==================== block 1
Fig. 1: block 1, metal layers overlaid
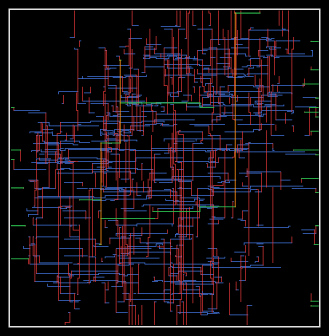
[src/rtl/mesh_injector.sv]
`default_nettype none
// ============================================================================
// mesh_injector : formats commands into mesh packets, queues them, and drives
//                 a 4-phase bundled-data injection channel.   Rev 1.0
// ============================================================================

module mesh_injector #(
  parameter int WIDTH       = 15,
  parameter int ROW         = 4,
  parameter int COL         = 4,
  parameter int X_HOP_LOC   = 4,
  parameter int Y_HOP_LOC   = 7,
  parameter int DEPTH       = 4,
  parameter int SYNC_STAGES = 2,
  localparam int DW = $clog2(ROW * COL),
  localparam int PW = WIDTH - Y_HOP_LOC - 3
) (
  input  logic             clk,
  input  logic             rst_n,
  input  logic             in_valid,
  output logic             in_ready,
  input  logic [DW-1:0]    in_dest,
  input  logic [1:0]       in_type,
  input  logic [PW-1:0]    in_payload,
  output logic             out_req,
  input  logic             out_ack,
  output logic [WIDTH-1:0] out_data,
  output logic [15:0]      sent_count,
  output logic             err,
  output logic             busy
);

  localparam int AW    = $clog2(DEPTH);
  localparam int NODES = ROW * COL;

  typedef enum logic [1:0] {
    IDLE     = 2'd0,
    WAIT_ACK = 2'd1,
    WAIT_REL = 2'd2
  } state_t;

  state_t                 state_q, state_d;
  logic [WIDTH-1:0]       mem_q [DEPTH];
  logic [AW-1:0]          wptr_q, rptr_q;
  logic [AW:0]            count_q, count_d;
  logic                   rdy_q, err_q, req_q, req_d;
  logic [WIDTH-1:0]       data_q, data_d;
  logic [15:0]            sent_q, sent_d;
  logic [SYNC_STAGES-1:0] sync_q;
  logic                   ack_s, accept_w, push_w, pop_w, dest_ok_w;
  int unsigned            dest_i;
  logic [2:0]             x_w, y_w;
  logic [WIDTH-1:0]       pkt_w;

  assign dest_i    = 32'(in_dest);
  assign dest_ok_w = dest_i < 32'(NODES);
  assign x_w       = 3'(dest_i % COL);
  assign y_w       = 3'(ROW - 1 - dest_i / COL);

  // Hop directions are always east/south since injection enters at row ROW-1, col 0.
  always_comb begin
    pkt_w                         = '0;
    pkt_w[1:0]                    = in_type;
    pkt_w[X_HOP_LOC +: 3]         = x_w;
    pkt_w[Y_HOP_LOC +: 3]         = y_w;
    pkt_w[WIDTH-1:Y_HOP_LOC+3]    = in_payload;
  end

  assign in_ready = rdy_q & (count_q != (AW+1)'(DEPTH));
  assign accept_w = in_valid & in_ready;
  assign push_w   = accept_w & dest_ok_w;
  assign ack_s    = sync_q[SYNC_STAGES-1];

  always_comb begin
    count_d = count_q;
    case ({push_w, pop_w})
      2'b10:   count_d = count_q + 1'b1;
      2'b01:   count_d = count_q - 1'b1;
      default: count_d = count_q;
    endcase
  end

  always_comb begin
    state_d = state_q;
    req_d   = req_q;
    data_d  = data_q;
    sent_d  = sent_q;
    pop_w   = 1'b0;
    case (state_q)
      IDLE: begin
        if ((count_q != '0) && !ack_s) begin
          pop_w   = 1'b1;
          data_d  = mem_q[rptr_q];
          req_d   = 1'b1;
          state_d = WAIT_ACK;
        end
      end
      WAIT_ACK: begin
        if (ack_s) begin
          req_d   = 1'b0;
          state_d = WAIT_REL;
        end
      end
      WAIT_REL: begin
        if (!ack_s) begin
          sent_d  = sent_q + 16'd1;
          state_d = IDLE;
        end
      end
      default: begin
        req_d   = 1'b0;
        state_d = IDLE;
      end
    endcase
  end

  always_ff @(posedge clk) begin
    if (push_w) mem_q[wptr_q] <= pkt_w;
  end

  always_ff @(posedge clk or negedge rst_n) begin
    if (!rst_n) begin
      rdy_q   <= 1'b0;
      err_q   <= 1'b0;
      wptr_q  <= '0;
      rptr_q  <= '0;
      count_q <= '0;
      sync_q  <= '0;
      state_q <= IDLE;
      req_q   <= 1'b0;
      data_q  <= '0;
      sent_q  <= '0;
    end else begin
      rdy_q   <= 1'b1;
      err_q   <= err_q | (accept_w & ~dest_ok_w);
      wptr_q  <= push_w ? wptr_q + 1'b1 : wptr_q;
      rptr_q  <= pop_w ? rptr_q + 1'b1 : rptr_q;
      count_q <= count_d;
      sync_q  <= {sync_q[SYNC_STAGES-2:0], out_ack};
      state_q <= state_d;
      req_q   <= req_d;
      data_q  <= data_d;
      sent_q  <= sent_d;
    end
  end

  assign out_req    = req_q;
  assign out_data   = data_q;
  assign sent_count = sent_q;
  assign err        = err_q;
  assign busy       = (count_q != '0) | (state_q != IDLE);

endmodule

`default_nettype wire

[config.mk]
export PLATFORM = sky130hd
export DESIGN_NAME = mesh_injector
export DESIGN_NICKNAME = d
export VERILOG_FILES = /design/src/rtl/mesh_injector.sv
export SDC_FILE = /design/constraint.sdc
export NUM_CORES = 1
export LEC_CHECK = 0
export CORE_AREA = 2 2 87 89
export CTS_CLUSTER_DIAMETER = 60
export DETAILED_ROUTE_END_ITERATION = 10
export DIE_AREA = 0 0 89 91
export PLACE_DENSITY = 0.72
export SLEW_MARGIN = 20
export SYNTH_ARGS = -nofsm -noshare
export SYNTH_HDL_FRONTEND = slang
export SYNTH_SLANG_ARGS = --single-unit
export TNS_END_PERCENT = 5
[constraint.sdc]
create_clock -name clk -period 3.1 [get_ports clk]
set_input_delay 0.465 -clock clk [delete_from_list [all_inputs] [get_ports clk]]
set_output_delay 0.465 -clock clk [all_outputs]
set_load 0.02 [all_outputs]
==> CHANGELOG.md <==
### Metrics

* Deepest clock path buffer count at 2
* Via count at 1703
* Largest net degree at the start of global routing at around 40
* Core ar. at 7137 um^2
* Max FFs per register at 44
* HPWL after DPL at around 3.5 mm
* Count of library flops with an enable pin at 44
* Most common cell in the netlist: edfxtp_1
* Slowest CP cell: clkdlybuf4s50_1
* # setup viols final at 0
* Met3 wire length at around 140 um
* Hold-fix buffers at CTS at 0
* RePlAce Congestion at 0.7071
* Hold WS at about 0.22 ns
* Placed inst area at 3921 um^2
* Biggest register: mem_q
* Sw Pwr at 0.001083 W
* Synth warn at 0
* IO buf count at roughly 44
* TritonCTS Buffers at 9
* R2R depth at 8
* Internal at 0.002497 W
* Reg clk slew, reported paths at 0.09 ns
* Final #Nets at 275
* Maximum level of the CTS H-tree at 3
* Number of DRC markers in iteration 0 at approximately 160
* Max-Cap Viols at 0
* Synth Area in Adders at 0.02778
* Worst EP arrival at 1.93 ns
* Top cell excl fill/tap: edfxtp_1
* Crit Path Category: reg -> out
* Outcome: finished clean
## Picture notes: Fig. 1
- orange: metal 4 (wire length 109 um)
- red: metal 2 (wire length 2530 um)
- green: metal 3 (wire length 142 um)
- blue: metal 1 (wire length 2510 um)

-- layout make-up --
cell class,count,share of cell area
clock buffers,13,0.04115
multi-input cells,103,0.2402
repair buffers,44,0.1053
flip-flops and latches,84,0.5616
clock inverters,3,0.01059
inverters,11,0.01120
well taps,99,0.02995
-- stage by stage --
stage	setup WS, ns	total power, W	cells	utilization
final	0.7003	0.003581	357	0.5794
after global routing	0.5659	0.003791	357	0.5794
after CTS	0.6952	0.003625	357	0.5794
after detailed placement	0.7480	0.002806	341	0.5494
after global placement	0.8148	0.002775	341	0.5494
after floorplan	0.8379	0.002422	207	-

==================== block 2
[config.mk]
export PLATFORM = sky130hd
export DESIGN_NAME = hdmi_frame_writer_flat
export DESIGN_NICKNAME = d
export VERILOG_FILES = /design/src/rtl/hdmi_frame_writer_if.sv /design/src/rtl/hdmi_frame_writer.sv /design/src/flat_wrapper.sv
export SDC_FILE = /design/constraint.sdc
export NUM_CORES = 1
export LEC_CHECK = 0
export ABC_CLOCK_PERIOD_IN_PS = 6600
export CELL_PAD_IN_SITES_DETAIL_PLACEMENT = 2
export CELL_PAD_IN_SITES_GLOBAL_PLACEMENT = 2
export CORE_MARGIN = 1.5
export CORE_UTILIZATION = 45
export CTS_CLUSTER_DIAMETER = 30
export DETAILED_ROUTE_END_ITERATION = 12
export PLACE_DENSITY_LB_ADDON = 0.1
export SLEW_MARGIN = 15
export SYNTH_ARGS = -nofsm -noshare
export SYNTH_HDL_FRONTEND = slang
export SYNTH_SLANG_ARGS = --single-unit
[constraint.sdc]
create_clock -name PIXCLK -period 6.6 [get_ports PIXCLK]
set_input_delay 1.32 -clock PIXCLK [delete_from_list [all_inputs] [get_ports PIXCLK]]
set_output_delay 1.32 -clock PIXCLK [all_outputs]
set_load 0.03 [all_outputs]
[src/rtl/hdmi_frame_writer_if.sv]
// ============================================================================
// Module      : hdmi_frame_writer_if
// Description : SDRAM write port of the HDMI frame writer. Carries the head
//               entry of the write FIFO (bank/row/col/pixel) with a
//               valid/ready handshake.
//               master : frame writer (drives wr_valid/wr_bank/wr_row/
//                        wr_col/wr_data, samples wr_ready)
//               slave  : SDRAM controller (samples the entry, drives wr_ready)
// Revision    : 1.0 - initial release
// ============================================================================
`default_nettype none

interface hdmi_frame_writer_if #(
  parameter int PIX_W  = 24,
  parameter int COL_W  = 10,
  parameter int ROW_W  = 13,
  parameter int BANK_W = 2
);
  logic              wr_valid;
  logic              wr_ready;
  logic [BANK_W-1:0] wr_bank;
  logic [ROW_W-1:0]  wr_row;
  logic [COL_W-1:0]  wr_col;
  logic [PIX_W-1:0]  wr_data;

  modport master (
    output wr_valid, wr_bank, wr_row, wr_col, wr_data,
    input  wr_ready
  );

  modport slave (
    input  wr_valid, wr_bank, wr_row, wr_col, wr_data,
    output wr_ready
  );
endinterface

`default_nettype wire

[src/rtl/hdmi_frame_writer.sv]
// ============================================================================
// Module      : hdmi_frame_writer
// Description : Counts active HDMI pixels per frame, maps each one to an
//               SDRAM {bank,row,col} word address and queues address+pixel
//               in a first-word-fall-through FIFO drained over a
//               valid/ready write port. Everything runs on PIXCLK.
// Ports       : PIXCLK/RESET             clock, sync active-high reset
//               HDMI_RGB/DE/VSYNC        decoded pixel stream
//               enable                   capture enable, sampled at frame start
//               wr (master)              SDRAM write port (FIFO head)
//               frame_done               pulse after the last pixel is queued
//               overflow                 sticky pixel-dropped flag
//               fifo_level               FIFO occupancy
//               disp_frame               bank half of last completed frame
//                                        (HDMI_DOUBLE_BUFFER_EN only)
// Options     : `define HDMI_DOUBLE_BUFFER_EN to alternate bank halves
//               between consecutive frames.
// Revision    : 1.0 - initial release
// ============================================================================
`default_nettype none

module hdmi_frame_writer #(
  parameter int H_ACTIVE   = 640,
  parameter int V_ACTIVE   = 480,
  parameter int PIX_W      = 24,
  parameter int COL_W      = 10,
  parameter int ROW_W      = 13,
  parameter int BANK_W     = 2,
  parameter int FIFO_DEPTH = 16
) (
  input  wire logic                          PIXCLK,
  input  wire logic                          RESET,
  input  wire logic [PIX_W-1:0]              HDMI_RGB,
  input  wire logic                          HDMI_DE,
  input  wire logic                          HDMI_VSYNC,
  input  wire logic                          enable,
  hdmi_frame_writer_if.master                wr,
  output logic                               frame_done,
  output logic                               overflow,
  output logic [$clog2(FIFO_DEPTH):0]        fifo_level
`ifdef HDMI_DOUBLE_BUFFER_EN
  ,
  output logic                               disp_frame
`endif
);

  localparam int AW = COL_W + ROW_W + BANK_W;
  localparam int XW = $clog2(H_ACTIVE + 1);
  localparam int YW = $clog2(V_ACTIVE + 1);
  localparam int PW = $clog2(FIFO_DEPTH);
  localparam int LW = PW + 1;
  localparam int EW = AW + PIX_W;

  localparam logic [XW-1:0] c_X_LAST = XW'(H_ACTIVE - 1);
  localparam logic [YW-1:0] c_Y_LAST = YW'(V_ACTIVE - 1);
  localparam logic [LW-1:0] c_FULL   = LW'(FIFO_DEPTH);

  localparam logic [1:0] c_IDLE    = 2'd0;
  localparam logic [1:0] c_CAPTURE = 2'd1;
  localparam logic [1:0] c_DONE    = 2'd2;

  logic [1:0]        state_q, state_d;
  logic              vsync_q;
  logic [XW-1:0]     x_q, x_d;
  logic [YW-1:0]     y_q, y_d;
  logic [AW-1:0]     lin_q, lin_d;

  logic [EW-1:0]     mem_q [FIFO_DEPTH];
  logic [PW-1:0]     wptr_q, rptr_q;
  logic [LW-1:0]     level_q, level_d;
  logic              ovf_q;

  logic              w_frame_start;
  logic              w_pix_push;
  logic              w_full;
  logic              w_pop;
  logic              w_wr_en;
  logic [BANK_W-1:0] w_bank;
  logic [EW-1:0]     w_entry;
  logic [EW-1:0]     w_head;

  assign w_frame_start = HDMI_VSYNC & ~vsync_q;

  // Frame sequencing. A VSYNC edge mid-capture abandons the frame and is
  // treated as the start of the next one in the same cycle; the pixel in
  // that cycle is not captured.
  always_comb begin
    state_d    = state_q;
    x_d        = x_q;
    y_d        = y_q;
    lin_d      = lin_q;
    w_pix_push = 1'b0;
    case (state_q)
      c_IDLE: begin
        if (w_frame_start && enable) state_d = c_CAPTURE;
      end
      c_CAPTURE: begin
        if (w_frame_start) begin
          x_d     = '0;
          y_d     = '0;
          lin_d   = '0;
          state_d = enable ? c_CAPTURE : c_IDLE;
        end else if (HDMI_DE) begin
          w_pix_push = 1'b1;
          // Advances even when the FIFO drops the pixel so later pixels
          // still land at their own frame position.
          lin_d      = lin_q + AW'(1);
          if (x_q == c_X_LAST) begin
            x_d = '0;
            y_d = y_q + YW'(1);
            if (y_q == c_Y_LAST) state_d = c_DONE;
          end else begin
            x_d = x_q + XW'(1);
          end
        end
      end
      c_DONE: begin
        x_d     = '0;
        y_d     = '0;
        lin_d   = '0;
        state_d = c_IDLE;
      end
      default: state_d = c_IDLE;
    endcase
  end

  always_ff @(posedge PIXCLK) begin
    if (RESET) begin
      state_q <= c_IDLE;
      vsync_q <= 1'b0;
      x_q     <= '0;
      y_q     <= '0;
      lin_q   <= '0;
    end else begin
      state_q <= state_d;
      vsync_q <= HDMI_VSYNC;
      x_q     <= x_d;
      y_q     <= y_d;
      lin_q   <= lin_d;
    end
  end

`ifdef HDMI_DOUBLE_BUFFER_EN
  logic sel_q;
  logic disp_q;

  // sel_q is the half being written; on completion it becomes the
  // displayable half and writing moves to the other one.
  always_ff @(posedge PIXCLK) begin
    if (RESET) begin
      sel_q  <= 1'b0;
      disp_q <= 1'b1;
    end else if (state_q == c_DONE) begin
      sel_q  <= ~sel_q;
      disp_q <= sel_q;
    end
  end

  always_comb begin
    w_bank             = lin_q[AW-1 -: BANK_W];
    w_bank[BANK_W-1]   = sel_q;
  end

  assign disp_frame = disp_q;
`else
  assign w_bank = lin_q[AW-1 -: BANK_W];
`endif

  assign w_entry = {w_bank, lin_q[COL_W+ROW_W-1:COL_W], lin_q[COL_W-1:0], HDMI_RGB};

  // FIFO: a push into a full FIFO is accepted only if the head leaves in
  // the same cycle; otherwise the pixel is lost and overflow latches.
  assign w_full  = (level_q == c_FULL);
  assign w_pop   = (level_q != '0) && wr.wr_ready;
  assign w_wr_en = w_pix_push && (!w_full || w_pop);
  assign level_d = level_q + LW'(w_wr_en) - LW'(w_pop);

  always_ff @(posedge PIXCLK) begin
    if (w_wr_en) mem_q[wptr_q] <= w_entry;
  end

  always_ff @(posedge PIXCLK) begin
    if (RESET) begin
      wptr_q  <= '0;
      rptr_q  <= '0;
      level_q <= '0;
      ovf_q   <= 1'b0;
    end else begin
      if (w_wr_en) wptr_q <= wptr_q + PW'(1);
      if (w_pop)   rptr_q <= rptr_q + PW'(1);
      level_q <= level_d;
      if (w_pix_push && w_full && !w_pop) ovf_q <= 1'b1;
    end
  end

  // Head is forced to zero while empty so stale storage never shows.
  assign w_head      = (level_q != '0) ? mem_q[rptr_q] : '0;
  assign wr.wr_valid = (level_q != '0);
  assign wr.wr_bank  = w_head[EW-1 -: BANK_W];
  assign wr.wr_row   = w_head[PIX_W+COL_W+ROW_W-1 -: ROW_W];
  assign wr.wr_col   = w_head[PIX_W+COL_W-1 -: COL_W];
  assign wr.wr_data  = w_head[PIX_W-1:0];

  assign frame_done = (state_q == c_DONE);
  assign overflow   = ovf_q;
  assign fifo_level = level_q;

endmodule

`default_nettype wire
[src/flat_wrapper.sv]
// flat-port wrapper written by rule: the top's interface ports become plain ports
module hdmi_frame_writer_flat 
#(
  parameter int H_ACTIVE   = 640,
  parameter int V_ACTIVE   = 480,
  parameter int PIX_W      = 24,
  parameter int COL_W      = 10,
  parameter int ROW_W      = 13,
  parameter int BANK_W     = 2,
  parameter int FIFO_DEPTH = 16
)
  (PIXCLK, RESET, HDMI_RGB, HDMI_DE, HDMI_VSYNC, enable, frame_done, overflow, fifo_level, wr_wr_valid, wr_wr_bank, wr_wr_row, wr_wr_col, wr_wr_data, wr_wr_ready);
  hdmi_frame_writer_if #(.PIX_W(PIX_W), .COL_W(COL_W), .ROW_W(ROW_W), .BANK_W(BANK_W)) wr_i ();
  input  wire logic PIXCLK;
  input  wire logic RESET;
  input  wire logic [PIX_W-1:0] HDMI_RGB;
  input  wire logic HDMI_DE;
  input  wire logic HDMI_VSYNC;
  input  wire logic enable;
  output logic frame_done;
  output logic overflow;
  output logic [$clog2(FIFO_DEPTH):0] fifo_level;
  output wire logic [$bits(wr_i.wr_valid)-1:0] wr_wr_valid;
  output wire logic [$bits(wr_i.wr_bank)-1:0] wr_wr_bank;
  output wire logic [$bits(wr_i.wr_row)-1:0] wr_wr_row;
  output wire logic [$bits(wr_i.wr_col)-1:0] wr_wr_col;
  output wire logic [$bits(wr_i.wr_data)-1:0] wr_wr_data;
  input wire logic [$bits(wr_i.wr_ready)-1:0] wr_wr_ready;
  assign wr_wr_valid = wr_i.wr_valid;
  assign wr_wr_bank = wr_i.wr_bank;
  assign wr_wr_row = wr_i.wr_row;
  assign wr_wr_col = wr_i.wr_col;
  assign wr_wr_data = wr_i.wr_data;
  assign wr_i.wr_ready = wr_wr_ready;
  hdmi_frame_writer #(.H_ACTIVE(H_ACTIVE), .V_ACTIVE(V_ACTIVE), .PIX_W(PIX_W), .COL_W(COL_W), .ROW_W(ROW_W), .BANK_W(BANK_W), .FIFO_DEPTH(FIFO_DEPTH)) u_core (.PIXCLK(PIXCLK), .RESET(RESET), .HDMI_RGB(HDMI_RGB), .HDMI_DE(HDMI_DE), .HDMI_VSYNC(HDMI_VSYNC), .enable(enable), .wr(wr_i), .frame_done(frame_done), .overflow(overflow), .fifo_level(fifo_level));
endmodule
==> CHANGELOG.md <==
### Metrics

* Outcome: finished clean
* Most common cell in the netlist: edfxtp_1
* Drt drc at 0
* Routed Antenna Nets at 0
* TritonCTS Buffers at 169
* Syn_area_per_cell at between 20 and 25 um^2
* AND-OR/OR-AND share of the synthesized area at 0.01775
* Largest delay share family, worst path: buffers and inverters
* Buffering overhead at 0.03248
* Combinational gate area at 7666 um^2
* Sw Pwr at a little under 0.005 W
* Final TNS setup at 0 ns
* Xor+xnor area frac at 0.01229
* Largest net degree at the start of global routing at roughly 70
* Tot Pwr at 0.01758 W
* Min-delay worst type: reg -> reg
* Synth Area in Adders at 0.007099
* IO buf count at 86
* Clock share of power at 0.503
* OpenROAD warning count at 32
* Synth Instances at 1583
* Deepest clock path buffer count at 3
* Row count at 98
* Internal at 0.01272 W
* Sequential share of power at 0.340
* Crit Path Category: reg -> out
* Core ar. at 71850 um^2
* Placed inst area at 35050 um^2
* Final hold vios at 0
* Total Wirelength at 103.3 mm
* Hold depth at 2
* Yosys Chip Area at 32780 um^2
* Measured slew at the worst slew-check pin at 1.181 ns
* Period minus WS final at roughly 5.7 ns
* Core Util, Final at 0.5693
* Max Freq at 176.5 MHz
* Met3 wire length at 5.235 mm
* Met2 WL at around 54 mm
* Clock tree cell share of total cell area at 0.1418
* Post-route clock period utilization at 0.8583
* Slowest CP cell: nand2b_2
==> cell usage in the layout (no fill, tap or decap), drive strengths merged, types with 2 or more instances in the layout <==
cell	n
edfxtp	784
clkbuf	197
mux4	196
mux2i	99
clkdlybuf4s50	86
nor2	81
clkinv	69
dfxtp	65
o22ai	49
buf	43
inv	31
nand2	27
xnor2	24
xor2	22
bufinv	21
nand3	18
ha	17
a21oi	16
nand4	16
clkinvlp	14
nor3	12
nand2b	8
o21ai	6
and3	5
nor2b	5
a211oi	5
a2111oi	4
and4	3
and2	2
nand4b	2
or3	2
a21o	2
nor4	2
Fig. 2: block 2, track usage over the die
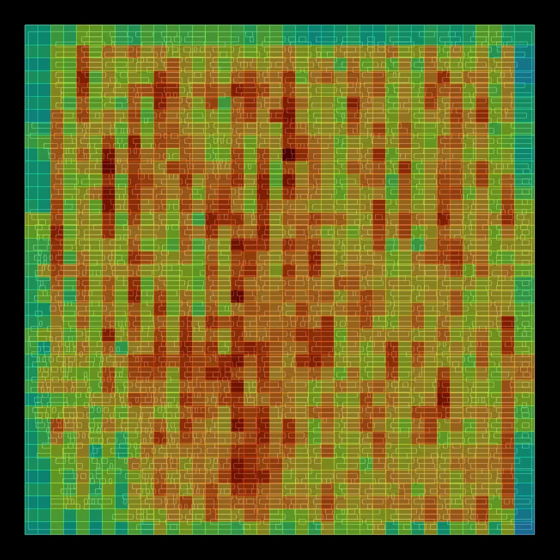
Total GRT Usage: 0.2847
routing usage on met2: 0.4898
global route hottest layer: met2
GR Layer Usage met1: 0.3626

Fig. 3: block 2, metal layers overlaid
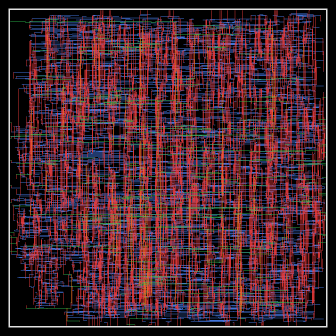
- red: metal 2 (wire length 53.9 mm)
- orange: metal 4 (wire length 2870 um)
- blue: metal 1 (wire length 41.3 mm)
- green: metal 3 (wire length 5240 um)

Fig. 4: block 2, local utilization
The die is cut into 27 by 27 equal tiles; white is low, dark blue is high, 0 to 100% covered.
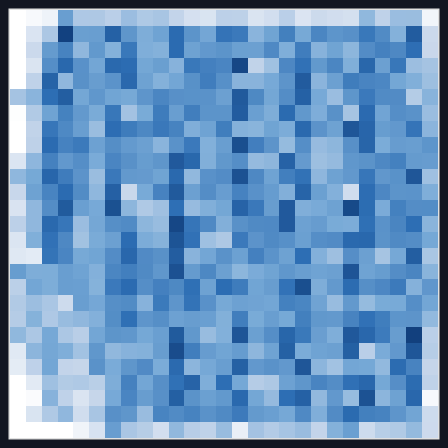
- tiles over 75% full: 12%
- emptiest ninth of the die: lower left
- mean over tiles: 53%
- fullest tile: 94%


==================== block 3
Fig. 5: block 3, local utilization
The die is cut into 9 by 9 equal tiles; white is low, dark blue is high, 0 to 100% covered.
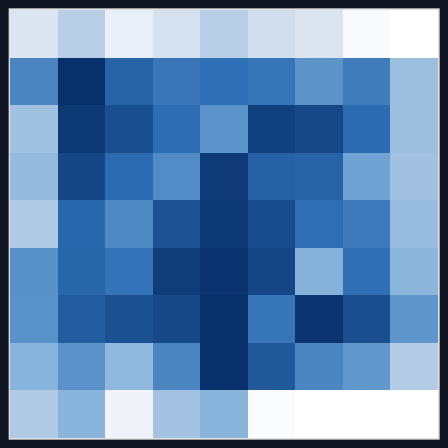
Fig. 6: block 3, metal layers overlaid
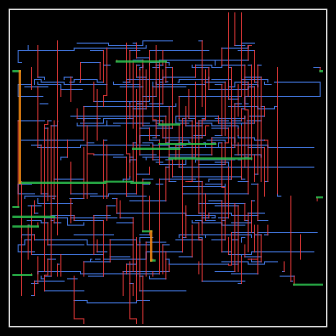
[src/rtl/uart_pkg.sv]
// ---------------------------------------------------------------------------
// uart_pkg
// Shared definitions for the UART transmit/receive blocks: the transmitter
// state enum, serial line levels and the legal ranges of the parameters.
//
// Configuration macro: UART_TX_PARITY_EN (enables the PARITY state in the
// transmitter; the enum always lists it so the encoding stays stable).
// ---------------------------------------------------------------------------
package uart_pkg;

  // Transmitter frame states, in the order they occur on the line
  typedef enum logic [2:0] {
    IDLE   = 3'd0,
    START  = 3'd1,
    DATA   = 3'd2,
    PARITY = 3'd3,
    STOP   = 3'd4
  } uart_tx_state_t;

  // Serial line levels
  localparam logic UART_IDLE  = 1'b1;
  localparam logic UART_START = 1'b0;

  // Legal parameter ranges
  localparam int DATA_BITS_MIN    = 5;
  localparam int DATA_BITS_MAX    = 9;
  localparam int CLKS_PER_BIT_MIN = 2;
  localparam int STOP_BITS_MIN    = 1;
  localparam int STOP_BITS_MAX    = 2;

endpackage

[src/rtl/uart_baud_tick.sv]
// ---------------------------------------------------------------------------
// uart_baud_tick
// Bit-time counter shared by the UART transmitter and receiver. Counts
// 0..CLKS_PER_BIT-1 and flags the last cycle of each bit time.
//
// Ports:
//   i_clock  - clock, rising edge
//   i_reset  - asynchronous active-high reset
//   i_clear  - synchronous clear; holds the counter at 0 while high
//   o_tick   - high during the last cycle of a bit time (count = CLKS_PER_BIT-1)
// ---------------------------------------------------------------------------
module uart_baud_tick
  import uart_pkg::*;
#(
  parameter int CLKS_PER_BIT = 16
) (
  input  logic i_clock,
  input  logic i_reset,
  input  logic i_clear,
  output logic o_tick
);

  localparam int CW = (CLKS_PER_BIT > 1) ? $clog2(CLKS_PER_BIT) : 1;
  localparam logic [CW-1:0] LAST_COUNT = CW'(CLKS_PER_BIT - 1);

  if (CLKS_PER_BIT < CLKS_PER_BIT_MIN) begin : gBadClksPerBit
    $error("uart_baud_tick: CLKS_PER_BIT must be at least 2");
  end

  logic [CW-1:0] count_q, count_d;

  // Wrapping at the last count means every new bit starts at 0 without
  // needing an explicit clear from the user on each bit boundary
  always_comb begin
    count_d = count_q;
    if (i_clear || (count_q == LAST_COUNT)) begin
      count_d = '0;
    end else begin
      count_d = count_q + 1'b1;
    end
  end

  always_ff @(posedge i_clock or posedge i_reset) begin
    if (i_reset) begin
      count_q <= '0;
    end else begin
      count_q <= count_d;
    end
  end

  assign o_tick = (count_q == LAST_COUNT) && !i_clear;

endmodule

[src/rtl/uart_tx_frame.sv]
// ---------------------------------------------------------------------------
// uart_tx_frame
// Parametrised UART transmitter. Serialises a word as start bit, DATA_BITS
// data bits LSB first, optional parity bit and STOP_BITS stop bits, each bit
// held for CLKS_PER_BIT clocks. Keeps the i_act/o_busy handshake of the
// older fixed 8-bit transmitter.
//
// Configuration macro: UART_TX_PARITY_EN
//   defined   - a parity bit follows the data (PARITY_ODD selects polarity)
//   undefined - data is followed directly by the stop bits
//
// Ports:
//   i_clock  - clock, rising edge
//   i_reset  - asynchronous active-high reset; aborts any frame in flight
//   i_data   - word to send, sampled only when a request is accepted
//   i_act    - send request, accepted when o_busy is low
//   o_signal - serial line, idle high
//   o_busy   - frame in progress; requests are dropped while high
//   o_done   - one-cycle pulse in the cycle after the last stop bit
// ---------------------------------------------------------------------------
module uart_tx_frame
  import uart_pkg::*;
#(
  parameter int DATA_BITS    = 8,
  parameter int CLKS_PER_BIT = 16,
  parameter int STOP_BITS    = 1,
  parameter int PARITY_ODD   = 0
) (
  input  logic                 i_clock,
  input  logic                 i_reset,
  input  logic [DATA_BITS-1:0] i_data,
  input  logic                 i_act,
  output logic                 o_signal,
  output logic                 o_busy,
  output logic                 o_done
);

  localparam int BW = $clog2(DATA_BITS + 1);
  localparam logic [BW-1:0] LAST_DATA_BIT = BW'(DATA_BITS - 1);
  localparam logic [BW-1:0] LAST_STOP_BIT = BW'(STOP_BITS - 1);

  if (DATA_BITS < DATA_BITS_MIN || DATA_BITS > DATA_BITS_MAX) begin : gBadDataBits
    $error("uart_tx_frame: DATA_BITS must be 5..9");
  end
  if (STOP_BITS < STOP_BITS_MIN || STOP_BITS > STOP_BITS_MAX) begin : gBadStopBits
    $error("uart_tx_frame: STOP_BITS must be 1 or 2");
  end
  if (PARITY_ODD != 0 && PARITY_ODD != 1) begin : gBadParityOdd
    $error("uart_tx_frame: PARITY_ODD must be 0 or 1");
  end

  uart_tx_state_t       state_q, state_d;
  logic [DATA_BITS-1:0] shift_q, shift_d;
  logic [BW-1:0]        bitCnt_q, bitCnt_d;
  logic                 signal_q, signal_d;
  logic                 busy_q, busy_d;
  logic                 done_q, done_d;
  logic                 frameEnd;
  logic                 baudClear;
  logic                 bitTick;
`ifdef UART_TX_PARITY_EN
  logic                 parity_q, parity_d;
`endif

  // Bit timing: the counter is held at 0 while idle, so the first bit of a
  // frame starts counting from 0 in the cycle right after acceptance
  assign baudClear = (state_q == IDLE);

  uart_baud_tick #(
    .CLKS_PER_BIT(CLKS_PER_BIT)
  ) baudTick (
    .i_clock(i_clock),
    .i_reset(i_reset),
    .i_clear(baudClear),
    .o_tick (bitTick)
  );

  // State register; outputs are registered too so nothing combinational
  // reaches the pins
  always_ff @(posedge i_clock or posedge i_reset) begin
    if (i_reset) begin
      state_q  <= IDLE;
      shift_q  <= '0;
      bitCnt_q <= '0;
      signal_q <= UART_IDLE;
      busy_q   <= 1'b0;
      done_q   <= 1'b0;
`ifdef UART_TX_PARITY_EN
      parity_q <= 1'b0;
`endif
    end else begin
      state_q  <= state_d;
      shift_q  <= shift_d;
      bitCnt_q <= bitCnt_d;
      signal_q <= signal_d;
      busy_q   <= busy_d;
      done_q   <= done_d;
`ifdef UART_TX_PARITY_EN
      parity_q <= parity_d;
`endif
    end
  end

  // Next-state logic. The bit counter counts data bits in DATA and stop
  // bits in STOP, and is zeroed on every state change. Parity is computed
  // from the word at acceptance since the shift register is consumed.
  always_comb begin
    state_d  = state_q;
    shift_d  = shift_q;
    bitCnt_d = bitCnt_q;
    frameEnd = 1'b0;
`ifdef UART_TX_PARITY_EN
    parity_d = parity_q;
`endif
    case (state_q)
      IDLE: begin
        if (i_act) begin
          state_d  = START;
          shift_d  = i_data;
          bitCnt_d = '0;
`ifdef UART_TX_PARITY_EN
          parity_d = (^i_data) ^ 1'(PARITY_ODD);
`endif
        end
      end
      START: begin
        if (bitTick) begin
          state_d  = DATA;
          bitCnt_d = '0;
        end
      end
      DATA: begin
        if (bitTick) begin
          shift_d = {1'b1, shift_q[DATA_BITS-1:1]};
          if (bitCnt_q == LAST_DATA_BIT) begin
            bitCnt_d = '0;
`ifdef UART_TX_PARITY_EN
            state_d  = PARITY;
`else
            state_d  = STOP;
`endif
          end else begin
            bitCnt_d = bitCnt_q + 1'b1;
          end
        end
      end
`ifdef UART_TX_PARITY_EN
      PARITY: begin
        if (bitTick) begin
          state_d  = STOP;
          bitCnt_d = '0;
        end
      end
`endif
      STOP: begin
        if (bitTick) begin
          if (bitCnt_q == LAST_STOP_BIT) begin
            state_d  = IDLE;
            bitCnt_d = '0;
            frameEnd = 1'b1;
          end else begin
            bitCnt_d = bitCnt_q + 1'b1;
          end
        end
      end
      default: begin
        state_d  = IDLE;
        bitCnt_d = '0;
      end
    endcase
  end

  // Output logic, decoded from the next state so the registered outputs
  // line up with the state they describe
  always_comb begin
    signal_d = UART_IDLE;
    case (state_d)
      IDLE:   signal_d = UART_IDLE;
      START:  signal_d = UART_START;
      DATA:   signal_d = shift_d[0];
`ifdef UART_TX_PARITY_EN
      PARITY: signal_d = parity_d;
`endif
      STOP:   signal_d = UART_IDLE;
      default: signal_d = UART_IDLE;
    endcase
    busy_d = (state_d != IDLE);
    done_d = frameEnd;
  end

  assign o_signal = signal_q;
  assign o_busy   = busy_q;
  assign o_done   = done_q;

endmodule

[config.mk]
export PLATFORM = sky130hd
export DESIGN_NAME = uart_tx_frame
export DESIGN_NICKNAME = d
export VERILOG_FILES = /design/src/rtl/uart_pkg.sv /design/src/rtl/uart_baud_tick.sv /design/src/rtl/uart_tx_frame.sv
export SDC_FILE = /design/constraint.sdc
export NUM_CORES = 1
export LEC_CHECK = 0
export CAP_MARGIN = 20
export CORE_UTILIZATION = 65
export DETAILED_ROUTE_END_ITERATION = 8
export DONT_BUFFER_PORTS = 1
export HOLD_SLACK_MARGIN = 0.08
export PLACE_DENSITY = 0.81
export SLEW_MARGIN = 20
export SYNTH_ARGS = -nofsm -noshare
export SYNTH_HDL_FRONTEND = slang
export SYNTH_HIERARCHICAL = 1
export SYNTH_SLANG_ARGS = --single-unit
[constraint.sdc]
create_clock -name i_clock -period 4.03 [get_ports i_clock]
set_input_delay 0.806 -clock i_clock [delete_from_list [all_inputs] [get_ports i_clock]]
set_output_delay 0.806 -clock i_clock [all_outputs]
set_load 0.01 [all_outputs]
==> CHANGELOG.md <==
### Metrics

* Outcome: finished clean
* Biggest register: shift_q
* Crit path buffers/inverters at 1
* Reg-to-reg startpoint: baudTick/count_q[0]$_DFF_PP0_
* Slew headroom at 0.5478
* Tap cells at 24
* Postcts setup bufs at 0
* Measured slew at the worst slew-check pin at about 0.68 ns
* Worst EP arrival at 2.41 ns
* Share of layout cells above drive strength 1 at 0.09649
* # setup viols final at 0
* Period minus WS final at ~2.2 ns
* Critical path launch point: baudTick/count_q[0]$_DFF_PP0_
* Highest-power group: sequential cells
* TritonCTS Buffers at 3
* OpenROAD warning count at 28
* RePlAce Congestion at 0.8534
* Core Util, Final at 0.7457
* Placed inst area at ~1200 um^2
* Core ar. at roughly 1600 um^2
* Buffering overhead at 0
* Routing usage on met2 at 0.3941
* Max Freq at 449.5 MHz
* Clock share of power at 0.169
* Maximum level of the CTS H-tree at 1
* Crit-path max FO at 9
* Syn_area_per_cell at 10.01 um^2
* Pleak at around 0.55 nW
* Post-CTS Resized at 0
* GR Layer Usage met1 at 0.3298
* Combinational share of power at 0.307
* Clock tree cell share of total cell area at 0.03053
* Final Skew at 0.004525 ns
* Ys cells at 116
* Num Clock Sinks at 22
* Slowest CP cell: nor2b_1
* Final TNS setup at 0 ns
* Largest delay share family, worst path: simple AND/OR/NAND/NOR gates
Notes on Fig. 5 above:
- mean over tiles: 59%
- fullest tile: 100%
- densest ninth of the die: centre
- nearly empty tiles: 4.9%

Notes on Fig. 6 above:
- green: metal 3 (wire length 73.5 um)
- red: metal 2 (wire length 1000 um)
- blue: metal 1 (wire length 940 um)
- orange: metal 4 (wire length 19.7 um)

routing by layer:
layer,vias up,share of wire
met5,-,0
met2,21,0.49
met3,4,0.036
met1,387,0.46
met4,0,0.0093
li1,402,-
kinds of logic (layout without fill, tap and decap cells):
kind of cell | after synthesis | after routing | share of synthesized area
AND-OR/OR-AND | 33 | 33 | 0.1950
AND/OR/NAND/NOR | 33 | 33 | 0.1767
flip-flops | 22 | 22 | 0.4752
buffers and inverters | 20 | 18 | 0.07867
adder cells (fa/ha/maj) | 3 | 3 | 0.03233
multiplexers | 3 | 3 | 0.02694
XOR/XNOR | 2 | 2 | 0.01509

==================== block 4
Fig. 7: block 4, track usage over the die
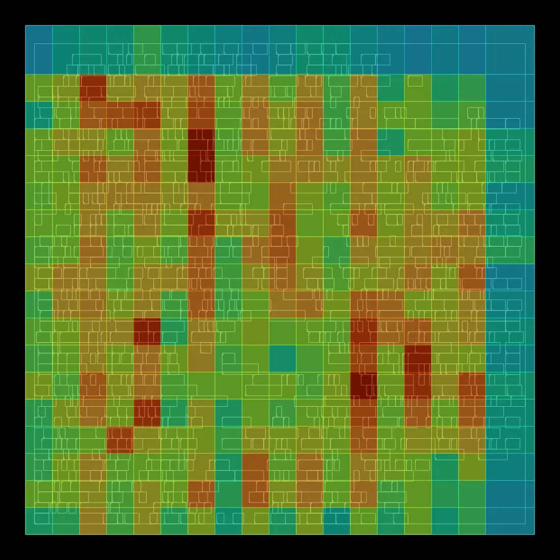
### src/rtl/mem_arb_pkg.sv
// Shared types and defaults for the byte-serial memory arbiter.
package mem_arb_pkg;
  localparam int BEATS          = 4;
  localparam int BEAT_W         = 2;
  localparam int ADDR_W_DEF     = 16;
  localparam int STARVE_MAX_DEF = 4;

  typedef enum logic [1:0] {
    IDLE,
    XFER,
    TAIL,
    ACK
  } state_t;
endpackage

### src/rtl/mem_byte_pack.sv
// Big-endian byte assembly: three captured bytes plus the live read byte.
module mem_byte_pack (
  input  logic        i_clk,
  input  logic        i_rst_n,
  input  logic        i_cap,
  input  logic [7:0]  i_byte,
  output logic [31:0] o_word
);
  logic [23:0] r_sh;

  always_ff @(posedge i_clk) begin
    if (!i_rst_n) begin
      r_sh <= '0;
    end else if (i_cap) begin
      r_sh <= {r_sh[15:0], i_byte};
    end
  end

  assign o_word = {r_sh, i_byte};
endmodule

### src/rtl/mem_arbiter.sv
// Fetch/data arbiter onto a byte-wide synchronous memory,
// moving one 32-bit word per grant as four big-endian beats.
module mem_arbiter
  import mem_arb_pkg::*;
#(
  parameter int ADDR_W     = ADDR_W_DEF,
  parameter int STARVE_MAX = STARVE_MAX_DEF
) (
  input  logic              mem_Clk,
  input  logic              mem_Rst_n,
  input  logic              if_req,
  input  logic [31:0]       if_addr,
  output logic              if_ack,
  output logic [31:0]       if_rdata,
  input  logic              dm_req,
  input  logic              dm_we,
  input  logic [31:0]       dm_addr,
  input  logic [31:0]       dm_wdata,
  output logic              dm_ack,
  output logic [31:0]       dm_rdata,
  output logic [ADDR_W-1:0] mem_addr,
  output logic              mem_we,
  output logic [7:0]        mem_wbyte,
  input  logic [7:0]        mem_rbyte,
  output logic              busy
);
  localparam int SW = $clog2(STARVE_MAX + 1);
  localparam logic [SW-1:0] STARVE_LIM = SW'(STARVE_MAX);
  localparam logic [BEAT_W-1:0] LAST = BEAT_W'(BEATS - 1);

  state_t              r_state;
  state_t              w_nxt;
  logic [BEAT_W-1:0]   r_beat;
  logic [SW-1:0]       r_starve;
  logic [ADDR_W-1:0]   r_addr;
  logic                r_we;
  logic                r_fetch;
  logic [31:0]         r_wdata;
  logic [31:0]         r_if_rdata;
  logic [31:0]         r_dm_rdata;
  logic                w_accept;
  logic                w_grant_if;
  logic                w_cap;
  logic [31:0]         w_word;
  logic [7:0]          w_wbyte;
  logic                w_unused;

  assign w_unused = &{1'b0, if_addr[31:ADDR_W], dm_addr[31:ADDR_W]};

  assign w_grant_if = if_req && (!dm_req || r_starve == STARVE_LIM);
  assign w_accept   = (r_state == IDLE) && (if_req || dm_req);

  always_ff @(posedge mem_Clk) begin
    if (!mem_Rst_n) r_state <= IDLE;
    else            r_state <= w_nxt;
  end

  always_comb begin
    w_nxt = r_state;
    case (r_state)
      IDLE:    if (w_accept) w_nxt = XFER;
      XFER:    if (r_beat == LAST) w_nxt = TAIL;
      TAIL:    w_nxt = ACK;
      ACK:     w_nxt = IDLE;
      default: w_nxt = IDLE;
    endcase
  end

  always_ff @(posedge mem_Clk) begin
    if (!mem_Rst_n) begin
      r_beat     <= '0;
      r_starve   <= '0;
      r_addr     <= '0;
      r_we       <= 1'b0;
      r_fetch    <= 1'b0;
      r_wdata    <= '0;
      r_if_rdata <= '0;
      r_dm_rdata <= '0;
    end else begin
      r_beat <= (r_state == XFER) ? r_beat + 1'b1 : '0;
      if (r_state == IDLE) begin
        if (!if_req) r_starve <= '0;
        if (w_accept) begin
          r_fetch <= w_grant_if;
          r_addr  <= w_grant_if ? if_addr[ADDR_W-1:0]
                                : dm_addr[ADDR_W-1:0];
          r_we    <= !w_grant_if && dm_we;
          r_wdata <= dm_wdata;
          if (w_grant_if)
            r_starve <= '0;
          else if (if_req && r_starve != STARVE_LIM)
            r_starve <= r_starve + 1'b1;
        end
      end
      // TAIL carries the final read byte; the word is complete here
      if (r_state == TAIL && !r_we) begin
        if (r_fetch) r_if_rdata <= w_word;
        else         r_dm_rdata <= w_word;
      end
    end
  end

  assign w_cap = (r_state == TAIL) ||
                 (r_state == XFER && r_beat != '0);

  mem_byte_pack u_pack (
    .i_clk   (mem_Clk),
    .i_rst_n (mem_Rst_n),
    .i_cap   (w_cap),
    .i_byte  (mem_rbyte),
    .o_word  (w_word)
  );

  always_comb begin
    w_wbyte = '0;
    unique case (r_beat)
      2'd0: w_wbyte = r_wdata[31:24];
      2'd1: w_wbyte = r_wdata[23:16];
      2'd2: w_wbyte = r_wdata[15:8];
      2'd3: w_wbyte = r_wdata[7:0];
    endcase
  end

  // Write strobe also drops on a low reset so an aborted beat never lands
  assign mem_we    = (r_state == XFER) && r_we && mem_Rst_n;
  assign mem_wbyte = (r_state == XFER && r_we) ? w_wbyte : '0;
  assign mem_addr  = (r_state == XFER) ? r_addr + ADDR_W'(r_beat) : '0;
  assign if_ack    = (r_state == ACK) && r_fetch;
  assign dm_ack    = (r_state == ACK) && !r_fetch;
  assign if_rdata  = r_if_rdata;
  assign dm_rdata  = r_dm_rdata;
  assign busy      = (r_state != IDLE);
endmodule

### config.mk
export PLATFORM = sky130hd
export DESIGN_NAME = mem_arbiter
export DESIGN_NICKNAME = d
export VERILOG_FILES = /design/src/rtl/mem_arb_pkg.sv /design/src/rtl/mem_byte_pack.sv /design/src/rtl/mem_arbiter.sv
export SDC_FILE = /design/constraint.sdc
export NUM_CORES = 1
export LEC_CHECK = 0
export CAP_MARGIN = 25
export CORE_MARGIN = 2
export CORE_UTILIZATION = 40
export CTS_CLUSTER_DIAMETER = 40
export DETAILED_ROUTE_END_ITERATION = 10
export PLACE_DENSITY = 0.71
export SLEW_MARGIN = 0
export SYNTH_ARGS = -nofsm -noshare
export SYNTH_HDL_FRONTEND = slang
export SYNTH_SLANG_ARGS = --single-unit
### constraint.sdc
create_clock -name mem_Clk -period 2.3 [get_ports mem_Clk]
set_input_delay 0.46 -clock mem_Clk [delete_from_list [all_inputs] [get_ports mem_Clk]]
set_output_delay 0.46 -clock mem_Clk [all_outputs]
set_load 0.01 [all_outputs]
==> CHANGELOG.md <==
### Metrics

* Placed inst area at a little over 8000 um^2
* Share of layout cells above drive strength 1 at 0.1318
* CLK BUF at 20
* DIE AREA at 16840 um^2
* Max Freq at about 400 MHz
* Failing checks: setup timing
* Worst EP arrival at around 2.0 ns
* Xor+xnor area frac at 0.01108
* GR Layer Usage met1 at 0.2558
* Final worst slack at -0.1626 ns
* Mapped Area at ~6300 um^2
* Maximum level of the CTS H-tree at 4
* Die Y at 129.8 um
* Synth Area in Adders at 0.02888
* Synth logic family: simple AND/OR/NAND/NOR gates
* Critical Path Sink Type: output pin
* Global-route wire length before repair at ~27 mm
* Num Clock Sinks at between 100 and 150
* Drt first pass iters at 5
* Via count at 5733
* Crit path buffers/inverters at 1
* Synth Instances at 780
* Pleak at 3.333 nW
* Initial antenna violation count at 0
* Outcome: finished, violations left
* Power of the sequential group at 0.00314 W
* Synth warn at 0
* AND-OR/OR-AND share of the synthesized area at 0.2138
* Async SR Flop Fraction at 0
* # setup viols final at 17
* # fillers at 1436
* Fin area at 8975 um^2
* RePlAce Congestion at 0.7736
Notes on Fig. 7 above:
routing usage on met2: 0.3375
routing usage on met3: 0.05822
mean routed wirelength per cell: 14.35 um
Total GRT Usage: 0.2019

[synth_stat cells, drive strengths merged, types with 9 or more instances]
cell type  number
clkbuf         29
o21ai          22
dfxtp         145
buf            26
inv             9
a21oi          14
a21boi        126
ha             13
a31oi          16
and2           13
nor2           19
nand2         289
[timing repair]
item | in CTS | in global routing
setup buffers | 0 | 2
endpoints found under the setup margin | 26 | 24
gates cloned | 0 | 0
gates resized | 125 | 12
pin swaps | 33 | 11
endpoints found under the hold margin | 0 | 0

==================== block 5
Fig. 8: block 5, metal layers overlaid
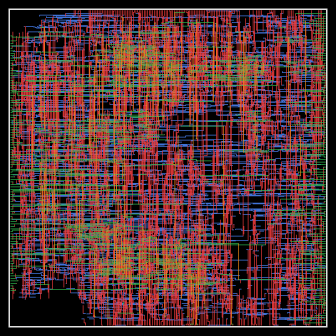
Fig. 9: block 5, selected gate families
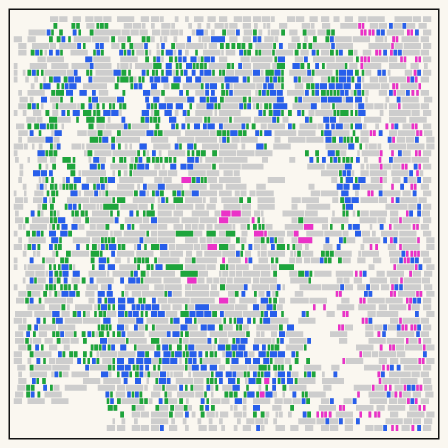
Fig. 10: block 5, local utilization
The die is cut into 17 by 17 equal tiles; white is low, dark blue is high, 0 to 100% covered.
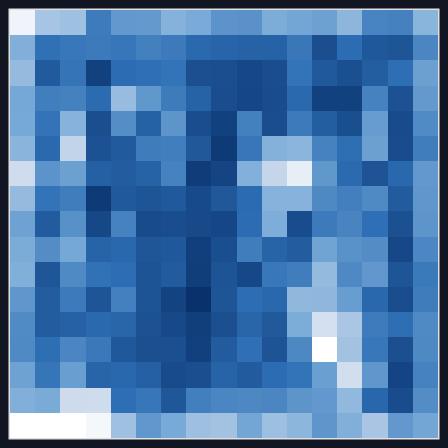
`src/rtl/matmul_scheduler.sv`:
```
// Sequencer for an NxN systolic MAC array of 8-bit floats.
// Accepts a job, clears the accumulators, drives the skewed operand
// wavefront for 3N-2 steps, then captures and presents the C matrix.
// All float arithmetic lives in the MAC cells; this block only routes operands.
module matmul_scheduler #(
   parameter int N = 3,
   parameter int W = 8
) (
   input  logic             clk,
   input  logic             reset,
   input  logic             start_valid,
   output logic             start_ready,
   input  logic [N*N*W-1:0] a_flat,
   input  logic [N*N*W-1:0] b_flat,
   output logic [N*N*W-1:0] mac_a,
   output logic [N*N*W-1:0] mac_b,
   output logic             acc_clr,
   output logic             acc_en,
   input  logic [N*N*W-1:0] c_flat,
   output logic             res_valid,
   input  logic             res_ready,
   output logic [N*N*W-1:0] res_data,
   output logic             busy,
   output logic [3:0]       step
);

   localparam int         STEPS = 3 * N - 2;
   localparam logic [3:0] LAST  = 4'(STEPS - 1);

   typedef enum logic [2:0] {
      S_IDLE    = 3'd0,
      S_CLEAR   = 3'd1,
      S_RUN     = 3'd2,
      S_CAPTURE = 3'd3,
      S_DONE    = 3'd4
   } state_t;

   state_t             state_q, state_d;
   logic [3:0]         s_q, s_d;
   logic [N*N*W-1:0]   a_q, a_d;
   logic [N*N*W-1:0]   b_q, b_d;
   logic [N*N*W-1:0]   res_q, res_d;
   logic               res_valid_q, res_valid_d;

   // Next-state logic: job acceptance, step counting and result capture.
   always_comb begin
      state_d     = state_q;
      s_d         = s_q;
      a_d         = a_q;
      b_d         = b_q;
      res_d       = res_q;
      res_valid_d = res_valid_q;
      case (state_q)
         S_IDLE: begin
            s_d = 4'd0;
            if (start_valid) begin
               a_d     = a_flat;
               b_d     = b_flat;
               state_d = S_CLEAR;
            end else begin
               state_d = S_IDLE;
            end
         end
         S_CLEAR: begin
            s_d     = 4'd0;
            state_d = S_RUN;
         end
         S_RUN: begin
            if (s_q == LAST) begin
               s_d     = 4'd0;
               state_d = S_CAPTURE;
            end else begin
               s_d     = s_q + 4'd1;
            end
         end
         S_CAPTURE: begin
            res_d       = c_flat;
            res_valid_d = 1'b1;
            state_d     = S_DONE;
         end
         S_DONE: begin
            if (res_ready) begin
               res_valid_d = 1'b0;
               state_d     = S_IDLE;
            end else begin
               state_d     = S_DONE;
            end
         end
         default: begin
            s_d         = 4'd0;
            res_valid_d = 1'b0;
            state_d     = S_IDLE;
         end
      endcase
   end

   // Operand wavefront: cell (i,j) consumes the k-th pair when s == i+j+k.
   always_comb begin
      mac_a = '0;
      mac_b = '0;
      if (state_q == S_RUN) begin
         for (int i = 0; i < N; i++) begin
            for (int j = 0; j < N; j++) begin
               for (int k = 0; k < N; k++) begin
                  if (int'(s_q) == i + j + k) begin
                     mac_a[(i*N+j)*W +: W] = a_q[(i*N+k)*W +: W];
                     mac_b[(i*N+j)*W +: W] = b_q[(k*N+j)*W +: W];
                  end else begin
                     mac_a[(i*N+j)*W +: W] = mac_a[(i*N+j)*W +: W];
                     mac_b[(i*N+j)*W +: W] = mac_b[(i*N+j)*W +: W];
                  end
               end
            end
         end
      end else begin
         mac_a = '0;
         mac_b = '0;
      end
   end

   // Status and array-control decodes of the current state.
   always_comb begin
      start_ready = (state_q == S_IDLE);
      busy        = (state_q != S_IDLE);
      acc_clr     = (state_q == S_CLEAR);
      acc_en      = (state_q == S_RUN);
      if (state_q == S_RUN) begin
         step = s_q;
      end else begin
         step = 4'd0;
      end
   end

   // State, step counter, latched operands and result registers.
   always_ff @(posedge clk) begin
      if (reset) begin
         state_q     <= S_IDLE;
         s_q         <= 4'd0;
         a_q         <= '0;
         b_q         <= '0;
         res_q       <= '0;
         res_valid_q <= 1'b0;
      end else begin
         state_q     <= state_d;
         s_q         <= s_d;
         a_q         <= a_d;
         b_q         <= b_d;
         res_q       <= res_d;
         res_valid_q <= res_valid_d;
      end
   end

   assign res_valid = res_valid_q;
   assign res_data  = res_q;

endmodule
```
`config.mk`:
```
export PLATFORM = sky130hd
export DESIGN_NAME = matmul_scheduler
export DESIGN_NICKNAME = d
export VERILOG_FILES = /design/src/rtl/matmul_scheduler.sv
export SDC_FILE = /design/constraint.sdc
export NUM_CORES = 1
export LEC_CHECK = 0
export ABC_AREA = 1
export CAP_MARGIN = 30
export CORE_UTILIZATION = 41
export DETAILED_ROUTE_END_ITERATION = 16
export PLACE_DENSITY = 0.8
export RECOVER_POWER = 100
export SLEW_MARGIN = 5
export SYNTH_ARGS = -nofsm -noshare
export SYNTH_HDL_FRONTEND = slang
export SYNTH_SLANG_ARGS = --single-unit
```
`constraint.sdc`:
```
create_clock -name clk -period 1.5 [get_ports clk]
set_input_delay 0.3 -clock clk [delete_from_list [all_inputs] [get_ports clk]]
set_output_delay 0.3 -clock clk [all_outputs]
set_load 0.01 [all_outputs]
```
==> CHANGELOG.md <==
### Metrics

* Final worst slack at -0.9491 ns
* Critical path endpoint: mac_b[54]
* Outcome: finished, violations left
* Slew Limit Fails at 0
* Postcts setup bufs at 46
* Yosys Chip Area at 12090 um^2
* Reg clk slew, reported paths at 0.06 ns
* Ys cells at ~1900
* Num Clock Sinks at 224
* Total Wirelength at between 60 and 70 mm
* Mean routed wirelength per cell at 21.75 um
* Comb/total area at 0.3422
* RSZ-0062 raised after global routing: yes
* Failing checks: setup timing
* Switching share of power at 0.3204
* Post-route clock period utilization at 1.633
* Worst EP arrival at 2.15 ns
* Global-route wire length before repair at slightly below 90 mm
* Crit-path max FO at 14
* ANT cells at 1
* Min-delay worst type: in -> reg
* Hold WS at 0.1895 ns
* Pleak at 9.014 nW
* Crit start category: flip-flop
* Buffering overhead at 0.3551
* Total grt overflow at 0
* Power of the sequential group at 0.00702 W
* Internal at 0.01246 W
* Synth logic family: simple AND/OR/NAND/NOR gates
* Mapped Area at 12090 um^2
* TritonCTS Buffers at 24
* # setup viols final at 435
* Clk pwr at 0.00609 W
* Slowest stage delay, CP at roughly 0.38 ns
* Reg2Reg Setup Slack at -0.33 ns
* HP Start: reset
* Slowest CP cell: dfxtp_4
* Synth Area in Adders at 0
* Inverter count at ~140
* FF-to-FF End: a_q[48]$_SDFFE_PP0P_
* AND-OR/OR-AND share of the synthesized area at 0.2349
* Met3 wire length at between 6 and 7 mm
* Syn_area_per_cell at 6.414 um^2
* Global route hottest layer: met2
About Fig. 8:
- green: metal 3 (wire length 6710 um)
- orange: metal 4 (wire length 3770 um)
- blue: metal 1 (wire length 22.1 mm)
- red: metal 2 (wire length 29.1 mm)

About Fig. 9:
- blue: aoi and oai cells (cells 526; most used a21oi_1; where widely spread)
- green: nand cells (cells 658; most used nand2_1; where widely spread)
- magenta: nor cells (cells 163; most used nor2_1)

About Fig. 10:
- nearly empty tiles: 1.4%
- fullest tile: 99%
- mean over tiles: 68%
- tiles over 75% full: 43%

-- flip-flops by register name, indices dropped and copies added, names as in the netlist --
register	flops
b_q	72
res_valid	1
s_q	4
res_data	72
state_q	3
a_q	72
-- Yosys cell counts --
library cell,instances
inv_1,134
buf_6,5
o21ai_1,23
nand3_1,232
nor3_1,1
inv_2,7
nand2_1,422
a21oi_1,229
nor2_2,4
nor2_4,3
buf_2,59
nand3b_1,1
buf_4,17
clkbuf_1,72
dfxtp_1,224
o21ai_0,194
clkinv_2,1
nand2_2,2
o21a_1,1
buf_1,19
o211ai_1,80
nor2_1,155

==================== block 6
`src/rtl/ras_stack_if.sv`:
```
// rtl/ras_stack_if.sv - control/data bundle between a return-address stack and its user.
interface ras_stack_if #(
   parameter int WIDTH = 32,
   parameter int DEPTH = 16
);
   localparam int PTR_W = $clog2(DEPTH);
   localparam int CNT_W = $clog2(DEPTH + 1);

   logic             push;
   logic             pop;
   logic [WIDTH-1:0] data_in;
   logic             flush;
   logic             restore;
   logic [PTR_W-1:0] restore_ptr;
   logic [CNT_W-1:0] restore_count;
   logic [WIDTH-1:0] top_out;
   logic             top_valid;
   logic             empty;
   logic             full;
   logic [CNT_W-1:0] count;
   logic [PTR_W-1:0] ckpt_ptr;
   logic [CNT_W-1:0] ckpt_count;
   logic             overflow;
   logic             underflow;

   modport master (
      output push, pop, data_in, flush, restore, restore_ptr, restore_count,
      input  top_out, top_valid, empty, full, count, ckpt_ptr, ckpt_count,
             overflow, underflow
   );

   modport slave (
      input  push, pop, data_in, flush, restore, restore_ptr, restore_count,
      output top_out, top_valid, empty, full, count, ckpt_ptr, ckpt_count,
             overflow, underflow
   );
endinterface

```
`src/rtl/ras_stack.sv`:
```
// rtl/ras_stack.sv - LIFO return-address stack with replace-top, circular overwrite and checkpoint restore.
module ras_stack #(
   parameter int WIDTH     = 32,
   parameter int DEPTH     = 16,
   parameter int OVERWRITE = 1,
   parameter int PTR_W     = $clog2(DEPTH),
   parameter int CNT_W     = $clog2(DEPTH + 1)
) (
   input logic        clk,
   input logic        rst,
   ras_stack_if.slave s
);
   localparam logic [PTR_W-1:0] PTR_LAST = PTR_W'(DEPTH - 1);
   localparam logic [PTR_W-1:0] PTR_ONE  = PTR_W'(1);
   localparam logic [CNT_W-1:0] CNT_FULL = CNT_W'(DEPTH);
   localparam logic [CNT_W-1:0] CNT_ONE  = CNT_W'(1);

   logic [WIDTH-1:0] mem_q [DEPTH];
   logic [PTR_W-1:0] tp_q, tp_d, tp_inc, tp_dec, wr_addr;
   logic [CNT_W-1:0] cnt_q, cnt_d;
   logic             ovf_q, ovf_d, unf_q, unf_d;
   logic             wr_en;
   logic             is_empty, is_full;

   assign is_empty = (cnt_q == '0);
   assign is_full  = (cnt_q == CNT_FULL);
   assign tp_inc   = (tp_q == PTR_LAST) ? '0 : tp_q + PTR_ONE;
   assign tp_dec   = (tp_q == '0) ? PTR_LAST : tp_q - PTR_ONE;

   // Priority flush > restore > push/pop; the lower actions and their error pulses are dropped.
   always_comb begin
      tp_d    = tp_q;
      cnt_d   = cnt_q;
      wr_en   = 1'b0;
      wr_addr = tp_q;
      ovf_d   = 1'b0;
      unf_d   = 1'b0;
      if (s.flush) begin
         tp_d  = '0;
         cnt_d = '0;
      end else if (s.restore) begin
         tp_d  = s.restore_ptr;
         cnt_d = (s.restore_count > CNT_FULL) ? CNT_FULL : s.restore_count;
      end else if (s.push && s.pop && !is_empty) begin
         wr_en   = 1'b1;
         wr_addr = tp_dec;
      end else if (s.push) begin
         if (!is_full) begin
            wr_en = 1'b1;
            tp_d  = tp_inc;
            cnt_d = cnt_q + CNT_ONE;
         end else begin
            ovf_d = 1'b1;
            if (OVERWRITE != 0) begin
               wr_en = 1'b1;
               tp_d  = tp_inc;
            end
         end
      end else if (s.pop) begin
         if (!is_empty) begin
            tp_d  = tp_dec;
            cnt_d = cnt_q - CNT_ONE;
         end else begin
            unf_d = 1'b1;
         end
      end
   end

   always_ff @(posedge clk) begin
      if (rst) begin
         tp_q  <= '0;
         cnt_q <= '0;
         ovf_q <= 1'b0;
         unf_q <= 1'b0;
      end else begin
         tp_q  <= tp_d;
         cnt_q <= cnt_d;
         ovf_q <= ovf_d;
         unf_q <= unf_d;
      end
   end

   always_ff @(posedge clk) begin
      if (!rst && wr_en) begin
         mem_q[wr_addr] <= s.data_in;
      end
   end

   assign s.top_out    = is_empty ? '0 : mem_q[tp_dec];
   assign s.top_valid  = !is_empty;
   assign s.empty      = is_empty;
   assign s.full       = is_full;
   assign s.count      = cnt_q;
   assign s.ckpt_ptr   = tp_q;
   assign s.ckpt_count = cnt_q;
   assign s.overflow   = ovf_q;
   assign s.underflow  = unf_q;
endmodule
```
`src/flat_wrapper.sv`:
```
// flat-port wrapper written by rule: the top's interface ports become plain ports
module ras_stack_flat 
#(
   parameter int WIDTH     = 32,
   parameter int DEPTH     = 16,
   parameter int OVERWRITE = 1,
   parameter int PTR_W     = $clog2(DEPTH),
   parameter int CNT_W     = $clog2(DEPTH + 1)
)
  (clk, rst, s_push, s_pop, s_data_in, s_flush, s_restore, s_restore_ptr, s_restore_count, s_top_out, s_top_valid, s_empty, s_full, s_count, s_ckpt_ptr, s_ckpt_count, s_overflow, s_underflow);
  ras_stack_if #(.WIDTH(WIDTH), .DEPTH(DEPTH)) s_i ();
  input logic clk;
  input logic rst;
  input wire logic [$bits(s_i.push)-1:0] s_push;
  input wire logic [$bits(s_i.pop)-1:0] s_pop;
  input wire logic [$bits(s_i.data_in)-1:0] s_data_in;
  input wire logic [$bits(s_i.flush)-1:0] s_flush;
  input wire logic [$bits(s_i.restore)-1:0] s_restore;
  input wire logic [$bits(s_i.restore_ptr)-1:0] s_restore_ptr;
  input wire logic [$bits(s_i.restore_count)-1:0] s_restore_count;
  output wire logic [$bits(s_i.top_out)-1:0] s_top_out;
  output wire logic [$bits(s_i.top_valid)-1:0] s_top_valid;
  output wire logic [$bits(s_i.empty)-1:0] s_empty;
  output wire logic [$bits(s_i.full)-1:0] s_full;
  output wire logic [$bits(s_i.count)-1:0] s_count;
  output wire logic [$bits(s_i.ckpt_ptr)-1:0] s_ckpt_ptr;
  output wire logic [$bits(s_i.ckpt_count)-1:0] s_ckpt_count;
  output wire logic [$bits(s_i.overflow)-1:0] s_overflow;
  output wire logic [$bits(s_i.underflow)-1:0] s_underflow;
  assign s_i.push = s_push;
  assign s_i.pop = s_pop;
  assign s_i.data_in = s_data_in;
  assign s_i.flush = s_flush;
  assign s_i.restore = s_restore;
  assign s_i.restore_ptr = s_restore_ptr;
  assign s_i.restore_count = s_restore_count;
  assign s_top_out = s_i.top_out;
  assign s_top_valid = s_i.top_valid;
  assign s_empty = s_i.empty;
  assign s_full = s_i.full;
  assign s_count = s_i.count;
  assign s_ckpt_ptr = s_i.ckpt_ptr;
  assign s_ckpt_count = s_i.ckpt_count;
  assign s_overflow = s_i.overflow;
  assign s_underflow = s_i.underflow;
  ras_stack #(.WIDTH(WIDTH), .DEPTH(DEPTH), .OVERWRITE(OVERWRITE), .PTR_W(PTR_W), .CNT_W(CNT_W)) u_core (.clk(clk), .rst(rst), .s(s_i));
endmodule
```
`config.mk`:
```
export PLATFORM = sky130hd
export DESIGN_NAME = ras_stack_flat
export DESIGN_NICKNAME = d
export VERILOG_FILES = /design/src/rtl/ras_stack_if.sv /design/src/rtl/ras_stack.sv /design/src/flat_wrapper.sv
export SDC_FILE = /design/constraint.sdc
export NUM_CORES = 1
export LEC_CHECK = 0
export CORE_UTILIZATION = 45
export DETAILED_ROUTE_END_ITERATION = 16
export PLACE_DENSITY_LB_ADDON = 0.12
export REMOVE_ABC_BUFFERS = 1
export SKIP_CTS_REPAIR_TIMING = 1
export SYNTH_ARGS = -nofsm -noshare
export SYNTH_HDL_FRONTEND = slang
export SYNTH_SLANG_ARGS = --single-unit
```
`constraint.sdc`:
```
create_clock -name clk -period 10.6 [get_ports clk]
set_clock_uncertainty 0.1 [all_clocks]
set_input_delay 1.59 -clock clk [delete_from_list [all_inputs] [get_ports clk]]
set_output_delay 1.59 -clock clk [all_outputs]
set_load 0.01 [all_outputs]
```
Fig. 11: block 6, track usage over the die
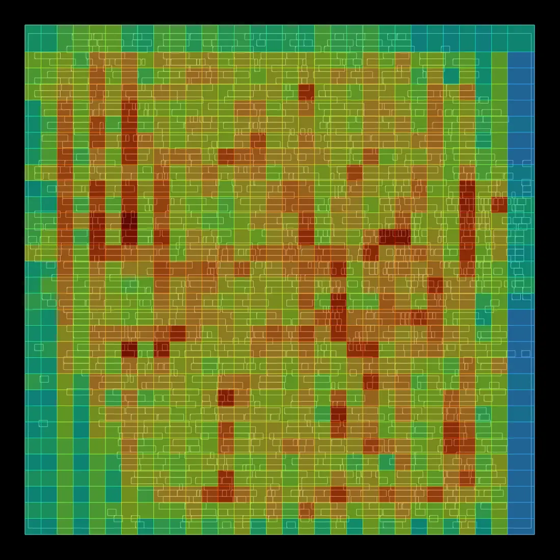
Core Util, Final: 0.5315
routing usage on met3: 0.04148

Fig. 12: block 6, selected gate families
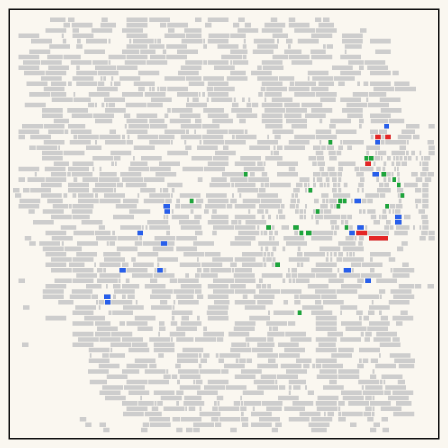
- red: xor and xnor cells (cells 5; most used xnor2_1)
- green: and/or cells (cells 22; most used and3_1; where middle right)
- blue: non-inverting ao/oa cells (cells 18; most used a311o_1)

==> CHANGELOG.md <==
### Metrics

* Outcome: finished clean
* Final worst slack at 3.882 ns
* Async SR Flop Fraction at 0
* Vias/cell at 5.905
* Maximum level of the CTS H-tree at 2
* Clock latency (worst-skew pair) at roughly 0.6 ns
* Yosys Chip Area at ~21000 um^2
* Number of global-route vias before repair at about 11000
* Area leader share at 0.7287
* Placed inst area at 22790 um^2
* Clk pwr at about 0.0017 W
* Top area cell types: edfxtp_1 (73%), mux4_2 (8.3%), mux2i_1 (2.8%)
* Top FF cell, synth: edfxtp_1
* Fin cells at between 1500 and 2000
* Synth Seq Share at 0.7392
* OpenROAD warning count at 26
* Final TNS setup at 0 ns
* Global route hottest layer: met2
* Hold WS at 0.5526 ns
* Reg2Reg Setup Slack at ~5.4 ns
* Slowest stage delay, CP at a little over 0.8 ns
* R2R depth at 9
* Largest delay share family, worst path: buffers and inverters
* Sw Pwr at 0.001042 W
* HPWL after DPL at 27.08 mm
* Synth flops at between 500 and 600
* Min-delay worst type: reg -> reg
* Comb. pwr at 0.000484 W
* Internal at 0.003420 W
* Crit Path Category: reg -> out
* Number of DRC markers in iteration 0 at 938
* IO buf count at 97
* Power of the sequential group at roughly 0.0023 W
* Reg clk slew, reported paths at 0.07 ns
* Dpl cells at 1822
* Combinational share of power at 0.108
* CTS root buf: clkbuf_16
* Crit path buffers/inverters at 3
* Drt drc at 0
* Deepest clock path buffer count at 3
* CTS tree: yes
* Slowest CP cell: buf_4
final cells by class:
cell class	count	area, um^2	area share
clock buffers	75	1451	0.05966
clock inverters	21	90.09	0.003703
inverters	12	45.04	0.001851
multi-input cells	563	5219	0.2145
flip-flops and latches	523	15600	0.6412
well taps	600	750.7	0.03086
repair buffers	124	1174	0.04824
metal layers:
metal / vias up / wire length [um] / part of all wire
li1: 5005 / - / -
met1: 5871 / 22270 / 0.44
met2: 385 / 24310 / 0.48
met3: 65 / 3088 / 0.061
met4: 0 / 950 / 0.019
met5: - / 0 / 0

==================== block 7
Fig. 13: block 7, local utilization
The die is cut into 27 by 27 equal tiles; white is low, dark blue is high, 0 to 100% covered.
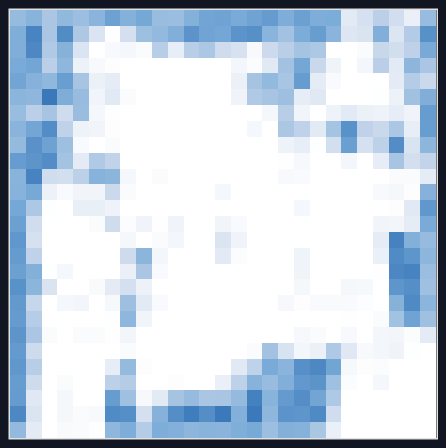
### src/rtl/layer1_sched.sv
// +----------------------------------------------------------------------------+
// | layer1_sched : sequences NUM_NEURONS passes through one shared layer-1     |
// |                neuron datapath; optional argmax via LAYER1_SCHED_MAXIDX_EN |
// | Revision     : 1.0                                                         |
// +----------------------------------------------------------------------------+
`default_nettype none

module layer1_sched #(
  parameter int NUM_NEURONS = 32,
  parameter int IMAGE_SIZE  = 121,
  parameter int WEIGHT_BIT  = 4,
  parameter int OUTPUT_BIT  = 4,
  localparam int AW = (NUM_NEURONS > 1) ? $clog2(NUM_NEURONS) : 1
) (
  input  logic                             clk3,
  input  logic                             reset2,
  input  logic                             start,
  input  logic                             abort,
  input  logic [IMAGE_SIZE-1:0]            feat_in,
  input  logic [WEIGHT_BIT*IMAGE_SIZE-1:0] w_data,
  input  logic [2:0]                       b_data,
  input  logic [OUTPUT_BIT-1:0]            nrn_out,
  output logic                             w_rd,
  output logic [AW-1:0]                    w_addr,
  output logic [IMAGE_SIZE-1:0]            feat_out,
  output logic [WEIGHT_BIT*IMAGE_SIZE-1:0] weight_out,
  output logic [2:0]                       bias_out,
  output logic                             nrn_clr,
  output logic                             busy,
  output logic                             done,
  output logic [NUM_NEURONS*OUTPUT_BIT-1:0] result,
  output logic [AW-1:0]                    max_idx,
  output logic [OUTPUT_BIT-1:0]            max_val
);

  localparam logic [2:0] S_IDLE  = 3'd0;
  localparam logic [2:0] S_FETCH = 3'd1;
  localparam logic [2:0] S_CLEAR = 3'd2;
  localparam logic [2:0] S_EVAL  = 3'd3;
  localparam logic [2:0] S_STORE = 3'd4;
  localparam logic [2:0] S_DONE  = 3'd5;

  localparam logic [AW-1:0] c_K_LAST = AW'(NUM_NEURONS - 1);
  localparam logic [AW-1:0] c_K_ONE  = AW'(1);

  logic [2:0]                        r_state;
  logic [AW-1:0]                     r_k;
  logic [IMAGE_SIZE-1:0]             r_feat;
  logic [WEIGHT_BIT*IMAGE_SIZE-1:0]  r_weight;
  logic [2:0]                        r_bias;
  logic [NUM_NEURONS*OUTPUT_BIT-1:0] r_result;
  logic                              w_accept;
  logic                              w_store;

  assign w_accept = (r_state == S_IDLE) && start;
  // abort outranks the STORE write
  assign w_store  = (r_state == S_STORE) && !abort;

  always_ff @(posedge clk3 or negedge reset2) begin
    if (!reset2) begin
      r_state  <= S_IDLE;
      r_k      <= '0;
      r_feat   <= '0;
      r_weight <= '0;
      r_bias   <= '0;
      r_result <= '0;
    end else begin
      case (r_state)
        S_IDLE: begin
          if (start) begin
            r_feat   <= feat_in;
            r_result <= '0;
            r_k      <= '0;
            r_state  <= S_FETCH;
          end
        end
        S_FETCH: r_state <= abort ? S_IDLE : S_CLEAR;
        S_CLEAR: begin
          if (abort) begin
            r_state <= S_IDLE;
          end else begin
            r_weight <= w_data;
            r_bias   <= b_data;
            r_state  <= S_EVAL;
          end
        end
        S_EVAL: r_state <= abort ? S_IDLE : S_STORE;
        S_STORE: begin
          if (abort) begin
            r_state <= S_IDLE;
          end else begin
            r_result[r_k*OUTPUT_BIT +: OUTPUT_BIT] <= nrn_out;
            if (r_k == c_K_LAST) begin
              r_state <= S_DONE;
            end else begin
              r_k     <= r_k + c_K_ONE;
              r_state <= S_FETCH;
            end
          end
        end
        S_DONE:  r_state <= S_IDLE;
        default: r_state <= S_IDLE;
      endcase
    end
  end

`ifdef LAYER1_SCHED_MAXIDX_EN
  logic [AW-1:0]         r_max_idx;
  logic [OUTPUT_BIT-1:0] r_max_val;

  // strict compare keeps the lowest index on ties
  always_ff @(posedge clk3 or negedge reset2) begin
    if (!reset2) begin
      r_max_idx <= '0;
      r_max_val <= '0;
    end else if (w_accept) begin
      r_max_idx <= '0;
      r_max_val <= '0;
    end else if (w_store && (nrn_out > r_max_val)) begin
      r_max_idx <= r_k;
      r_max_val <= nrn_out;
    end
  end

  assign max_idx = r_max_idx;
  assign max_val = r_max_val;
`else
  assign max_idx = '0;
  assign max_val = '0;
`endif

  assign w_rd       = (r_state == S_FETCH);
  assign nrn_clr    = (r_state == S_CLEAR);
  assign busy       = (r_state != S_IDLE);
  assign done       = (r_state == S_DONE);
  assign w_addr     = r_k;
  assign feat_out   = r_feat;
  assign weight_out = r_weight;
  assign bias_out   = r_bias;
  assign result     = r_result;

endmodule

`default_nettype wire

### config.mk
export PLATFORM = sky130hd
export DESIGN_NAME = layer1_sched
export DESIGN_NICKNAME = d
export VERILOG_FILES = /design/src/rtl/layer1_sched.sv
export SDC_FILE = /design/constraint.sdc
export NUM_CORES = 1
export LEC_CHECK = 0
export ABC_AREA = 1
export CAP_MARGIN = 15
export CORE_AREA = 3 3 529 531
export DETAILED_ROUTE_END_ITERATION = 10
export DIE_AREA = 0 0 532 534
export HOLD_SLACK_MARGIN = 0.05
export RECOVER_POWER = 50
export SETUP_SLACK_MARGIN = 0.4
export SLEW_MARGIN = 10
export SYNTH_ARGS = -nofsm -noshare
export SYNTH_HDL_FRONTEND = slang
export SYNTH_SLANG_ARGS = --single-unit
### constraint.sdc
create_clock -name clk3 -period 2.8 [get_ports clk3]
set_input_delay 0.7 -clock clk3 [delete_from_list [all_inputs] [get_ports clk3]]
set_output_delay 0.7 -clock clk3 [all_outputs]
set_load 0.01 [all_outputs]
==> CHANGELOG.md <==
### Metrics

* Cell variety after synth at 32
* Slowest stage delay, CP at between 0.4 and 0.5 ns
* Drt drc at 0
* Simple share at 0.1347
* Share of layout cells above drive strength 1 at 0.2504
* CLK BUF at 134
* Die W at 532 um
* Yosys Chip Area at 29660 um^2
* Failing checks: capacitance limit, slew limit
* Worst Hold End: feat_out[9]$_DFFE_PN0P_
* Slew Limit Fails at 28
* Initial antenna violation count at 115
* I/O pin total at 1370
* Max-Cap Viols at 1
* Xor+xnor area frac at 0
* Outcome: finished, violations left
About Fig. 13:
- densest ninth of the die: upper left
- nearly empty tiles: 43%
- mean over tiles: 17%
- emptiest ninth of the die: centre
- fullest tile: 71%

[cell usage after synthesis (4+ instances only)]
library cell  count
mux2_2          487
nand2_2           6
buf_2            58
nand3b_1          6
dfrtp_1         744
nand4_1          30
nand4_2           4
inv_1            27
a21oi_1           4
nand2_1         601
buf_4            12
nand3_1         143
clkbuf_1         56
inv_2             7
o211ai_1         22
nor2_2           12
nor3_2            4
ha_1              4
nor2_1           99
nor3_1           18
o2111ai_1        45
nor4_1            5
buf_1            20
o21ai_0          19
nor2_4            5

==================== block 8
--- config.mk ---
export PLATFORM = sky130hd
export DESIGN_NAME = sprite_blitter
export DESIGN_NICKNAME = d
export VERILOG_FILES = /design/src/rtl/video_pkg.sv /design/src/rtl/blit_addr_gen.sv /design/src/rtl/sprite_blitter.sv
export SDC_FILE = /design/constraint.sdc
export NUM_CORES = 1
export LEC_CHECK = 0
export CORE_UTILIZATION = 61
export CTS_CLUSTER_DIAMETER = 80
export DETAILED_ROUTE_END_ITERATION = 7
export HOLD_SLACK_MARGIN = 0.02
export PLACE_DENSITY = 0.87
export REMOVE_ABC_BUFFERS = 1
export SYNTH_ARGS = -nofsm -noshare
export SYNTH_HDL_FRONTEND = slang
export SYNTH_SLANG_ARGS = --single-unit
--- constraint.sdc ---
create_clock -name iVGA_CLK -period 6.8 [get_ports iVGA_CLK]
set_input_delay 1.02 -clock iVGA_CLK [delete_from_list [all_inputs] [get_ports iVGA_CLK]]
set_output_delay 1.02 -clock iVGA_CLK [all_outputs]
set_load 0.01 [all_outputs]
--- src/rtl/video_pkg.sv ---
// Screen, sprite sheet and blitter constants shared by the video write path.
package video_pkg;
  localparam int SCREEN_W = 640;
  localparam int SCREEN_H = 480;
  localparam int SHEET_W  = 640;
  localparam logic [7:0] TRANSP_IDX = 8'hFF;
  localparam int FB_AW  = 19;
  localparam int ROM_AW = 17;

  typedef enum logic [1:0] {IDLE, RUN, DRAIN, FIN} blit_state_t;
endpackage

--- src/rtl/blit_addr_gen.sv ---
// Raster walker for the blitter: col/row counters, incremental source and
// destination addresses, last-pixel and off-screen clip flags.
module blit_addr_gen
  import video_pkg::*;
(
  input  logic              iVGA_CLK,
  input  logic              iRST_n,
  input  logic              load,
  input  logic              step,
  input  logic [ROM_AW-1:0] src,
  input  logic [9:0]        x,
  input  logic [8:0]        y,
  input  logic [9:0]        w,
  input  logic [8:0]        h,
  output logic [ROM_AW-1:0] rom_addr,
  output logic [FB_AW-1:0]  dst_addr,
  output logic              last,
  output logic              clip
);
  logic [9:0]        x_reg, w_reg, col_reg;
  logic [8:0]        y_reg, h_reg, row_reg;
  logic [ROM_AW-1:0] src_base_reg, src_addr_reg;
  logic [FB_AW-1:0]  dst_base_reg, dst_addr_reg;
  logic [FB_AW-1:0]  y_ext, dst_start;
  logic              row_end;

  // y*640 + x built from shifts so no multiplier is inferred
  assign y_ext     = {10'd0, y};
  assign dst_start = (y_ext << 9) + (y_ext << 7) + {9'd0, x};
  assign row_end   = (col_reg == w_reg - 10'd1);

  always_ff @(posedge iVGA_CLK) begin
    if (!iRST_n) begin
      x_reg <= '0; y_reg <= '0; w_reg <= '0; h_reg <= '0;
      col_reg <= '0; row_reg <= '0;
      src_base_reg <= '0; src_addr_reg <= '0;
      dst_base_reg <= '0; dst_addr_reg <= '0;
    end else if (load) begin
      x_reg <= x; y_reg <= y; w_reg <= w; h_reg <= h;
      col_reg <= '0; row_reg <= '0;
      src_base_reg <= src; src_addr_reg <= src;
      dst_base_reg <= dst_start; dst_addr_reg <= dst_start;
    end else if (step) begin
      if (row_end) begin
        col_reg      <= '0;
        row_reg      <= row_reg + 9'd1;
        src_base_reg <= src_base_reg + ROM_AW'(SHEET_W);
        src_addr_reg <= src_base_reg + ROM_AW'(SHEET_W);
        dst_base_reg <= dst_base_reg + FB_AW'(SCREEN_W);
        dst_addr_reg <= dst_base_reg + FB_AW'(SCREEN_W);
      end else begin
        col_reg      <= col_reg + 10'd1;
        src_addr_reg <= src_addr_reg + ROM_AW'(1);
        dst_addr_reg <= dst_addr_reg + FB_AW'(1);
      end
    end
  end

  assign rom_addr = src_addr_reg;
  assign dst_addr = dst_addr_reg;
  assign last     = row_end && (row_reg == h_reg - 9'd1);
  // widened compares so x+col / y+row cannot wrap back on screen
  assign clip     = (({1'b0, x_reg} + {1'b0, col_reg}) >= 11'(SCREEN_W)) ||
                    (({1'b0, y_reg} + {1'b0, row_reg}) >= 10'(SCREEN_H));
endmodule

--- src/rtl/sprite_blitter.sv ---
// Sprite sheet to framebuffer blitter: copy or fill a rectangle, with
// transparent-key skipping and screen-edge clipping, one pixel per cycle.
module sprite_blitter
  import video_pkg::*;
(
  input  logic              iVGA_CLK,
  input  logic              iRST_n,
  input  logic              iCMD_valid,
  output logic              oCMD_ready,
  input  logic              iCMD_fill,
  input  logic              iCMD_key_en,
  input  logic [ROM_AW-1:0] iCMD_src,
  input  logic [9:0]        iCMD_x,
  input  logic [8:0]        iCMD_y,
  input  logic [9:0]        iCMD_w,
  input  logic [8:0]        iCMD_h,
  input  logic [7:0]        iCMD_color,
  output logic [ROM_AW-1:0] oROM_ADDR,
  input  logic [7:0]        iROM_Q,
  output logic [FB_AW-1:0]  oFB_ADDR,
  output logic [7:0]        oFB_DATA,
  output logic              oFB_WE,
  output logic              oBUSY,
  output logic              oDONE
);
  blit_state_t       state_reg;
  logic              busy_reg, done_reg;
  logic              fill_reg, key_en_reg;
  logic [7:0]        color_reg;
  logic              s1_valid_reg, s1_clip_reg;
  logic [FB_AW-1:0]  s1_addr_reg;
  logic [ROM_AW-1:0] rom_addr;
  logic [FB_AW-1:0]  dst_addr;
  logic              last_pix, clip;
  logic              accept, keyed;
  logic [7:0]        pix_data;

  assign accept = iCMD_valid && !busy_reg;

  blit_addr_gen u_addr_gen (
    .iVGA_CLK (iVGA_CLK),
    .iRST_n   (iRST_n),
    .load     (accept),
    .step     (state_reg == RUN),
    .src      (iCMD_src),
    .x        (iCMD_x),
    .y        (iCMD_y),
    .w        (iCMD_w),
    .h        (iCMD_h),
    .rom_addr (rom_addr),
    .dst_addr (dst_addr),
    .last     (last_pix),
    .clip     (clip)
  );

  always_ff @(posedge iVGA_CLK) begin
    if (!iRST_n) begin
      state_reg    <= IDLE;
      busy_reg     <= 1'b0;
      done_reg     <= 1'b0;
      fill_reg     <= 1'b0;
      key_en_reg   <= 1'b0;
      color_reg    <= '0;
      s1_valid_reg <= 1'b0;
      s1_clip_reg  <= 1'b0;
      s1_addr_reg  <= '0;
    end else begin
      done_reg     <= (state_reg == FIN);
      s1_valid_reg <= (state_reg == RUN);
      s1_clip_reg  <= clip;
      s1_addr_reg  <= dst_addr;
      case (state_reg)
        IDLE: if (accept) begin
          fill_reg   <= iCMD_fill;
          key_en_reg <= iCMD_key_en;
          color_reg  <= iCMD_color;
          busy_reg   <= 1'b1;
          state_reg  <= (iCMD_w == 10'd0 || iCMD_h == 9'd0) ? FIN : RUN;
        end
        RUN:   if (last_pix) state_reg <= DRAIN;
        DRAIN: state_reg <= FIN;
        FIN: begin
          busy_reg  <= 1'b0;
          state_reg <= IDLE;
        end
        default: state_reg <= IDLE;
      endcase
    end
  end

  // ROM data arrives in stage 1, so keying is decided against it directly
  assign keyed    = key_en_reg && !fill_reg && (iROM_Q == TRANSP_IDX);
  assign pix_data = fill_reg ? color_reg : iROM_Q;

  assign oFB_WE     = iRST_n && s1_valid_reg && !s1_clip_reg && !keyed;
  assign oFB_DATA   = (iRST_n && s1_valid_reg) ? pix_data : 8'd0;
  assign oFB_ADDR   = iRST_n ? s1_addr_reg : '0;
  assign oROM_ADDR  = iRST_n ? rom_addr : '0;
  assign oBUSY      = iRST_n && busy_reg;
  assign oCMD_ready = !oBUSY;
  assign oDONE      = iRST_n && done_reg;
endmodule

Fig. 14: block 8, signal wires on met2
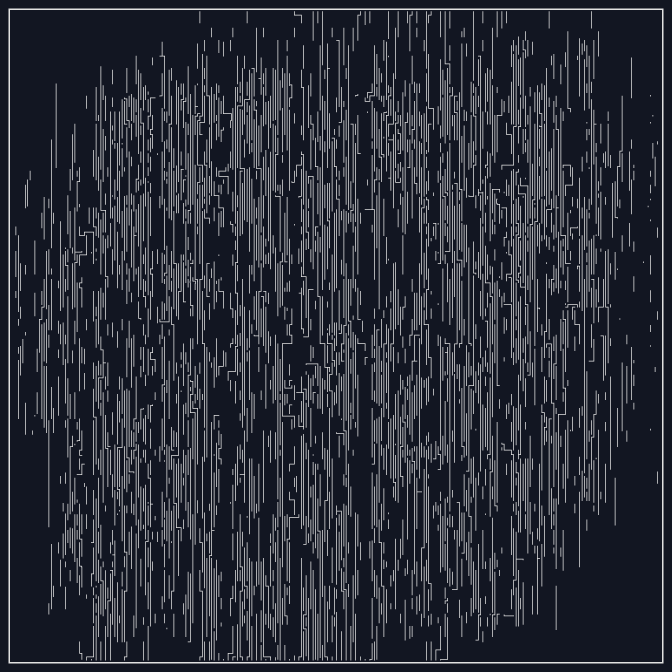
- nets with wire on the layer: 1179
- share of all routed wire: 49%
- longest straight run: 37.7 um
- wire length on this layer: 12200 um
- main direction: vertical

==> CHANGELOG.md <==
### Metrics

* Outcome: finished clean
* Pre-CTS setup slack at roughly 2.7 ns
* Clock share of power at 0.328
* Top cell excl fill/tap: nand2_1
* Deepest clock path buffer count at 2
* Logic Gate Count at 933
* Layout area overhead at 19.74%
* Sw Pwr at 0.001057 W
* Max IR drop VDD at 218.8 uV
* Most frequent cells in the layout: nand2_1 (205), dfxtp_1 (164), a21oi_1 (138)
* Crit-path max FO at roughly 74
* Synth area leader: dfxtp_1
* Tap cells at 211
* Largest net degree at the start of global routing at roughly 84
* Total GRT Usage at 0.3191
* Count of library flops with an enable pin at 0
* AND-OR/OR-AND share of the synthesized area at 0.1848
* Share of layout cells above drive strength 1 at 0.05267
* RePlAce Congestion at 0.9007
* Inverter count at 31
* Top area cell types: dfxtp_1 (34%), nand2_1 (8.1%), a21oi_1 (7.2%)
* Die Y at 127.1 um
* Die W at 127.1 um
* Yosys Chip Area at about 9600 um^2
* Hold depth at 2
* Dpl cells at 1471
* Critical path endpoint: oROM_ADDR[11]
* Post-route clock period utilization at 0.5528
* Critical path launch point: iRST_n
* GR Layer Usage met1 at 0.4026
* Min-delay worst type: reg -> reg
* Slowest CP cell: buf_4
* Switching share of power at 0.3300
* Synth Seq Share at 0.3437
* I/O pin total at between 100 and 150
* DIE AREA at 16160 um^2
* Top cells by count: nand2_1 (205), dfxtp_1 (164), a21oi_1 (138), xnor2_1 (67), nor2_1 (66)
* Slew headroom at 0.2464
* Total Wirelength at 25.03 mm
-- per-layer routing --
| metal | routed length [um] | vias up |
|---|---|---|
| li1 | - | 4332 |
| met1 | 10750 | 4285 |
| met2 | 12210 | 308 |
| met3 | 1464 | 59 |
| met4 | 612 | 0 |
| met5 | 0 | - |
-- power by group through the flow --
stage	combinational, W	sequential, W	clock, W
floorplan	0.000595	0.00123	0
global placement	0.000836	0.00127	0
detailed placement	0.000868	0.00127	0
CTS	0.000882	0.00125	0.00105
global route	0.000978	0.00128	0.00109
finish	0.000892	0.00126	0.00105

==================== block 9
Fig. 15: block 9, track usage over the die
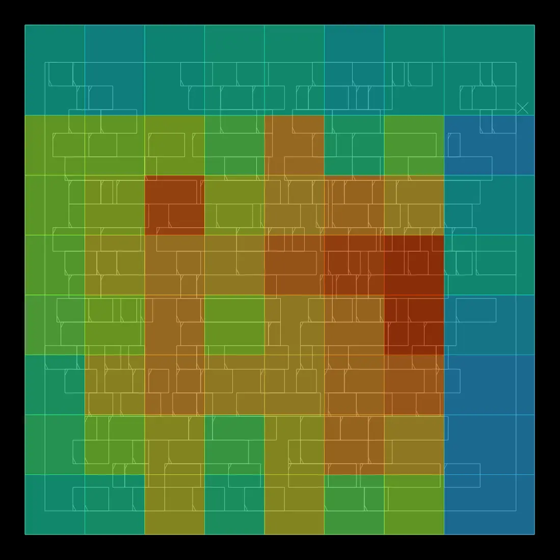
Fig. 16: block 9, selected gate families
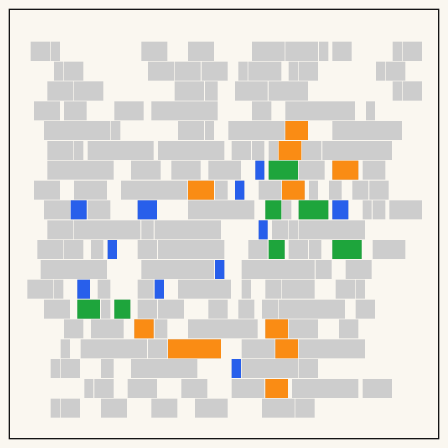
### src/rtl/lm_sm_uop_sequencer_if.sv
// Bundle of decode-side request, RR-side micro-op and status signals for
// the LM/SM micro-op sequencer.
// The "master" modport is the decode/RR environment; the "slave" modport is
// the sequencer itself.
// Optional feature macro: LMSM_PERF_CNT_EN adds the perf_uops/perf_stall counters.
interface lm_sm_uop_sequencer_if #(
    parameter int NREG = 8,
    parameter int AW   = 3,
    parameter int DW   = 16
);
    // Request from decode
    logic            start;
    logic            is_store;
    logic [AW-1:0]   base_reg;
    logic [NREG-1:0] reg_mask;
    logic            flush;
    // Handshake from register-read
    logic            uop_ready;
    // Micro-op towards register-read
    logic            uop_valid;
    logic            uop_store;
    logic [AW-1:0]   uop_reg;
    logic [AW-1:0]   uop_base;
    logic [DW-1:0]   uop_offset;
    logic            uop_last;
    logic            uop_r7_write;
    // Pipeline control / status
    logic            stall_fetch;
    logic            busy;
    logic            done;
`ifdef LMSM_PERF_CNT_EN
    logic [31:0]     perf_uops;
    logic [31:0]     perf_stall;

    modport master (
        output start, is_store, base_reg, reg_mask, flush, uop_ready,
        input  uop_valid, uop_store, uop_reg, uop_base, uop_offset, uop_last,
               uop_r7_write, stall_fetch, busy, done, perf_uops, perf_stall
    );
    modport slave (
        input  start, is_store, base_reg, reg_mask, flush, uop_ready,
        output uop_valid, uop_store, uop_reg, uop_base, uop_offset, uop_last,
               uop_r7_write, stall_fetch, busy, done, perf_uops, perf_stall
    );
`else
    modport master (
        output start, is_store, base_reg, reg_mask, flush, uop_ready,
        input  uop_valid, uop_store, uop_reg, uop_base, uop_offset, uop_last,
               uop_r7_write, stall_fetch, busy, done
    );
    modport slave (
        input  start, is_store, base_reg, reg_mask, flush, uop_ready,
        output uop_valid, uop_store, uop_reg, uop_base, uop_offset, uop_last,
               uop_r7_write, stall_fetch, busy, done
    );
`endif
endinterface

### src/rtl/lm_sm_uop_sequencer.sv
// Load-multiple / store-multiple micro-op sequencer.
// Expands one LM/SM register mask into one single-register micro-op per set
// bit, at most one per cycle, while holding fetch/decode. Honours RR
// backpressure (uop_ready) and pipeline flush.
// Optional feature macro: LMSM_PERF_CNT_EN adds saturating 32-bit counters of
// fired micro-ops (perf_uops) and backpressured cycles (perf_stall).
module lm_sm_uop_sequencer #(
    parameter int NREG    = 8,
    parameter int AW      = 3,
    parameter int DW      = 16,
    parameter int DESCEND = 0
) (
    input  logic                    clk,
    input  logic                    rst_n,
    lm_sm_uop_sequencer_if.slave    bus
);
    // Sequence counter only needs to count up to NREG micro-ops.
    localparam int CW = $clog2(NREG + 1);

    typedef enum logic {
        IDLE  = 1'b0,
        ISSUE = 1'b1
    } state_e;

    state_e          state_q, state_d;
    logic [NREG-1:0] mask_q, mask_d;     // registers still to be issued
    logic [AW-1:0]   base_q, base_d;
    logic            store_q, store_d;
    logic [CW-1:0]   offset_q, offset_d;
    logic            done_q, done_d;

    logic            in_issue;
    logic [AW-1:0]   sel;
    logic            one_left;
    logic            fire;
    logic            last;

    // Priority encoder over the remaining mask: lowest set bit first, or the
    // highest one when DESCEND is set. Later loop iterations win.
    function automatic logic [AW-1:0] pick(input logic [NREG-1:0] m);
        logic [AW-1:0] r;
        r = '0;
        for (int i = 0; i < NREG; i++) begin
            int j;
            j = (DESCEND != 0) ? i : (NREG - 1 - i);
            if (m[j]) r = AW'(j);
        end
        return r;
    endfunction

    assign in_issue = (state_q == ISSUE);
    assign sel      = pick(mask_q);
    assign one_left = (mask_q != '0) && ((mask_q & (mask_q - NREG'(1))) == '0);
    assign fire     = in_issue && bus.uop_ready;
    assign last     = in_issue && one_left;

    // Next-state decode; flush outranks everything, start is only heard in IDLE.
    always_comb begin
        // NOTE: every _d signal gets its hold value first so no path leaves it
        // unassigned, which is what would otherwise infer a latch.
        state_d  = state_q;
        mask_d   = mask_q;
        base_d   = base_q;
        store_d  = store_q;
        offset_d = offset_q;
        done_d   = 1'b0;
        if (bus.flush) begin
            state_d = IDLE;
            mask_d  = '0;
        end else if (state_q == IDLE) begin
            if (bus.start) begin
                if (bus.reg_mask != '0) begin
                    state_d  = ISSUE;
                    mask_d   = bus.reg_mask;
                    base_d   = bus.base_reg;
                    store_d  = bus.is_store;
                    offset_d = '0;
                end else begin
                    // Empty register list: nothing to issue, just acknowledge.
                    done_d = 1'b1;
                end
            end
        end else if (fire) begin
            mask_d[sel] = 1'b0;
            offset_d    = offset_q + CW'(1);
            if (last) begin
                state_d = IDLE;
                done_d  = 1'b1;
            end
        end
    end

    // FSM and datapath state register.
    always_ff @(posedge clk or negedge rst_n) begin
        if (!rst_n) begin
            state_q  <= IDLE;
            mask_q   <= '0;
            base_q   <= '0;
            store_q  <= 1'b0;
            offset_q <= '0;
            done_q   <= 1'b0;
        end else begin
            // NOTE: state is updated with non-blocking assignments so every
            // register samples the pre-edge values, independent of statement order.
            state_q  <= state_d;
            mask_q   <= mask_d;
            base_q   <= base_d;
            store_q  <= store_d;
            offset_q <= offset_d;
            done_q   <= done_d;
        end
    end

    // Micro-op outputs come straight from the state registers, so they are
    // stable for as long as RR withholds uop_ready.
    assign bus.uop_valid    = in_issue;
    assign bus.uop_store    = store_q;
    assign bus.uop_reg      = sel;
    assign bus.uop_base     = base_q;
    assign bus.uop_offset   = DW'(offset_q);
    assign bus.uop_last     = last;
    assign bus.uop_r7_write = in_issue && !store_q && (sel == AW'(NREG - 1));
    assign bus.busy         = in_issue;
    assign bus.done         = done_q;

    // Keep the LM/SM instruction in IF/ID from its start cycle until the edge
    // on which its last micro-op is accepted; a flush releases it at once.
    assign bus.stall_fetch  = in_issue ? (!(fire && last) && !bus.flush)
                                       : (bus.start && (bus.reg_mask != '0) && !bus.flush);

`ifdef LMSM_PERF_CNT_EN
    logic [31:0] perf_uops_q, perf_uops_d;
    logic [31:0] perf_stall_q, perf_stall_d;

    // Saturating event counters; flush does not touch them.
    always_comb begin
        perf_uops_d  = perf_uops_q;
        perf_stall_d = perf_stall_q;
        if (fire && (perf_uops_q != '1)) perf_uops_d = perf_uops_q + 32'd1;
        if (in_issue && !bus.uop_ready && (perf_stall_q != '1)) perf_stall_d = perf_stall_q + 32'd1;
    end

    // Performance counter registers.
    always_ff @(posedge clk or negedge rst_n) begin
        if (!rst_n) begin
            perf_uops_q  <= '0;
            perf_stall_q <= '0;
        end else begin
            perf_uops_q  <= perf_uops_d;
            perf_stall_q <= perf_stall_d;
        end
    end

    assign bus.perf_uops  = perf_uops_q;
    assign bus.perf_stall = perf_stall_q;
`endif

endmodule

### src/flat_wrapper.sv
// flat-port wrapper written by rule: the top's interface ports become plain ports
module lm_sm_uop_sequencer_flat 
#(
    parameter int NREG    = 8,
    parameter int AW      = 3,
    parameter int DW      = 16,
    parameter int DESCEND = 0
)
  (clk, rst_n, bus_start, bus_is_store, bus_base_reg, bus_reg_mask, bus_flush, bus_uop_ready, bus_uop_valid, bus_uop_store, bus_uop_reg, bus_uop_base, bus_uop_offset, bus_uop_last, bus_uop_r7_write, bus_stall_fetch, bus_busy, bus_done);
  lm_sm_uop_sequencer_if #(.NREG(NREG), .AW(AW), .DW(DW)) bus_i ();
  input  logic clk;
  input  logic rst_n;
  input wire logic [$bits(bus_i.start)-1:0] bus_start;
  input wire logic [$bits(bus_i.is_store)-1:0] bus_is_store;
  input wire logic [$bits(bus_i.base_reg)-1:0] bus_base_reg;
  input wire logic [$bits(bus_i.reg_mask)-1:0] bus_reg_mask;
  input wire logic [$bits(bus_i.flush)-1:0] bus_flush;
  input wire logic [$bits(bus_i.uop_ready)-1:0] bus_uop_ready;
  output wire logic [$bits(bus_i.uop_valid)-1:0] bus_uop_valid;
  output wire logic [$bits(bus_i.uop_store)-1:0] bus_uop_store;
  output wire logic [$bits(bus_i.uop_reg)-1:0] bus_uop_reg;
  output wire logic [$bits(bus_i.uop_base)-1:0] bus_uop_base;
  output wire logic [$bits(bus_i.uop_offset)-1:0] bus_uop_offset;
  output wire logic [$bits(bus_i.uop_last)-1:0] bus_uop_last;
  output wire logic [$bits(bus_i.uop_r7_write)-1:0] bus_uop_r7_write;
  output wire logic [$bits(bus_i.stall_fetch)-1:0] bus_stall_fetch;
  output wire logic [$bits(bus_i.busy)-1:0] bus_busy;
  output wire logic [$bits(bus_i.done)-1:0] bus_done;
  assign bus_i.start = bus_start;
  assign bus_i.is_store = bus_is_store;
  assign bus_i.base_reg = bus_base_reg;
  assign bus_i.reg_mask = bus_reg_mask;
  assign bus_i.flush = bus_flush;
  assign bus_i.uop_ready = bus_uop_ready;
  assign bus_uop_valid = bus_i.uop_valid;
  assign bus_uop_store = bus_i.uop_store;
  assign bus_uop_reg = bus_i.uop_reg;
  assign bus_uop_base = bus_i.uop_base;
  assign bus_uop_offset = bus_i.uop_offset;
  assign bus_uop_last = bus_i.uop_last;
  assign bus_uop_r7_write = bus_i.uop_r7_write;
  assign bus_stall_fetch = bus_i.stall_fetch;
  assign bus_busy = bus_i.busy;
  assign bus_done = bus_i.done;
  lm_sm_uop_sequencer #(.NREG(NREG), .AW(AW), .DW(DW), .DESCEND(DESCEND)) u_core (.clk(clk), .rst_n(rst_n), .bus(bus_i));
endmodule
### config.mk
export PLATFORM = sky130hd
export DESIGN_NAME = lm_sm_uop_sequencer_flat
export DESIGN_NICKNAME = d
export VERILOG_FILES = /design/src/rtl/lm_sm_uop_sequencer_if.sv /design/src/rtl/lm_sm_uop_sequencer.sv /design/src/flat_wrapper.sv
export SDC_FILE = /design/constraint.sdc
export NUM_CORES = 1
export LEC_CHECK = 0
export CORE_MARGIN = 2
export CORE_UTILIZATION = 39
export CTS_BUF_LIST = sky130_fd_sc_hd__clkbuf_16
export DETAILED_ROUTE_END_ITERATION = 12
export GPL_ROUTABILITY_DRIVEN = 0
export GPL_TIMING_DRIVEN = 0
export HOLD_SLACK_MARGIN = 0.03
export MAX_ROUTING_LAYER = met4
export PLACE_DENSITY_LB_ADDON = 0.12
export SKIP_CTS_REPAIR_TIMING = 1
export SLEW_MARGIN = 30
export SYNTH_ARGS = -nofsm -noshare
export SYNTH_HDL_FRONTEND = slang
export SYNTH_SLANG_ARGS = --single-unit
export TNS_END_PERCENT = 10
### constraint.sdc
create_clock -name clk -period 1.8 [get_ports clk]
set_input_delay 0.36 -clock clk [delete_from_list [all_inputs] [get_ports clk]]
set_output_delay 0.36 -clock clk [all_outputs]
set_load 0.01 [all_outputs]
==> CHANGELOG.md <==
### Metrics

* Hold WS at ~0.43 ns
* Max-area cell class: logic gates
* TritonCTS Buffers at 3
* Async SR Flop Fraction at 1.000
* Registers at 18
* Crit Path Category: reg -> out
* Most common cell in the netlist: dfrtp_1
* Synth Seq Share at 0.3859
* Sw Pwr at 0.0004051 W
* Failing checks: DRC, setup timing
* Area leader share at 0.3859
* Buffering overhead at 0.2969
* Final worst slack at -0.6684 ns
* Total GRT Usage at 0.1841
* Power of the sequential group at 0.000487 W
* Final hold vios at 0
* Number of global-route vias before repair at 1042
* Total Wirelength at 3.155 mm
* Drt drc at 1
* Register area at 455.4 um^2
* # setup viols final at 6
* Buffers outside the clock class at 58
* Max Freq at 405.1 MHz
* Period minus WS final at 2.468 ns
* Crit path buffers/inverters at 2
* # fillers at 245
* Mapped Area at around 1200 um^2
* Outcome: finished, violations left
* Sequential share of power at 0.349
* IO buf count at 33
* Highest-power group: sequential cells
* Flop share of the area at 0.2502
* Simple share at 0.1629
* DIE AREA at 3447 um^2
* Clk pwr at between 0.0004 and 0.0005 W
## Picture notes: Fig. 15
Core Util, Final: 0.6490
routing usage on met2: 0.3002
global route hottest layer: met2

## Picture notes: Fig. 16
- blue: nand cells (cells 11; most used nand2_1; where centre)
- orange: non-inverting ao/oa cells (cells 10; most used a22o_1)
- green: and/or cells (cells 7; most used or4_4)

[worst register-to-register path, stage by stage (launching register included)]
cell and delay, ns:
dfrtp_2 0.47, or4_4 0.55, o211ai_1 0.24, a211oi_2 0.09
buf_4 0.16, a2bb2o_4 0.19
[routing by layer]
layer | part of all wire | vias up | routed length (um) | global-route usage
li1 | - | 523 | - | -
met1 | 0.42 | 511 | 1338 | 0.2396
met2 | 0.52 | 36 | 1652 | 0.3002
met3 | 0.045 | 4 | 143 | 0.03956
met4 | 0.0067 | 0 | 21 | 0.03247
met5 | 0 | - | 0 | -

==================== block 10
<file path="src/rtl/mips_pkg.sv">
// Shared constants for the multicycle MIPS control path: state codes,
// opcodes, funct fields and ALU control encodings.
package mips_pkg;

   localparam logic [3:0] ST_FETCH  = 4'd0;
   localparam logic [3:0] ST_DECODE = 4'd1;
   localparam logic [3:0] ST_MEMADR = 4'd2;
   localparam logic [3:0] ST_MEMRD  = 4'd3;
   localparam logic [3:0] ST_MEMWB  = 4'd4;
   localparam logic [3:0] ST_MEMWR  = 4'd5;
   localparam logic [3:0] ST_EXEC   = 4'd6;
   localparam logic [3:0] ST_ALUWB  = 4'd7;
   localparam logic [3:0] ST_BEQ    = 4'd8;
   localparam logic [3:0] ST_ADDIEX = 4'd9;
   localparam logic [3:0] ST_ADDIWB = 4'd10;
   localparam logic [3:0] ST_JUMP   = 4'd11;

   typedef enum logic [3:0] {
      FETCH  = ST_FETCH,
      DECODE = ST_DECODE,
      MEMADR = ST_MEMADR,
      MEMRD  = ST_MEMRD,
      MEMWB  = ST_MEMWB,
      MEMWR  = ST_MEMWR,
      EXEC   = ST_EXEC,
      ALUWB  = ST_ALUWB,
      BEQ    = ST_BEQ,
      ADDIEX = ST_ADDIEX,
      ADDIWB = ST_ADDIWB,
      JUMP   = ST_JUMP
   } state_t;

   localparam logic [5:0] OP_RTYPE = 6'b000000;
   localparam logic [5:0] OP_LW    = 6'b100011;
   localparam logic [5:0] OP_SW    = 6'b101011;
   localparam logic [5:0] OP_BEQ   = 6'b000100;
   localparam logic [5:0] OP_ADDI  = 6'b001000;
   localparam logic [5:0] OP_J     = 6'b000010;

   localparam logic [5:0] FN_ADD = 6'b100000;
   localparam logic [5:0] FN_SUB = 6'b100010;
   localparam logic [5:0] FN_AND = 6'b100100;
   localparam logic [5:0] FN_OR  = 6'b100101;
   localparam logic [5:0] FN_SLT = 6'b101010;

   localparam logic [2:0] ALU_AND = 3'b000;
   localparam logic [2:0] ALU_OR  = 3'b001;
   localparam logic [2:0] ALU_ADD = 3'b010;
   localparam logic [2:0] ALU_SUB = 3'b110;
   localparam logic [2:0] ALU_SLT = 3'b111;

endpackage

</file>
<file path="src/rtl/alu_decoder.sv">
// Maps the FSM's ALUOp class and the instruction funct field to an ALU opcode.
module alu_decoder
   import mips_pkg::*;
(
   input  logic [1:0] ALUOp,
   input  logic [5:0] Funct,
   output logic [2:0] ALUControl
);

   // Funct is only meaningful for R-type (ALUOp 10); unknown functs fall back to add.
   always_comb begin
      ALUControl = ALU_ADD;
      case (ALUOp)
         2'b01: ALUControl = ALU_SUB;
         2'b10: begin
            case (Funct)
               FN_ADD:  ALUControl = ALU_ADD;
               FN_SUB:  ALUControl = ALU_SUB;
               FN_AND:  ALUControl = ALU_AND;
               FN_OR:   ALUControl = ALU_OR;
               FN_SLT:  ALUControl = ALU_SLT;
               default: ALUControl = ALU_ADD;
            endcase
         end
         default: ALUControl = ALU_ADD;
      endcase
   end

endmodule

</file>
<file path="src/rtl/multicycle_control.sv">
// Moore control FSM for the multicycle MIPS datapath; write enables are
// gated off while reset is held so none can pulse during reset.
module multicycle_control
   import mips_pkg::*;
(
   input  logic       clk,
   input  logic       reset,
   input  logic [5:0] Op,
   input  logic [5:0] Funct,
   input  logic       Zero,
   output logic       IorD,
   output logic       MemWrite,
   output logic       IRWrite,
   output logic       RegDst,
   output logic       MemtoReg,
   output logic       RegWrite,
   output logic       ALUSrcA,
   output logic [1:0] ALUSrcB,
   output logic [2:0] ALUControl,
   output logic [1:0] PCSrc,
   output logic       PCEn,
   output logic [3:0] State
);

   state_t     r_state;
   state_t     w_next;
   logic       w_iord, w_memwrite, w_irwrite, w_regdst, w_memtoreg, w_regwrite;
   logic       w_alusrca, w_pcwrite, w_branch;
   logic [1:0] w_alusrcb, w_pcsrc, w_aluop;

   // State register.
   always_ff @(posedge clk or posedge reset) begin
      if (reset) r_state <= FETCH;
      else       r_state <= w_next;
   end

   // Next-state and per-state output decode.
   always_comb begin
      w_next     = FETCH;
      w_iord     = 1'b0;
      w_memwrite = 1'b0;
      w_irwrite  = 1'b0;
      w_regdst   = 1'b0;
      w_memtoreg = 1'b0;
      w_regwrite = 1'b0;
      w_alusrca  = 1'b0;
      w_pcwrite  = 1'b0;
      w_branch   = 1'b0;
      w_alusrcb  = 2'b00;
      w_pcsrc    = 2'b00;
      w_aluop    = 2'b00;
      case (r_state)
         FETCH: begin
            w_next    = DECODE;
            w_alusrcb = 2'b01;
            w_irwrite = 1'b1;
            w_pcwrite = 1'b1;
         end
         DECODE: begin
            w_alusrcb = 2'b11;
            case (Op)
               OP_LW, OP_SW: w_next = MEMADR;
               OP_RTYPE:     w_next = EXEC;
               OP_BEQ:       w_next = BEQ;
               OP_ADDI:      w_next = ADDIEX;
               OP_J:         w_next = JUMP;
               default:      w_next = FETCH;
            endcase
         end
         MEMADR: begin
            w_next    = (Op == OP_SW) ? MEMWR : MEMRD;
            w_alusrca = 1'b1;
            w_alusrcb = 2'b10;
         end
         MEMRD: begin
            w_next = MEMWB;
            w_iord = 1'b1;
         end
         MEMWB: begin
            w_memtoreg = 1'b1;
            w_regwrite = 1'b1;
         end
         MEMWR: begin
            w_iord     = 1'b1;
            w_memwrite = 1'b1;
         end
         EXEC: begin
            w_next    = ALUWB;
            w_alusrca = 1'b1;
            w_aluop   = 2'b10;
         end
         ALUWB: begin
            w_regdst   = 1'b1;
            w_regwrite = 1'b1;
         end
         BEQ: begin
            w_alusrca = 1'b1;
            w_aluop   = 2'b01;
            w_pcsrc   = 2'b01;
            w_branch  = 1'b1;
         end
         ADDIEX: begin
            w_next    = ADDIWB;
            w_alusrca = 1'b1;
            w_alusrcb = 2'b10;
         end
         ADDIWB: w_regwrite = 1'b1;
         JUMP: begin
            w_pcsrc   = 2'b10;
            w_pcwrite = 1'b1;
         end
         default: w_next = FETCH;
      endcase
   end

   alu_decoder u_alu_decoder (
      .ALUOp      (w_aluop),
      .Funct      (Funct),
      .ALUControl (ALUControl)
   );

   assign IorD     = w_iord;
   assign RegDst   = w_regdst;
   assign MemtoReg = w_memtoreg;
   assign ALUSrcA  = w_alusrca;
   assign ALUSrcB  = w_alusrcb;
   assign PCSrc    = w_pcsrc;
   assign State    = r_state;
   assign IRWrite  = w_irwrite  & ~reset;
   assign MemWrite = w_memwrite & ~reset;
   assign RegWrite = w_regwrite & ~reset;
   assign PCEn     = (w_pcwrite | (w_branch & Zero)) & ~reset;

endmodule

</file>
<file path="config.mk">
export PLATFORM = sky130hd
export DESIGN_NAME = multicycle_control
export DESIGN_NICKNAME = d
export VERILOG_FILES = /design/src/rtl/mips_pkg.sv /design/src/rtl/alu_decoder.sv /design/src/rtl/multicycle_control.sv
export SDC_FILE = /design/constraint.sdc
export NUM_CORES = 1
export LEC_CHECK = 0
export ABC_AREA = 1
export CAP_MARGIN = 20
export CORE_UTILIZATION = 30
export CTS_CLUSTER_SIZE = 12
export DETAILED_ROUTE_END_ITERATION = 16
export PLACE_DENSITY = 0.66
export SYNTH_ARGS = -nofsm -noshare
export SYNTH_HDL_FRONTEND = slang
export SYNTH_SLANG_ARGS = --single-unit
export TNS_END_PERCENT = 20
</file>
<file path="constraint.sdc">
create_clock -name clk -period 3.7 [get_ports clk]
set_clock_uncertainty 0.05 [all_clocks]
set_input_delay 1.11 -clock clk [delete_from_list [all_inputs] [get_ports clk]]
set_output_delay 1.11 -clock clk [all_outputs]
set_load 0.05 [all_outputs]
</file>
Fig. 17: block 10, track usage over the die
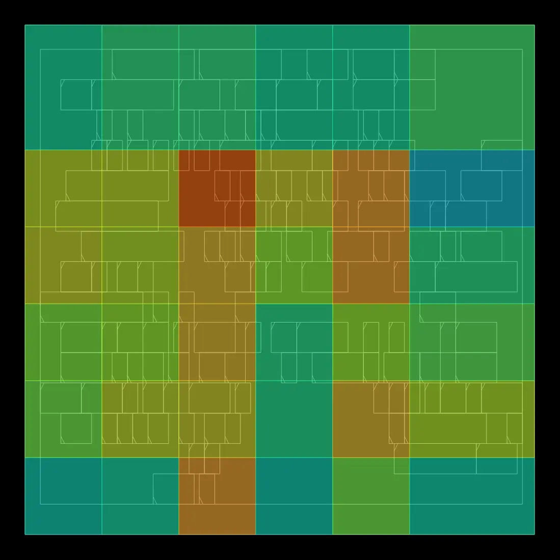
routing usage on met3: 0.02778
global route hottest layer: met2
GR Layer Usage met1: 0.1840
Total GRT Usage: 0.1607
mean routed wirelength per cell: 9.436 um

==> CHANGELOG.md <==
### Metrics

* Critical path endpoint: ALUControl[0]
* Combinational share of power at 0.779
* CLK BUF at 3
* # fillers at 180
* Registers at 4
* Slowest CP cell: clkdlybuf4s50_1
* Period minus WS final at approximately 3.5 ns
* Clock latency (worst-skew pair) at 0.23 ns
* Synth flops at 4
* Syn nets at 121
* Min-delay worst type: reg -> reg
* Initial antenna violation count at 0
* Cell variety after synth at 19
* FF-to-FF End: State[1]$_DFF_PP0_
* Placed inst area at 1012 um^2
* Measured slew at the worst slew-check pin at about 0.50 ns
* Syn_area_per_cell at ~5.5 um^2
* Slew headroom at 0.6664
* # setup viols final at 0
* Global-route wire length before repair at 2.408 mm
* Buffering overhead at 0.3869
* Layout area overhead at 80.57%
* Number of DRC markers in iteration 0 at 6
* Worst Hold End: State[1]$_DFF_PP0_
* Hold-fix buffers at CTS at 0
* R2R depth at 6
* Comb/total area at 0.3736
* Share of layout cells above drive strength 1 at 0.1786
* OpenROAD warning count at 28
* Largest delay share family, worst path: buffers and inverters
* Simple share at 0.5524
* Mux frac, synth at 0
* Hold depth at 4
* Combinational gate area at 386.6 um^2
* Crit Path Category: in -> out
* Core ar. at 1764 um^2
* Synth logic family: simple AND/OR/NAND/NOR gates
* Post-route clock period utilization at 0.9334
* Total Wirelength at 1.557 mm
* Outcome: finished clean
Fig. 18: block 10, metal layers overlaid
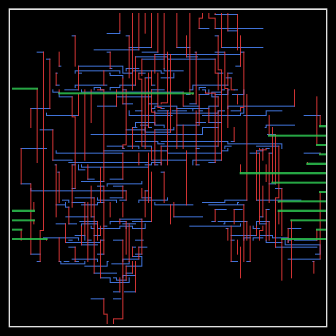
- red: metal 2 (wire length 794 um)
- blue: metal 1 (wire length 670 um)
- green: metal 3 (wire length 93.8 um)

## cell usage after synthesis
master / n
inv_1: 21
nand2_1: 21
nor2_1: 20
nand3_1: 11
dfrtp_1: 4
inv_2: 4
nand4_1: 4
nor2_2: 3
o21ai_0: 3
ha_1: 2
nand2_2: 2
nor2_4: 2
a21oi_1: 1
a31oi_1: 1
nand2_4: 1
nand3_2: 1
nor3b_1: 1
o21ai_1: 1
o22ai_1: 1

==================== block 11
===== src/rtl/mem_rd_arbiter_pkg.sv =====
// Shared encodings for the sram read-channel arbiter: FSM states, grant ids
// and the OKAY response code.
package mem_rd_arbiter_pkg;

    typedef enum logic [1:0] {
        IDLE = 2'd0,
        ADDR = 2'd1,
        DATA = 2'd2
    } state_e;

    localparam logic       GNT_IFU   = 1'b0;
    localparam logic       GNT_LSU   = 1'b1;
    localparam logic [2:0] RESP_OKAY = 3'b000;

endpackage


===== src/rtl/mem_rd_arbiter.sv =====
// Arbitrates one sram read channel (ar/r) between the ifu and the lsu, with
// a single read transaction in flight at a time.
module mem_rd_arbiter
    import mem_rd_arbiter_pkg::*;
#(
    parameter int DATA_LEN = 32,
    parameter int RESP_LEN = 3,
    parameter int ARB_RR   = 1
) (
    input  logic                clk,
    input  logic                rst_n,
    input  logic                ifu_arvalid,
    output logic                ifu_arready,
    input  logic [DATA_LEN-1:0] ifu_raddr,
    output logic                ifu_rvalid,
    input  logic                ifu_rready,
    output logic [DATA_LEN-1:0] ifu_rdata,
    output logic [RESP_LEN-1:0] ifu_rresp,
    input  logic                lsu_arvalid,
    output logic                lsu_arready,
    input  logic [DATA_LEN-1:0] lsu_raddr,
    output logic                lsu_rvalid,
    input  logic                lsu_rready,
    output logic [DATA_LEN-1:0] lsu_rdata,
    output logic [RESP_LEN-1:0] lsu_rresp,
    output logic                s_arvalid,
    input  logic                s_arready,
    output logic [DATA_LEN-1:0] s_raddr,
    input  logic                s_rvalid,
    output logic                s_rready,
    input  logic [DATA_LEN-1:0] s_rdata,
    input  logic [RESP_LEN-1:0] s_rresp
);

    state_e state_r;
    logic   grant_r;
    logic   last_grant_r;

    // Winner when leaving IDLE; under round-robin a tie goes to whoever was not served last.
    function automatic logic pick_winner(input logic ifu_req, input logic lsu_req,
                                         input logic last_gnt);
        logic winner;
        if (ifu_req && lsu_req) begin
            if (ARB_RR != 0) begin
                winner = ~last_gnt;
            end else begin
                winner = GNT_LSU;
            end
        end else if (lsu_req) begin
            winner = GNT_LSU;
        end else begin
            winner = GNT_IFU;
        end
        return winner;
    endfunction

    // Arbitration FSM: state, current grant and the grant of the last completed read.
    always_ff @(posedge clk or negedge rst_n) begin
        if (!rst_n) begin
            state_r      <= IDLE;
            grant_r      <= GNT_IFU;
            last_grant_r <= GNT_IFU;
        end else begin
            case (state_r)
                IDLE: begin
                    if (ifu_arvalid || lsu_arvalid) begin
                        grant_r <= pick_winner(ifu_arvalid, lsu_arvalid, last_grant_r);
                        state_r <= ADDR;
                    end else begin
                        state_r <= IDLE;
                    end
                end
                ADDR: begin
                    if (s_arvalid && s_arready) begin
                        state_r <= DATA;
                    end else begin
                        state_r <= ADDR;
                    end
                end
                DATA: begin
                    if (s_rvalid && s_rready) begin
                        last_grant_r <= grant_r;
                        state_r      <= IDLE;
                    end else begin
                        state_r <= DATA;
                    end
                end
                default: begin
                    state_r <= IDLE;
                end
            endcase
        end
    end

    // Channel steering; IDLE drives nothing, so no arvalid reaches an arready combinationally.
    always_comb begin
        ifu_arready = 1'b0;
        ifu_rvalid  = 1'b0;
        ifu_rdata   = '0;
        ifu_rresp   = '0;
        lsu_arready = 1'b0;
        lsu_rvalid  = 1'b0;
        lsu_rdata   = '0;
        lsu_rresp   = '0;
        s_arvalid   = 1'b0;
        s_raddr     = '0;
        s_rready    = 1'b0;
        case (state_r)
            ADDR: begin
                if (grant_r == GNT_LSU) begin
                    s_arvalid   = lsu_arvalid;
                    s_raddr     = lsu_raddr;
                    lsu_arready = s_arready;
                end else begin
                    s_arvalid   = ifu_arvalid;
                    s_raddr     = ifu_raddr;
                    ifu_arready = s_arready;
                end
            end
            DATA: begin
                if (grant_r == GNT_LSU) begin
                    s_rready   = lsu_rready;
                    lsu_rvalid = s_rvalid;
                    lsu_rdata  = s_rdata;
                    lsu_rresp  = s_rresp;
                end else begin
                    s_rready   = ifu_rready;
                    ifu_rvalid = s_rvalid;
                    ifu_rdata  = s_rdata;
                    ifu_rresp  = s_rresp;
                end
            end
            default: begin
                s_arvalid = 1'b0;
            end
        endcase
    end

endmodule

===== config.mk =====
export PLATFORM = sky130hd
export DESIGN_NAME = mem_rd_arbiter
export DESIGN_NICKNAME = d
export VERILOG_FILES = /design/src/rtl/mem_rd_arbiter_pkg.sv /design/src/rtl/mem_rd_arbiter.sv
export SDC_FILE = /design/constraint.sdc
export NUM_CORES = 1
export LEC_CHECK = 0
export CAP_MARGIN = 10
export CORE_AREA = 2 2 84 86
export CTS_CLUSTER_DIAMETER = 80
export DETAILED_ROUTE_END_ITERATION = 10
export DIE_AREA = 0 0 86 88
export GPL_ROUTABILITY_DRIVEN = 0
export PLACE_DENSITY = 0.74
export SETUP_SLACK_MARGIN = 0.05
export SLEW_MARGIN = 10
export SYNTH_ARGS = -nofsm -noshare
export SYNTH_HDL_FRONTEND = slang
export SYNTH_SLANG_ARGS = --single-unit

===== constraint.sdc =====
create_clock -name clk -period 1.3 [get_ports clk]
set_input_delay 0.26 -clock clk [delete_from_list [all_inputs] [get_ports clk]]
set_output_delay 0.26 -clock clk [all_outputs]
set_load 0.05 [all_outputs]

Fig. 19: block 11, track usage over the die
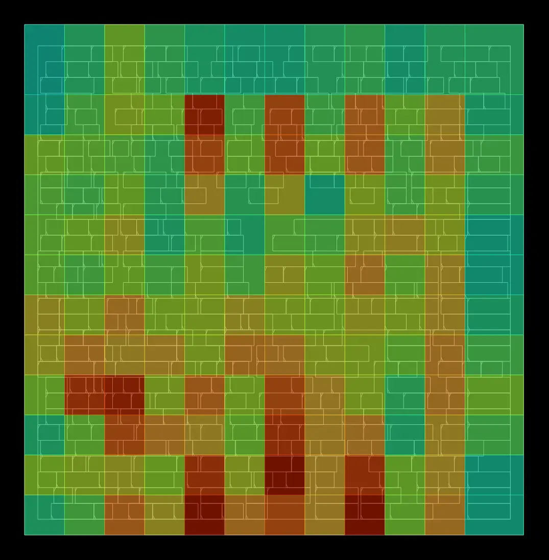
GR Layer Usage met1: 0.2428
routing usage on met2: 0.3777

==> CHANGELOG.md <==
### Metrics

* Tap cells at 80
* Top cells by count: and2_1 (38), and3_1 (37), nor2_1 (35), mux2i_1 (32)
* Final hold vios at 0
* Mean routed wirelength per cell at 17.03 um
* Measured slew at the worst slew-check pin at 0.3282 ns
* Simple share at 0.5197
* Ordered list of cells on the worst path: buf_12 > mux2i_1 > nor2_4 > buf_4
* Final TNS setup at -43.53 ns
* Top cell excl fill/tap: clkdlybuf4s50_1
* Final Skew at 0.002288 ns
* CLK BUF at 4
* Syn nets at 288
* Most common cell in the netlist: and2_1
* Failing checks: setup timing
* Logic Gate Count at between 150 and 200
* Critical path launch point: grant_r$_DFFE_PN0P_
* CTS tree: yes
* Clock latency (worst-skew pair) at 0.22 ns
* TritonCTS Buffers at 3
* Final worst slack at -0.4584 ns
* Share of layout cells above drive strength 1 at 0.6812
* # setup viols final at 110
* Slew headroom at 0.7805
* Post-route clock period utilization at 1.353
* Postcts setup bufs at 8
* Outcome: finished, violations left
* Min-delay worst type: in -> async
* Initial antenna violation count at 0
* OpenROAD warning count at 30
* Synth warn at 0
* Max-area cell class: non-clock buffers
* Placed inst area at ~4800 um^2
## routing by layer
metal / global-route usage / vias to the layer above / share of wire
met2: 0.3777 / 132 / 0.54
met3: 0.05372 / 18 / 0.078
met4: 0.05772 / 0 / 0.027
li1: - / 1092 / -
met1: 0.2428 / 1050 / 0.36
met5: 0 / - / 0
## power breakdown
part,switching [W],internal (W)
sequential,0.0000699,0.000179
combinational,0.00500,0.00379
clock,0.0000821,0.000211
total,0.00516,0.00418
## registers in the layout, summed over array words and instances (netlist names)
register and flops:
last_grant_r 1, grant_r 1, state_r 2

==================== block 12
Fig. 20: block 12, metal layers overlaid
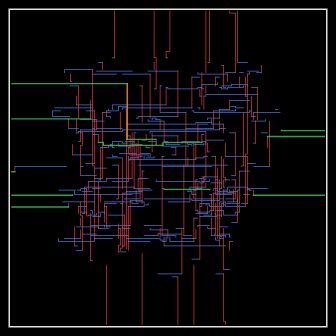
## src/rtl/bist_tpg_lfsr.sv

```systemverilog
// BIST test pattern generator: a seeded LFSR drives {A,B,Cin} vectors into the
// full adder under test and strobes the MISR (clear at session start, enable per vector).
module bist_tpg_lfsr #(
  parameter int               WIDTH        = 3,
  parameter logic [WIDTH-1:0] TAPS         = WIDTH'(3'b110),
  parameter logic [WIDTH-1:0] SEED         = WIDTH'(3'b001),
  parameter int               NUM_PATTERNS = 8,
  parameter bit               DE_BRUIJN    = 1'b1,
  localparam int              CW           = $clog2(NUM_PATTERNS + 1)
) (
  input  logic             clock,
  input  logic             reset,
  input  logic             start,
  input  logic             hold,
  input  logic             seed_load,
  input  logic [WIDTH-1:0] seed_in,
  output logic [WIDTH-1:0] pattern_out,
  output logic             pattern_valid,
  output logic             ora_en,
  output logic             ora_clr,
  output logic [CW-1:0]    pattern_count,
  output logic             busy,
  output logic             done
);

  typedef enum logic [1:0] {IDLE, RUN, DONE} state_t;

  localparam logic [CW-1:0] LAST = CW'(NUM_PATTERNS - 1);

  state_t           state_q, state_d;
  logic [WIDTH-1:0] seed_q, seed_d;
  logic [WIDTH-1:0] lfsr_q, lfsr_d;
  logic [WIDTH-1:0] out_q, out_d;
  logic [CW-1:0]    count_q, count_d;
  logic             pending_q, pending_d;
  logic             valid_q, valid_d;
  logic             clr_q, clr_d;
  logic             done_q, done_d;

  // The DE_BRUIJN term splices the all-zero state into the maximal-length cycle.
  function automatic logic [WIDTH-1:0] lfsr_step(input logic [WIDTH-1:0] v);
    logic fb;
    fb = ^(v & TAPS);
    if (DE_BRUIJN) fb = fb ^ (v[WIDTH-2:0] == '0);
    return {v[WIDTH-2:0], fb};
  endfunction

  always_ff @(posedge clock or posedge reset) begin
    if (reset) begin
      state_q   <= IDLE;
      seed_q    <= SEED;
      lfsr_q    <= SEED;
      out_q     <= '0;
      count_q   <= '0;
      pending_q <= 1'b0;
      valid_q   <= 1'b0;
      clr_q     <= 1'b0;
      done_q    <= 1'b0;
    end else begin
      state_q   <= state_d;
      seed_q    <= seed_d;
      lfsr_q    <= lfsr_d;
      out_q     <= out_d;
      count_q   <= count_d;
      pending_q <= pending_d;
      valid_q   <= valid_d;
      clr_q     <= clr_d;
      done_q    <= done_d;
    end
  end

  // pending marks a vector advanced under hold that has not been presented yet;
  // a RUN cycle with neither valid nor pending means the last vector went out under hold.
  always_comb begin
    state_d   = state_q;
    seed_d    = seed_q;
    lfsr_d    = lfsr_q;
    count_d   = count_q;
    pending_d = pending_q;
    valid_d   = 1'b0;
    clr_d     = 1'b0;
    done_d    = done_q;

    if (state_q != RUN && seed_load) begin
      seed_d = (!DE_BRUIJN && seed_in == '0) ? SEED : seed_in;
    end

    case (state_q)
      IDLE, DONE: begin
        if (start) begin
          state_d   = RUN;
          lfsr_d    = seed_d;
          count_d   = '0;
          pending_d = 1'b0;
          valid_d   = 1'b1;
          clr_d     = 1'b1;
          done_d    = 1'b0;
        end
      end
      RUN: begin
        if (valid_q) begin
          if (count_q == LAST) begin
            if (!hold) begin
              state_d = DONE;
              done_d  = 1'b1;
            end
          end else begin
            lfsr_d  = lfsr_step(lfsr_q);
            count_d = count_q + CW'(1);
            if (hold) pending_d = 1'b1;
            else      valid_d   = 1'b1;
          end
        end else if (!hold) begin
          if (pending_q) begin
            valid_d   = 1'b1;
            pending_d = 1'b0;
          end else begin
            state_d = DONE;
            done_d  = 1'b1;
          end
        end
      end
      default: state_d = IDLE;
    endcase

    out_d = valid_d ? lfsr_d : '0;
  end

  assign pattern_out   = out_q;
  assign pattern_valid = valid_q;
  assign ora_en        = valid_q;
  assign ora_clr       = clr_q;
  assign pattern_count = count_q;
  assign busy          = (state_q == RUN);
  assign done          = done_q;

endmodule
```

## config.mk

```make
export PLATFORM = sky130hd
export DESIGN_NAME = bist_tpg_lfsr
export DESIGN_NICKNAME = d
export VERILOG_FILES = /design/src/rtl/bist_tpg_lfsr.sv
export SDC_FILE = /design/constraint.sdc
export NUM_CORES = 1
export LEC_CHECK = 0
export ABC_AREA = 1
export CORE_MARGIN = 10
export CORE_UTILIZATION = 35
export DETAILED_ROUTE_END_ITERATION = 8
export GPL_TIMING_DRIVEN = 0
export PLACE_DENSITY_LB_ADDON = 0.05
export SLEW_MARGIN = 20
export SYNTH_ARGS = -nofsm -noshare
export SYNTH_HDL_FRONTEND = slang
export SYNTH_SLANG_ARGS = --single-unit
```

## constraint.sdc

```tcl
create_clock -name clock -period 1.7 [get_ports clock]
set_clock_uncertainty 0.1 [all_clocks]
set_input_delay 0.255 -clock clock [delete_from_list [all_inputs] [get_ports clock]]
set_output_delay 0.255 -clock clock [all_outputs]
set_load 0.01 [all_outputs]
```

==> CHANGELOG.md <==
### Metrics

* Comb/total area at 0.3333
* AND-OR/OR-AND share of the synthesized area at 0.07342
* Ordered list of cells on the worst path: buf_4 > clkdlybuf4s50_1
* Crit path buffers/inverters at 2
* Final #Nets at 155
* Worst path depth at 2
* Slowest stage delay, CP at 0.52 ns
* Via count at slightly below 800
* CTS root buf: clkbuf_4
* Inverter count at 22
* # fillers at 276
* Measured slew at the worst slew-check pin at between 0.7 and 0.8 ns
* IO buf count at 19
* Combinational gate area at 417.9 um^2
* Max IR drop VDD at 1014 uV
* Top cell excl fill/tap: nand2_1
* Registers at 19
* Post-CTS Resized at 2
* OpenROAD warning count at 26
* Initial antenna violation count at 0
* Vias/cell at between 4 and 5
* Comb. pwr at roughly 0.0010 W
* Max-area cell class: registers
* Row count at 19
* I/O pin total at 20
* Largest net degree at the start of global routing at 20
* Initial cell density of the core at 0.3616
* RSZ-0062 raised after global routing: no
* Slowest CP cell: clkdlybuf4s50_1
* Period minus WS final at 1.649 ns
* Area leader share at 0.4304
* Simple share at 0.3342
* Syn nets at ~130
* Combinational share of power at 0.509
* Logic Gate Count at 79
* Max FFs per register at 4
* R2R depth at 8
* Outcome: finished clean
## Picture notes: Fig. 20
- green: metal 3 (wire length 155 um)
- blue: metal 1 (wire length 939 um)
- orange: metal 4 (wire length 12.9 um)
- red: metal 2 (wire length 984 um)

[routing by layer]
layer	up-vias	track usage	share of wire
met5	-	0	0
met1	355	0.09644	0.45
met2	13	0.1509	0.47
met3	2	0.04354	0.074
met4	0	0.01899	0.0057
li1	418	-	-
[metrics by stage]
stage	hold WS, ns	std cells	power, W	utilization	setup slack [ns]
floorplan	0.1047	121	0.001444	-	0.2436
global placement	0.3671	171	0.001804	0.4453	0.08020
detailed placement	0.3786	171	0.001822	0.4453	0.09161
CTS	0.2984	175	0.002049	0.4549	0.01106
global route	0.3079	176	0.002251	0.4586	0.00008549
finish	0.2701	176	0.002029	0.4586	0.05148


==> screenshots <==
Metal layers overlaid.
Plate I
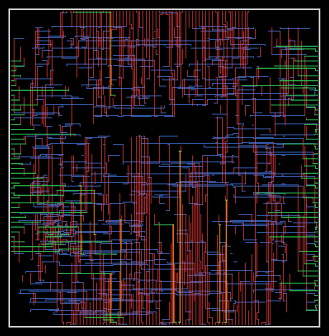
Plate II
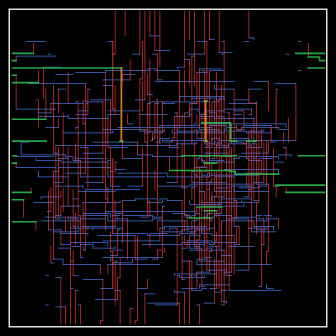
Plate III
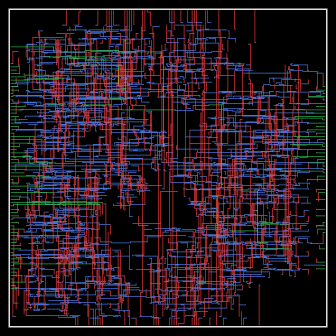
Plate IV
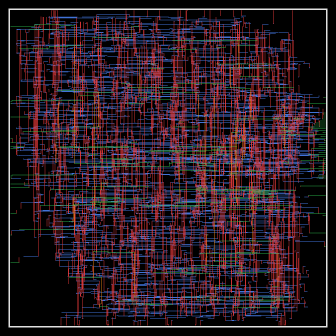
Plate V
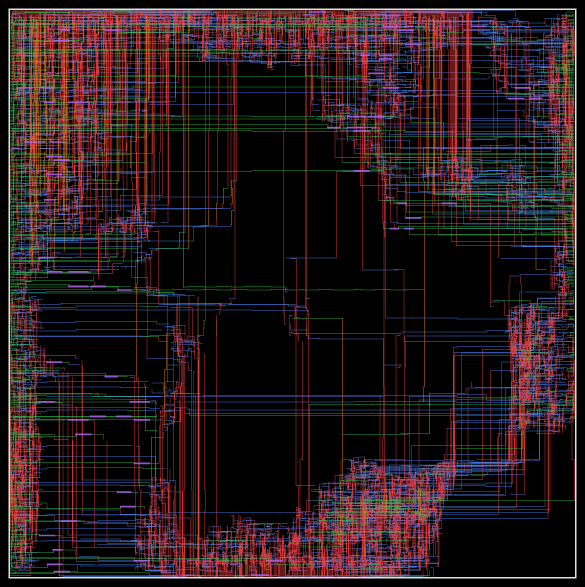
Plate VI
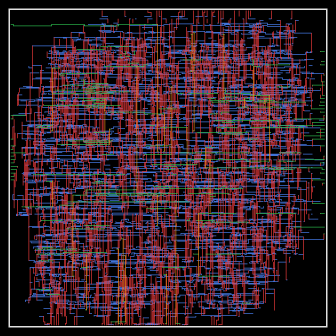
The one with the least wire is Plate II.
The one with the most wire is Plate V.
For block 4, see Plate III.
For block 8, see Plate VI.
For block 9, see Plate II.
For block 6, see Plate IV.
For block 7, see Plate V.
For block 11, see Plate I.

Key to Plate III:
- red: metal 2 (wire length 7830 um)
- orange: metal 4 (wire length 157 um)
- blue: metal 1 (wire length 7760 um)
- green: metal 3 (wire length 1000 um)


## Gallery

Signal wires on met2.
panel A
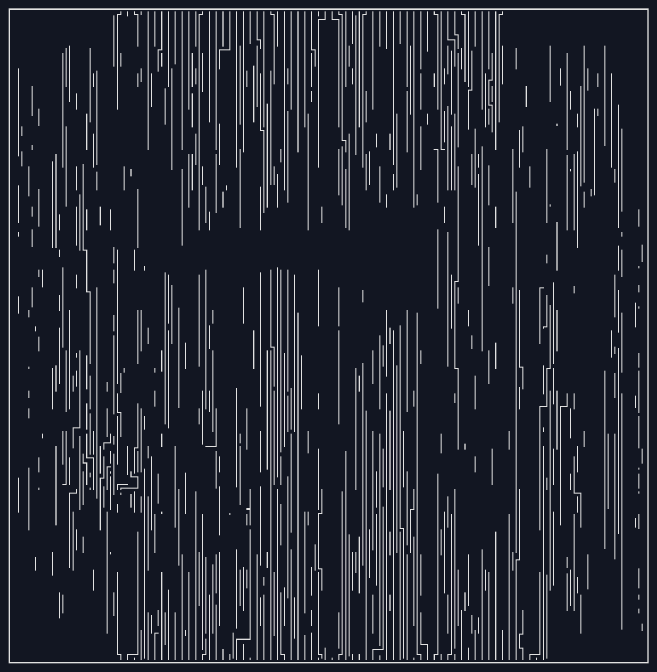
panel B
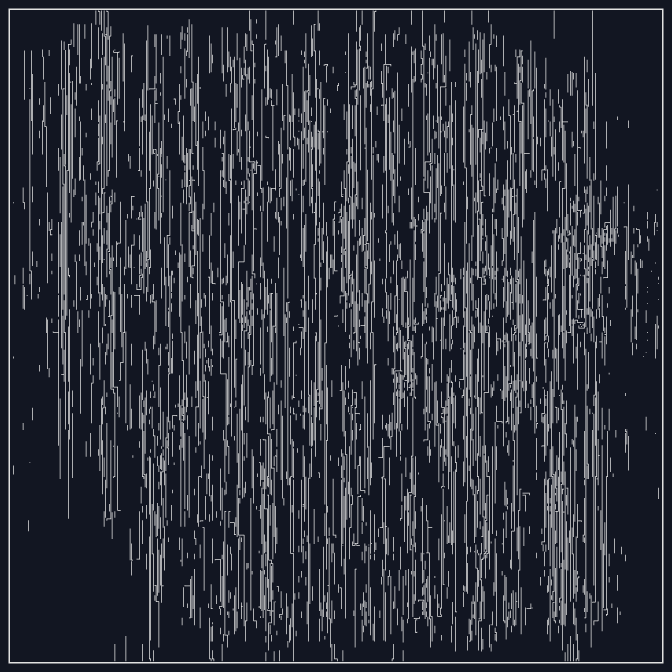
panel C
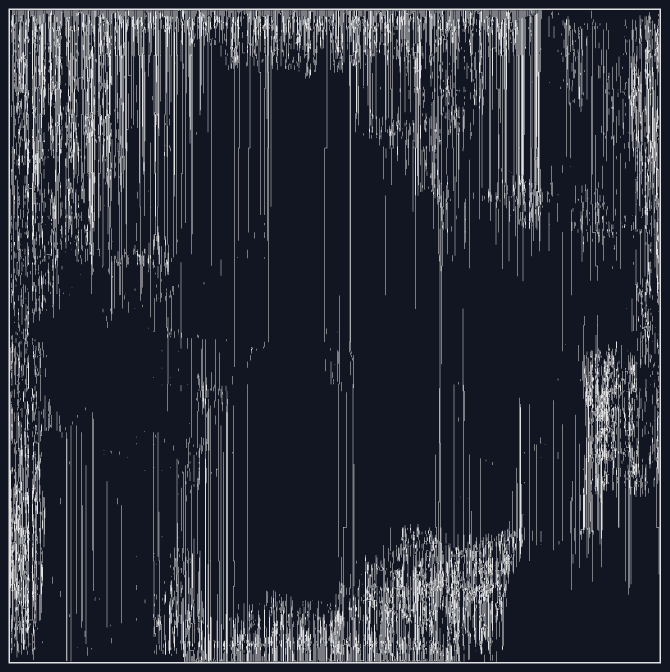
panel D
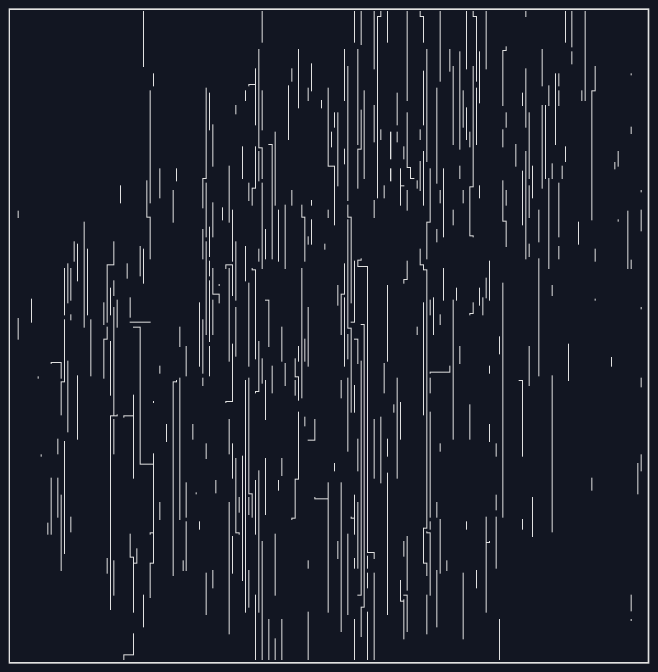
panel E
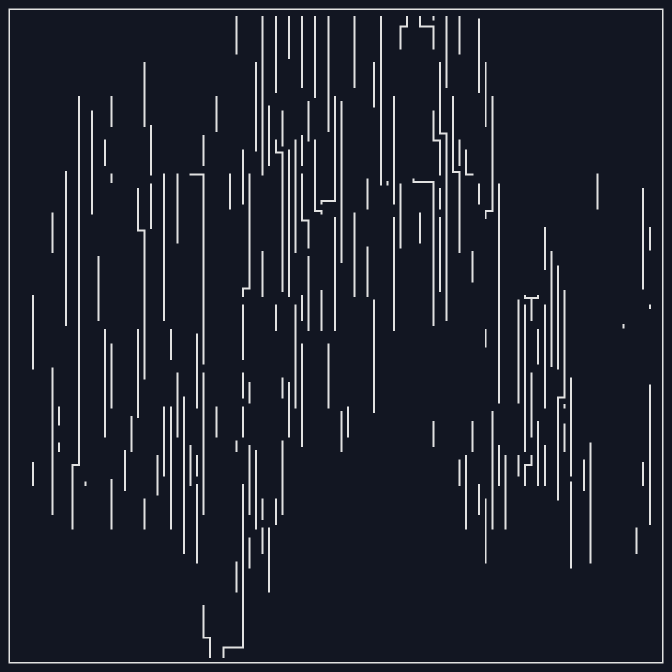
panel D -> block 1
panel B -> block 6
panel A -> block 11
panel E -> block 10
panel C -> block 7

No activity file was given, so power comes from the tool's default toggle rates.
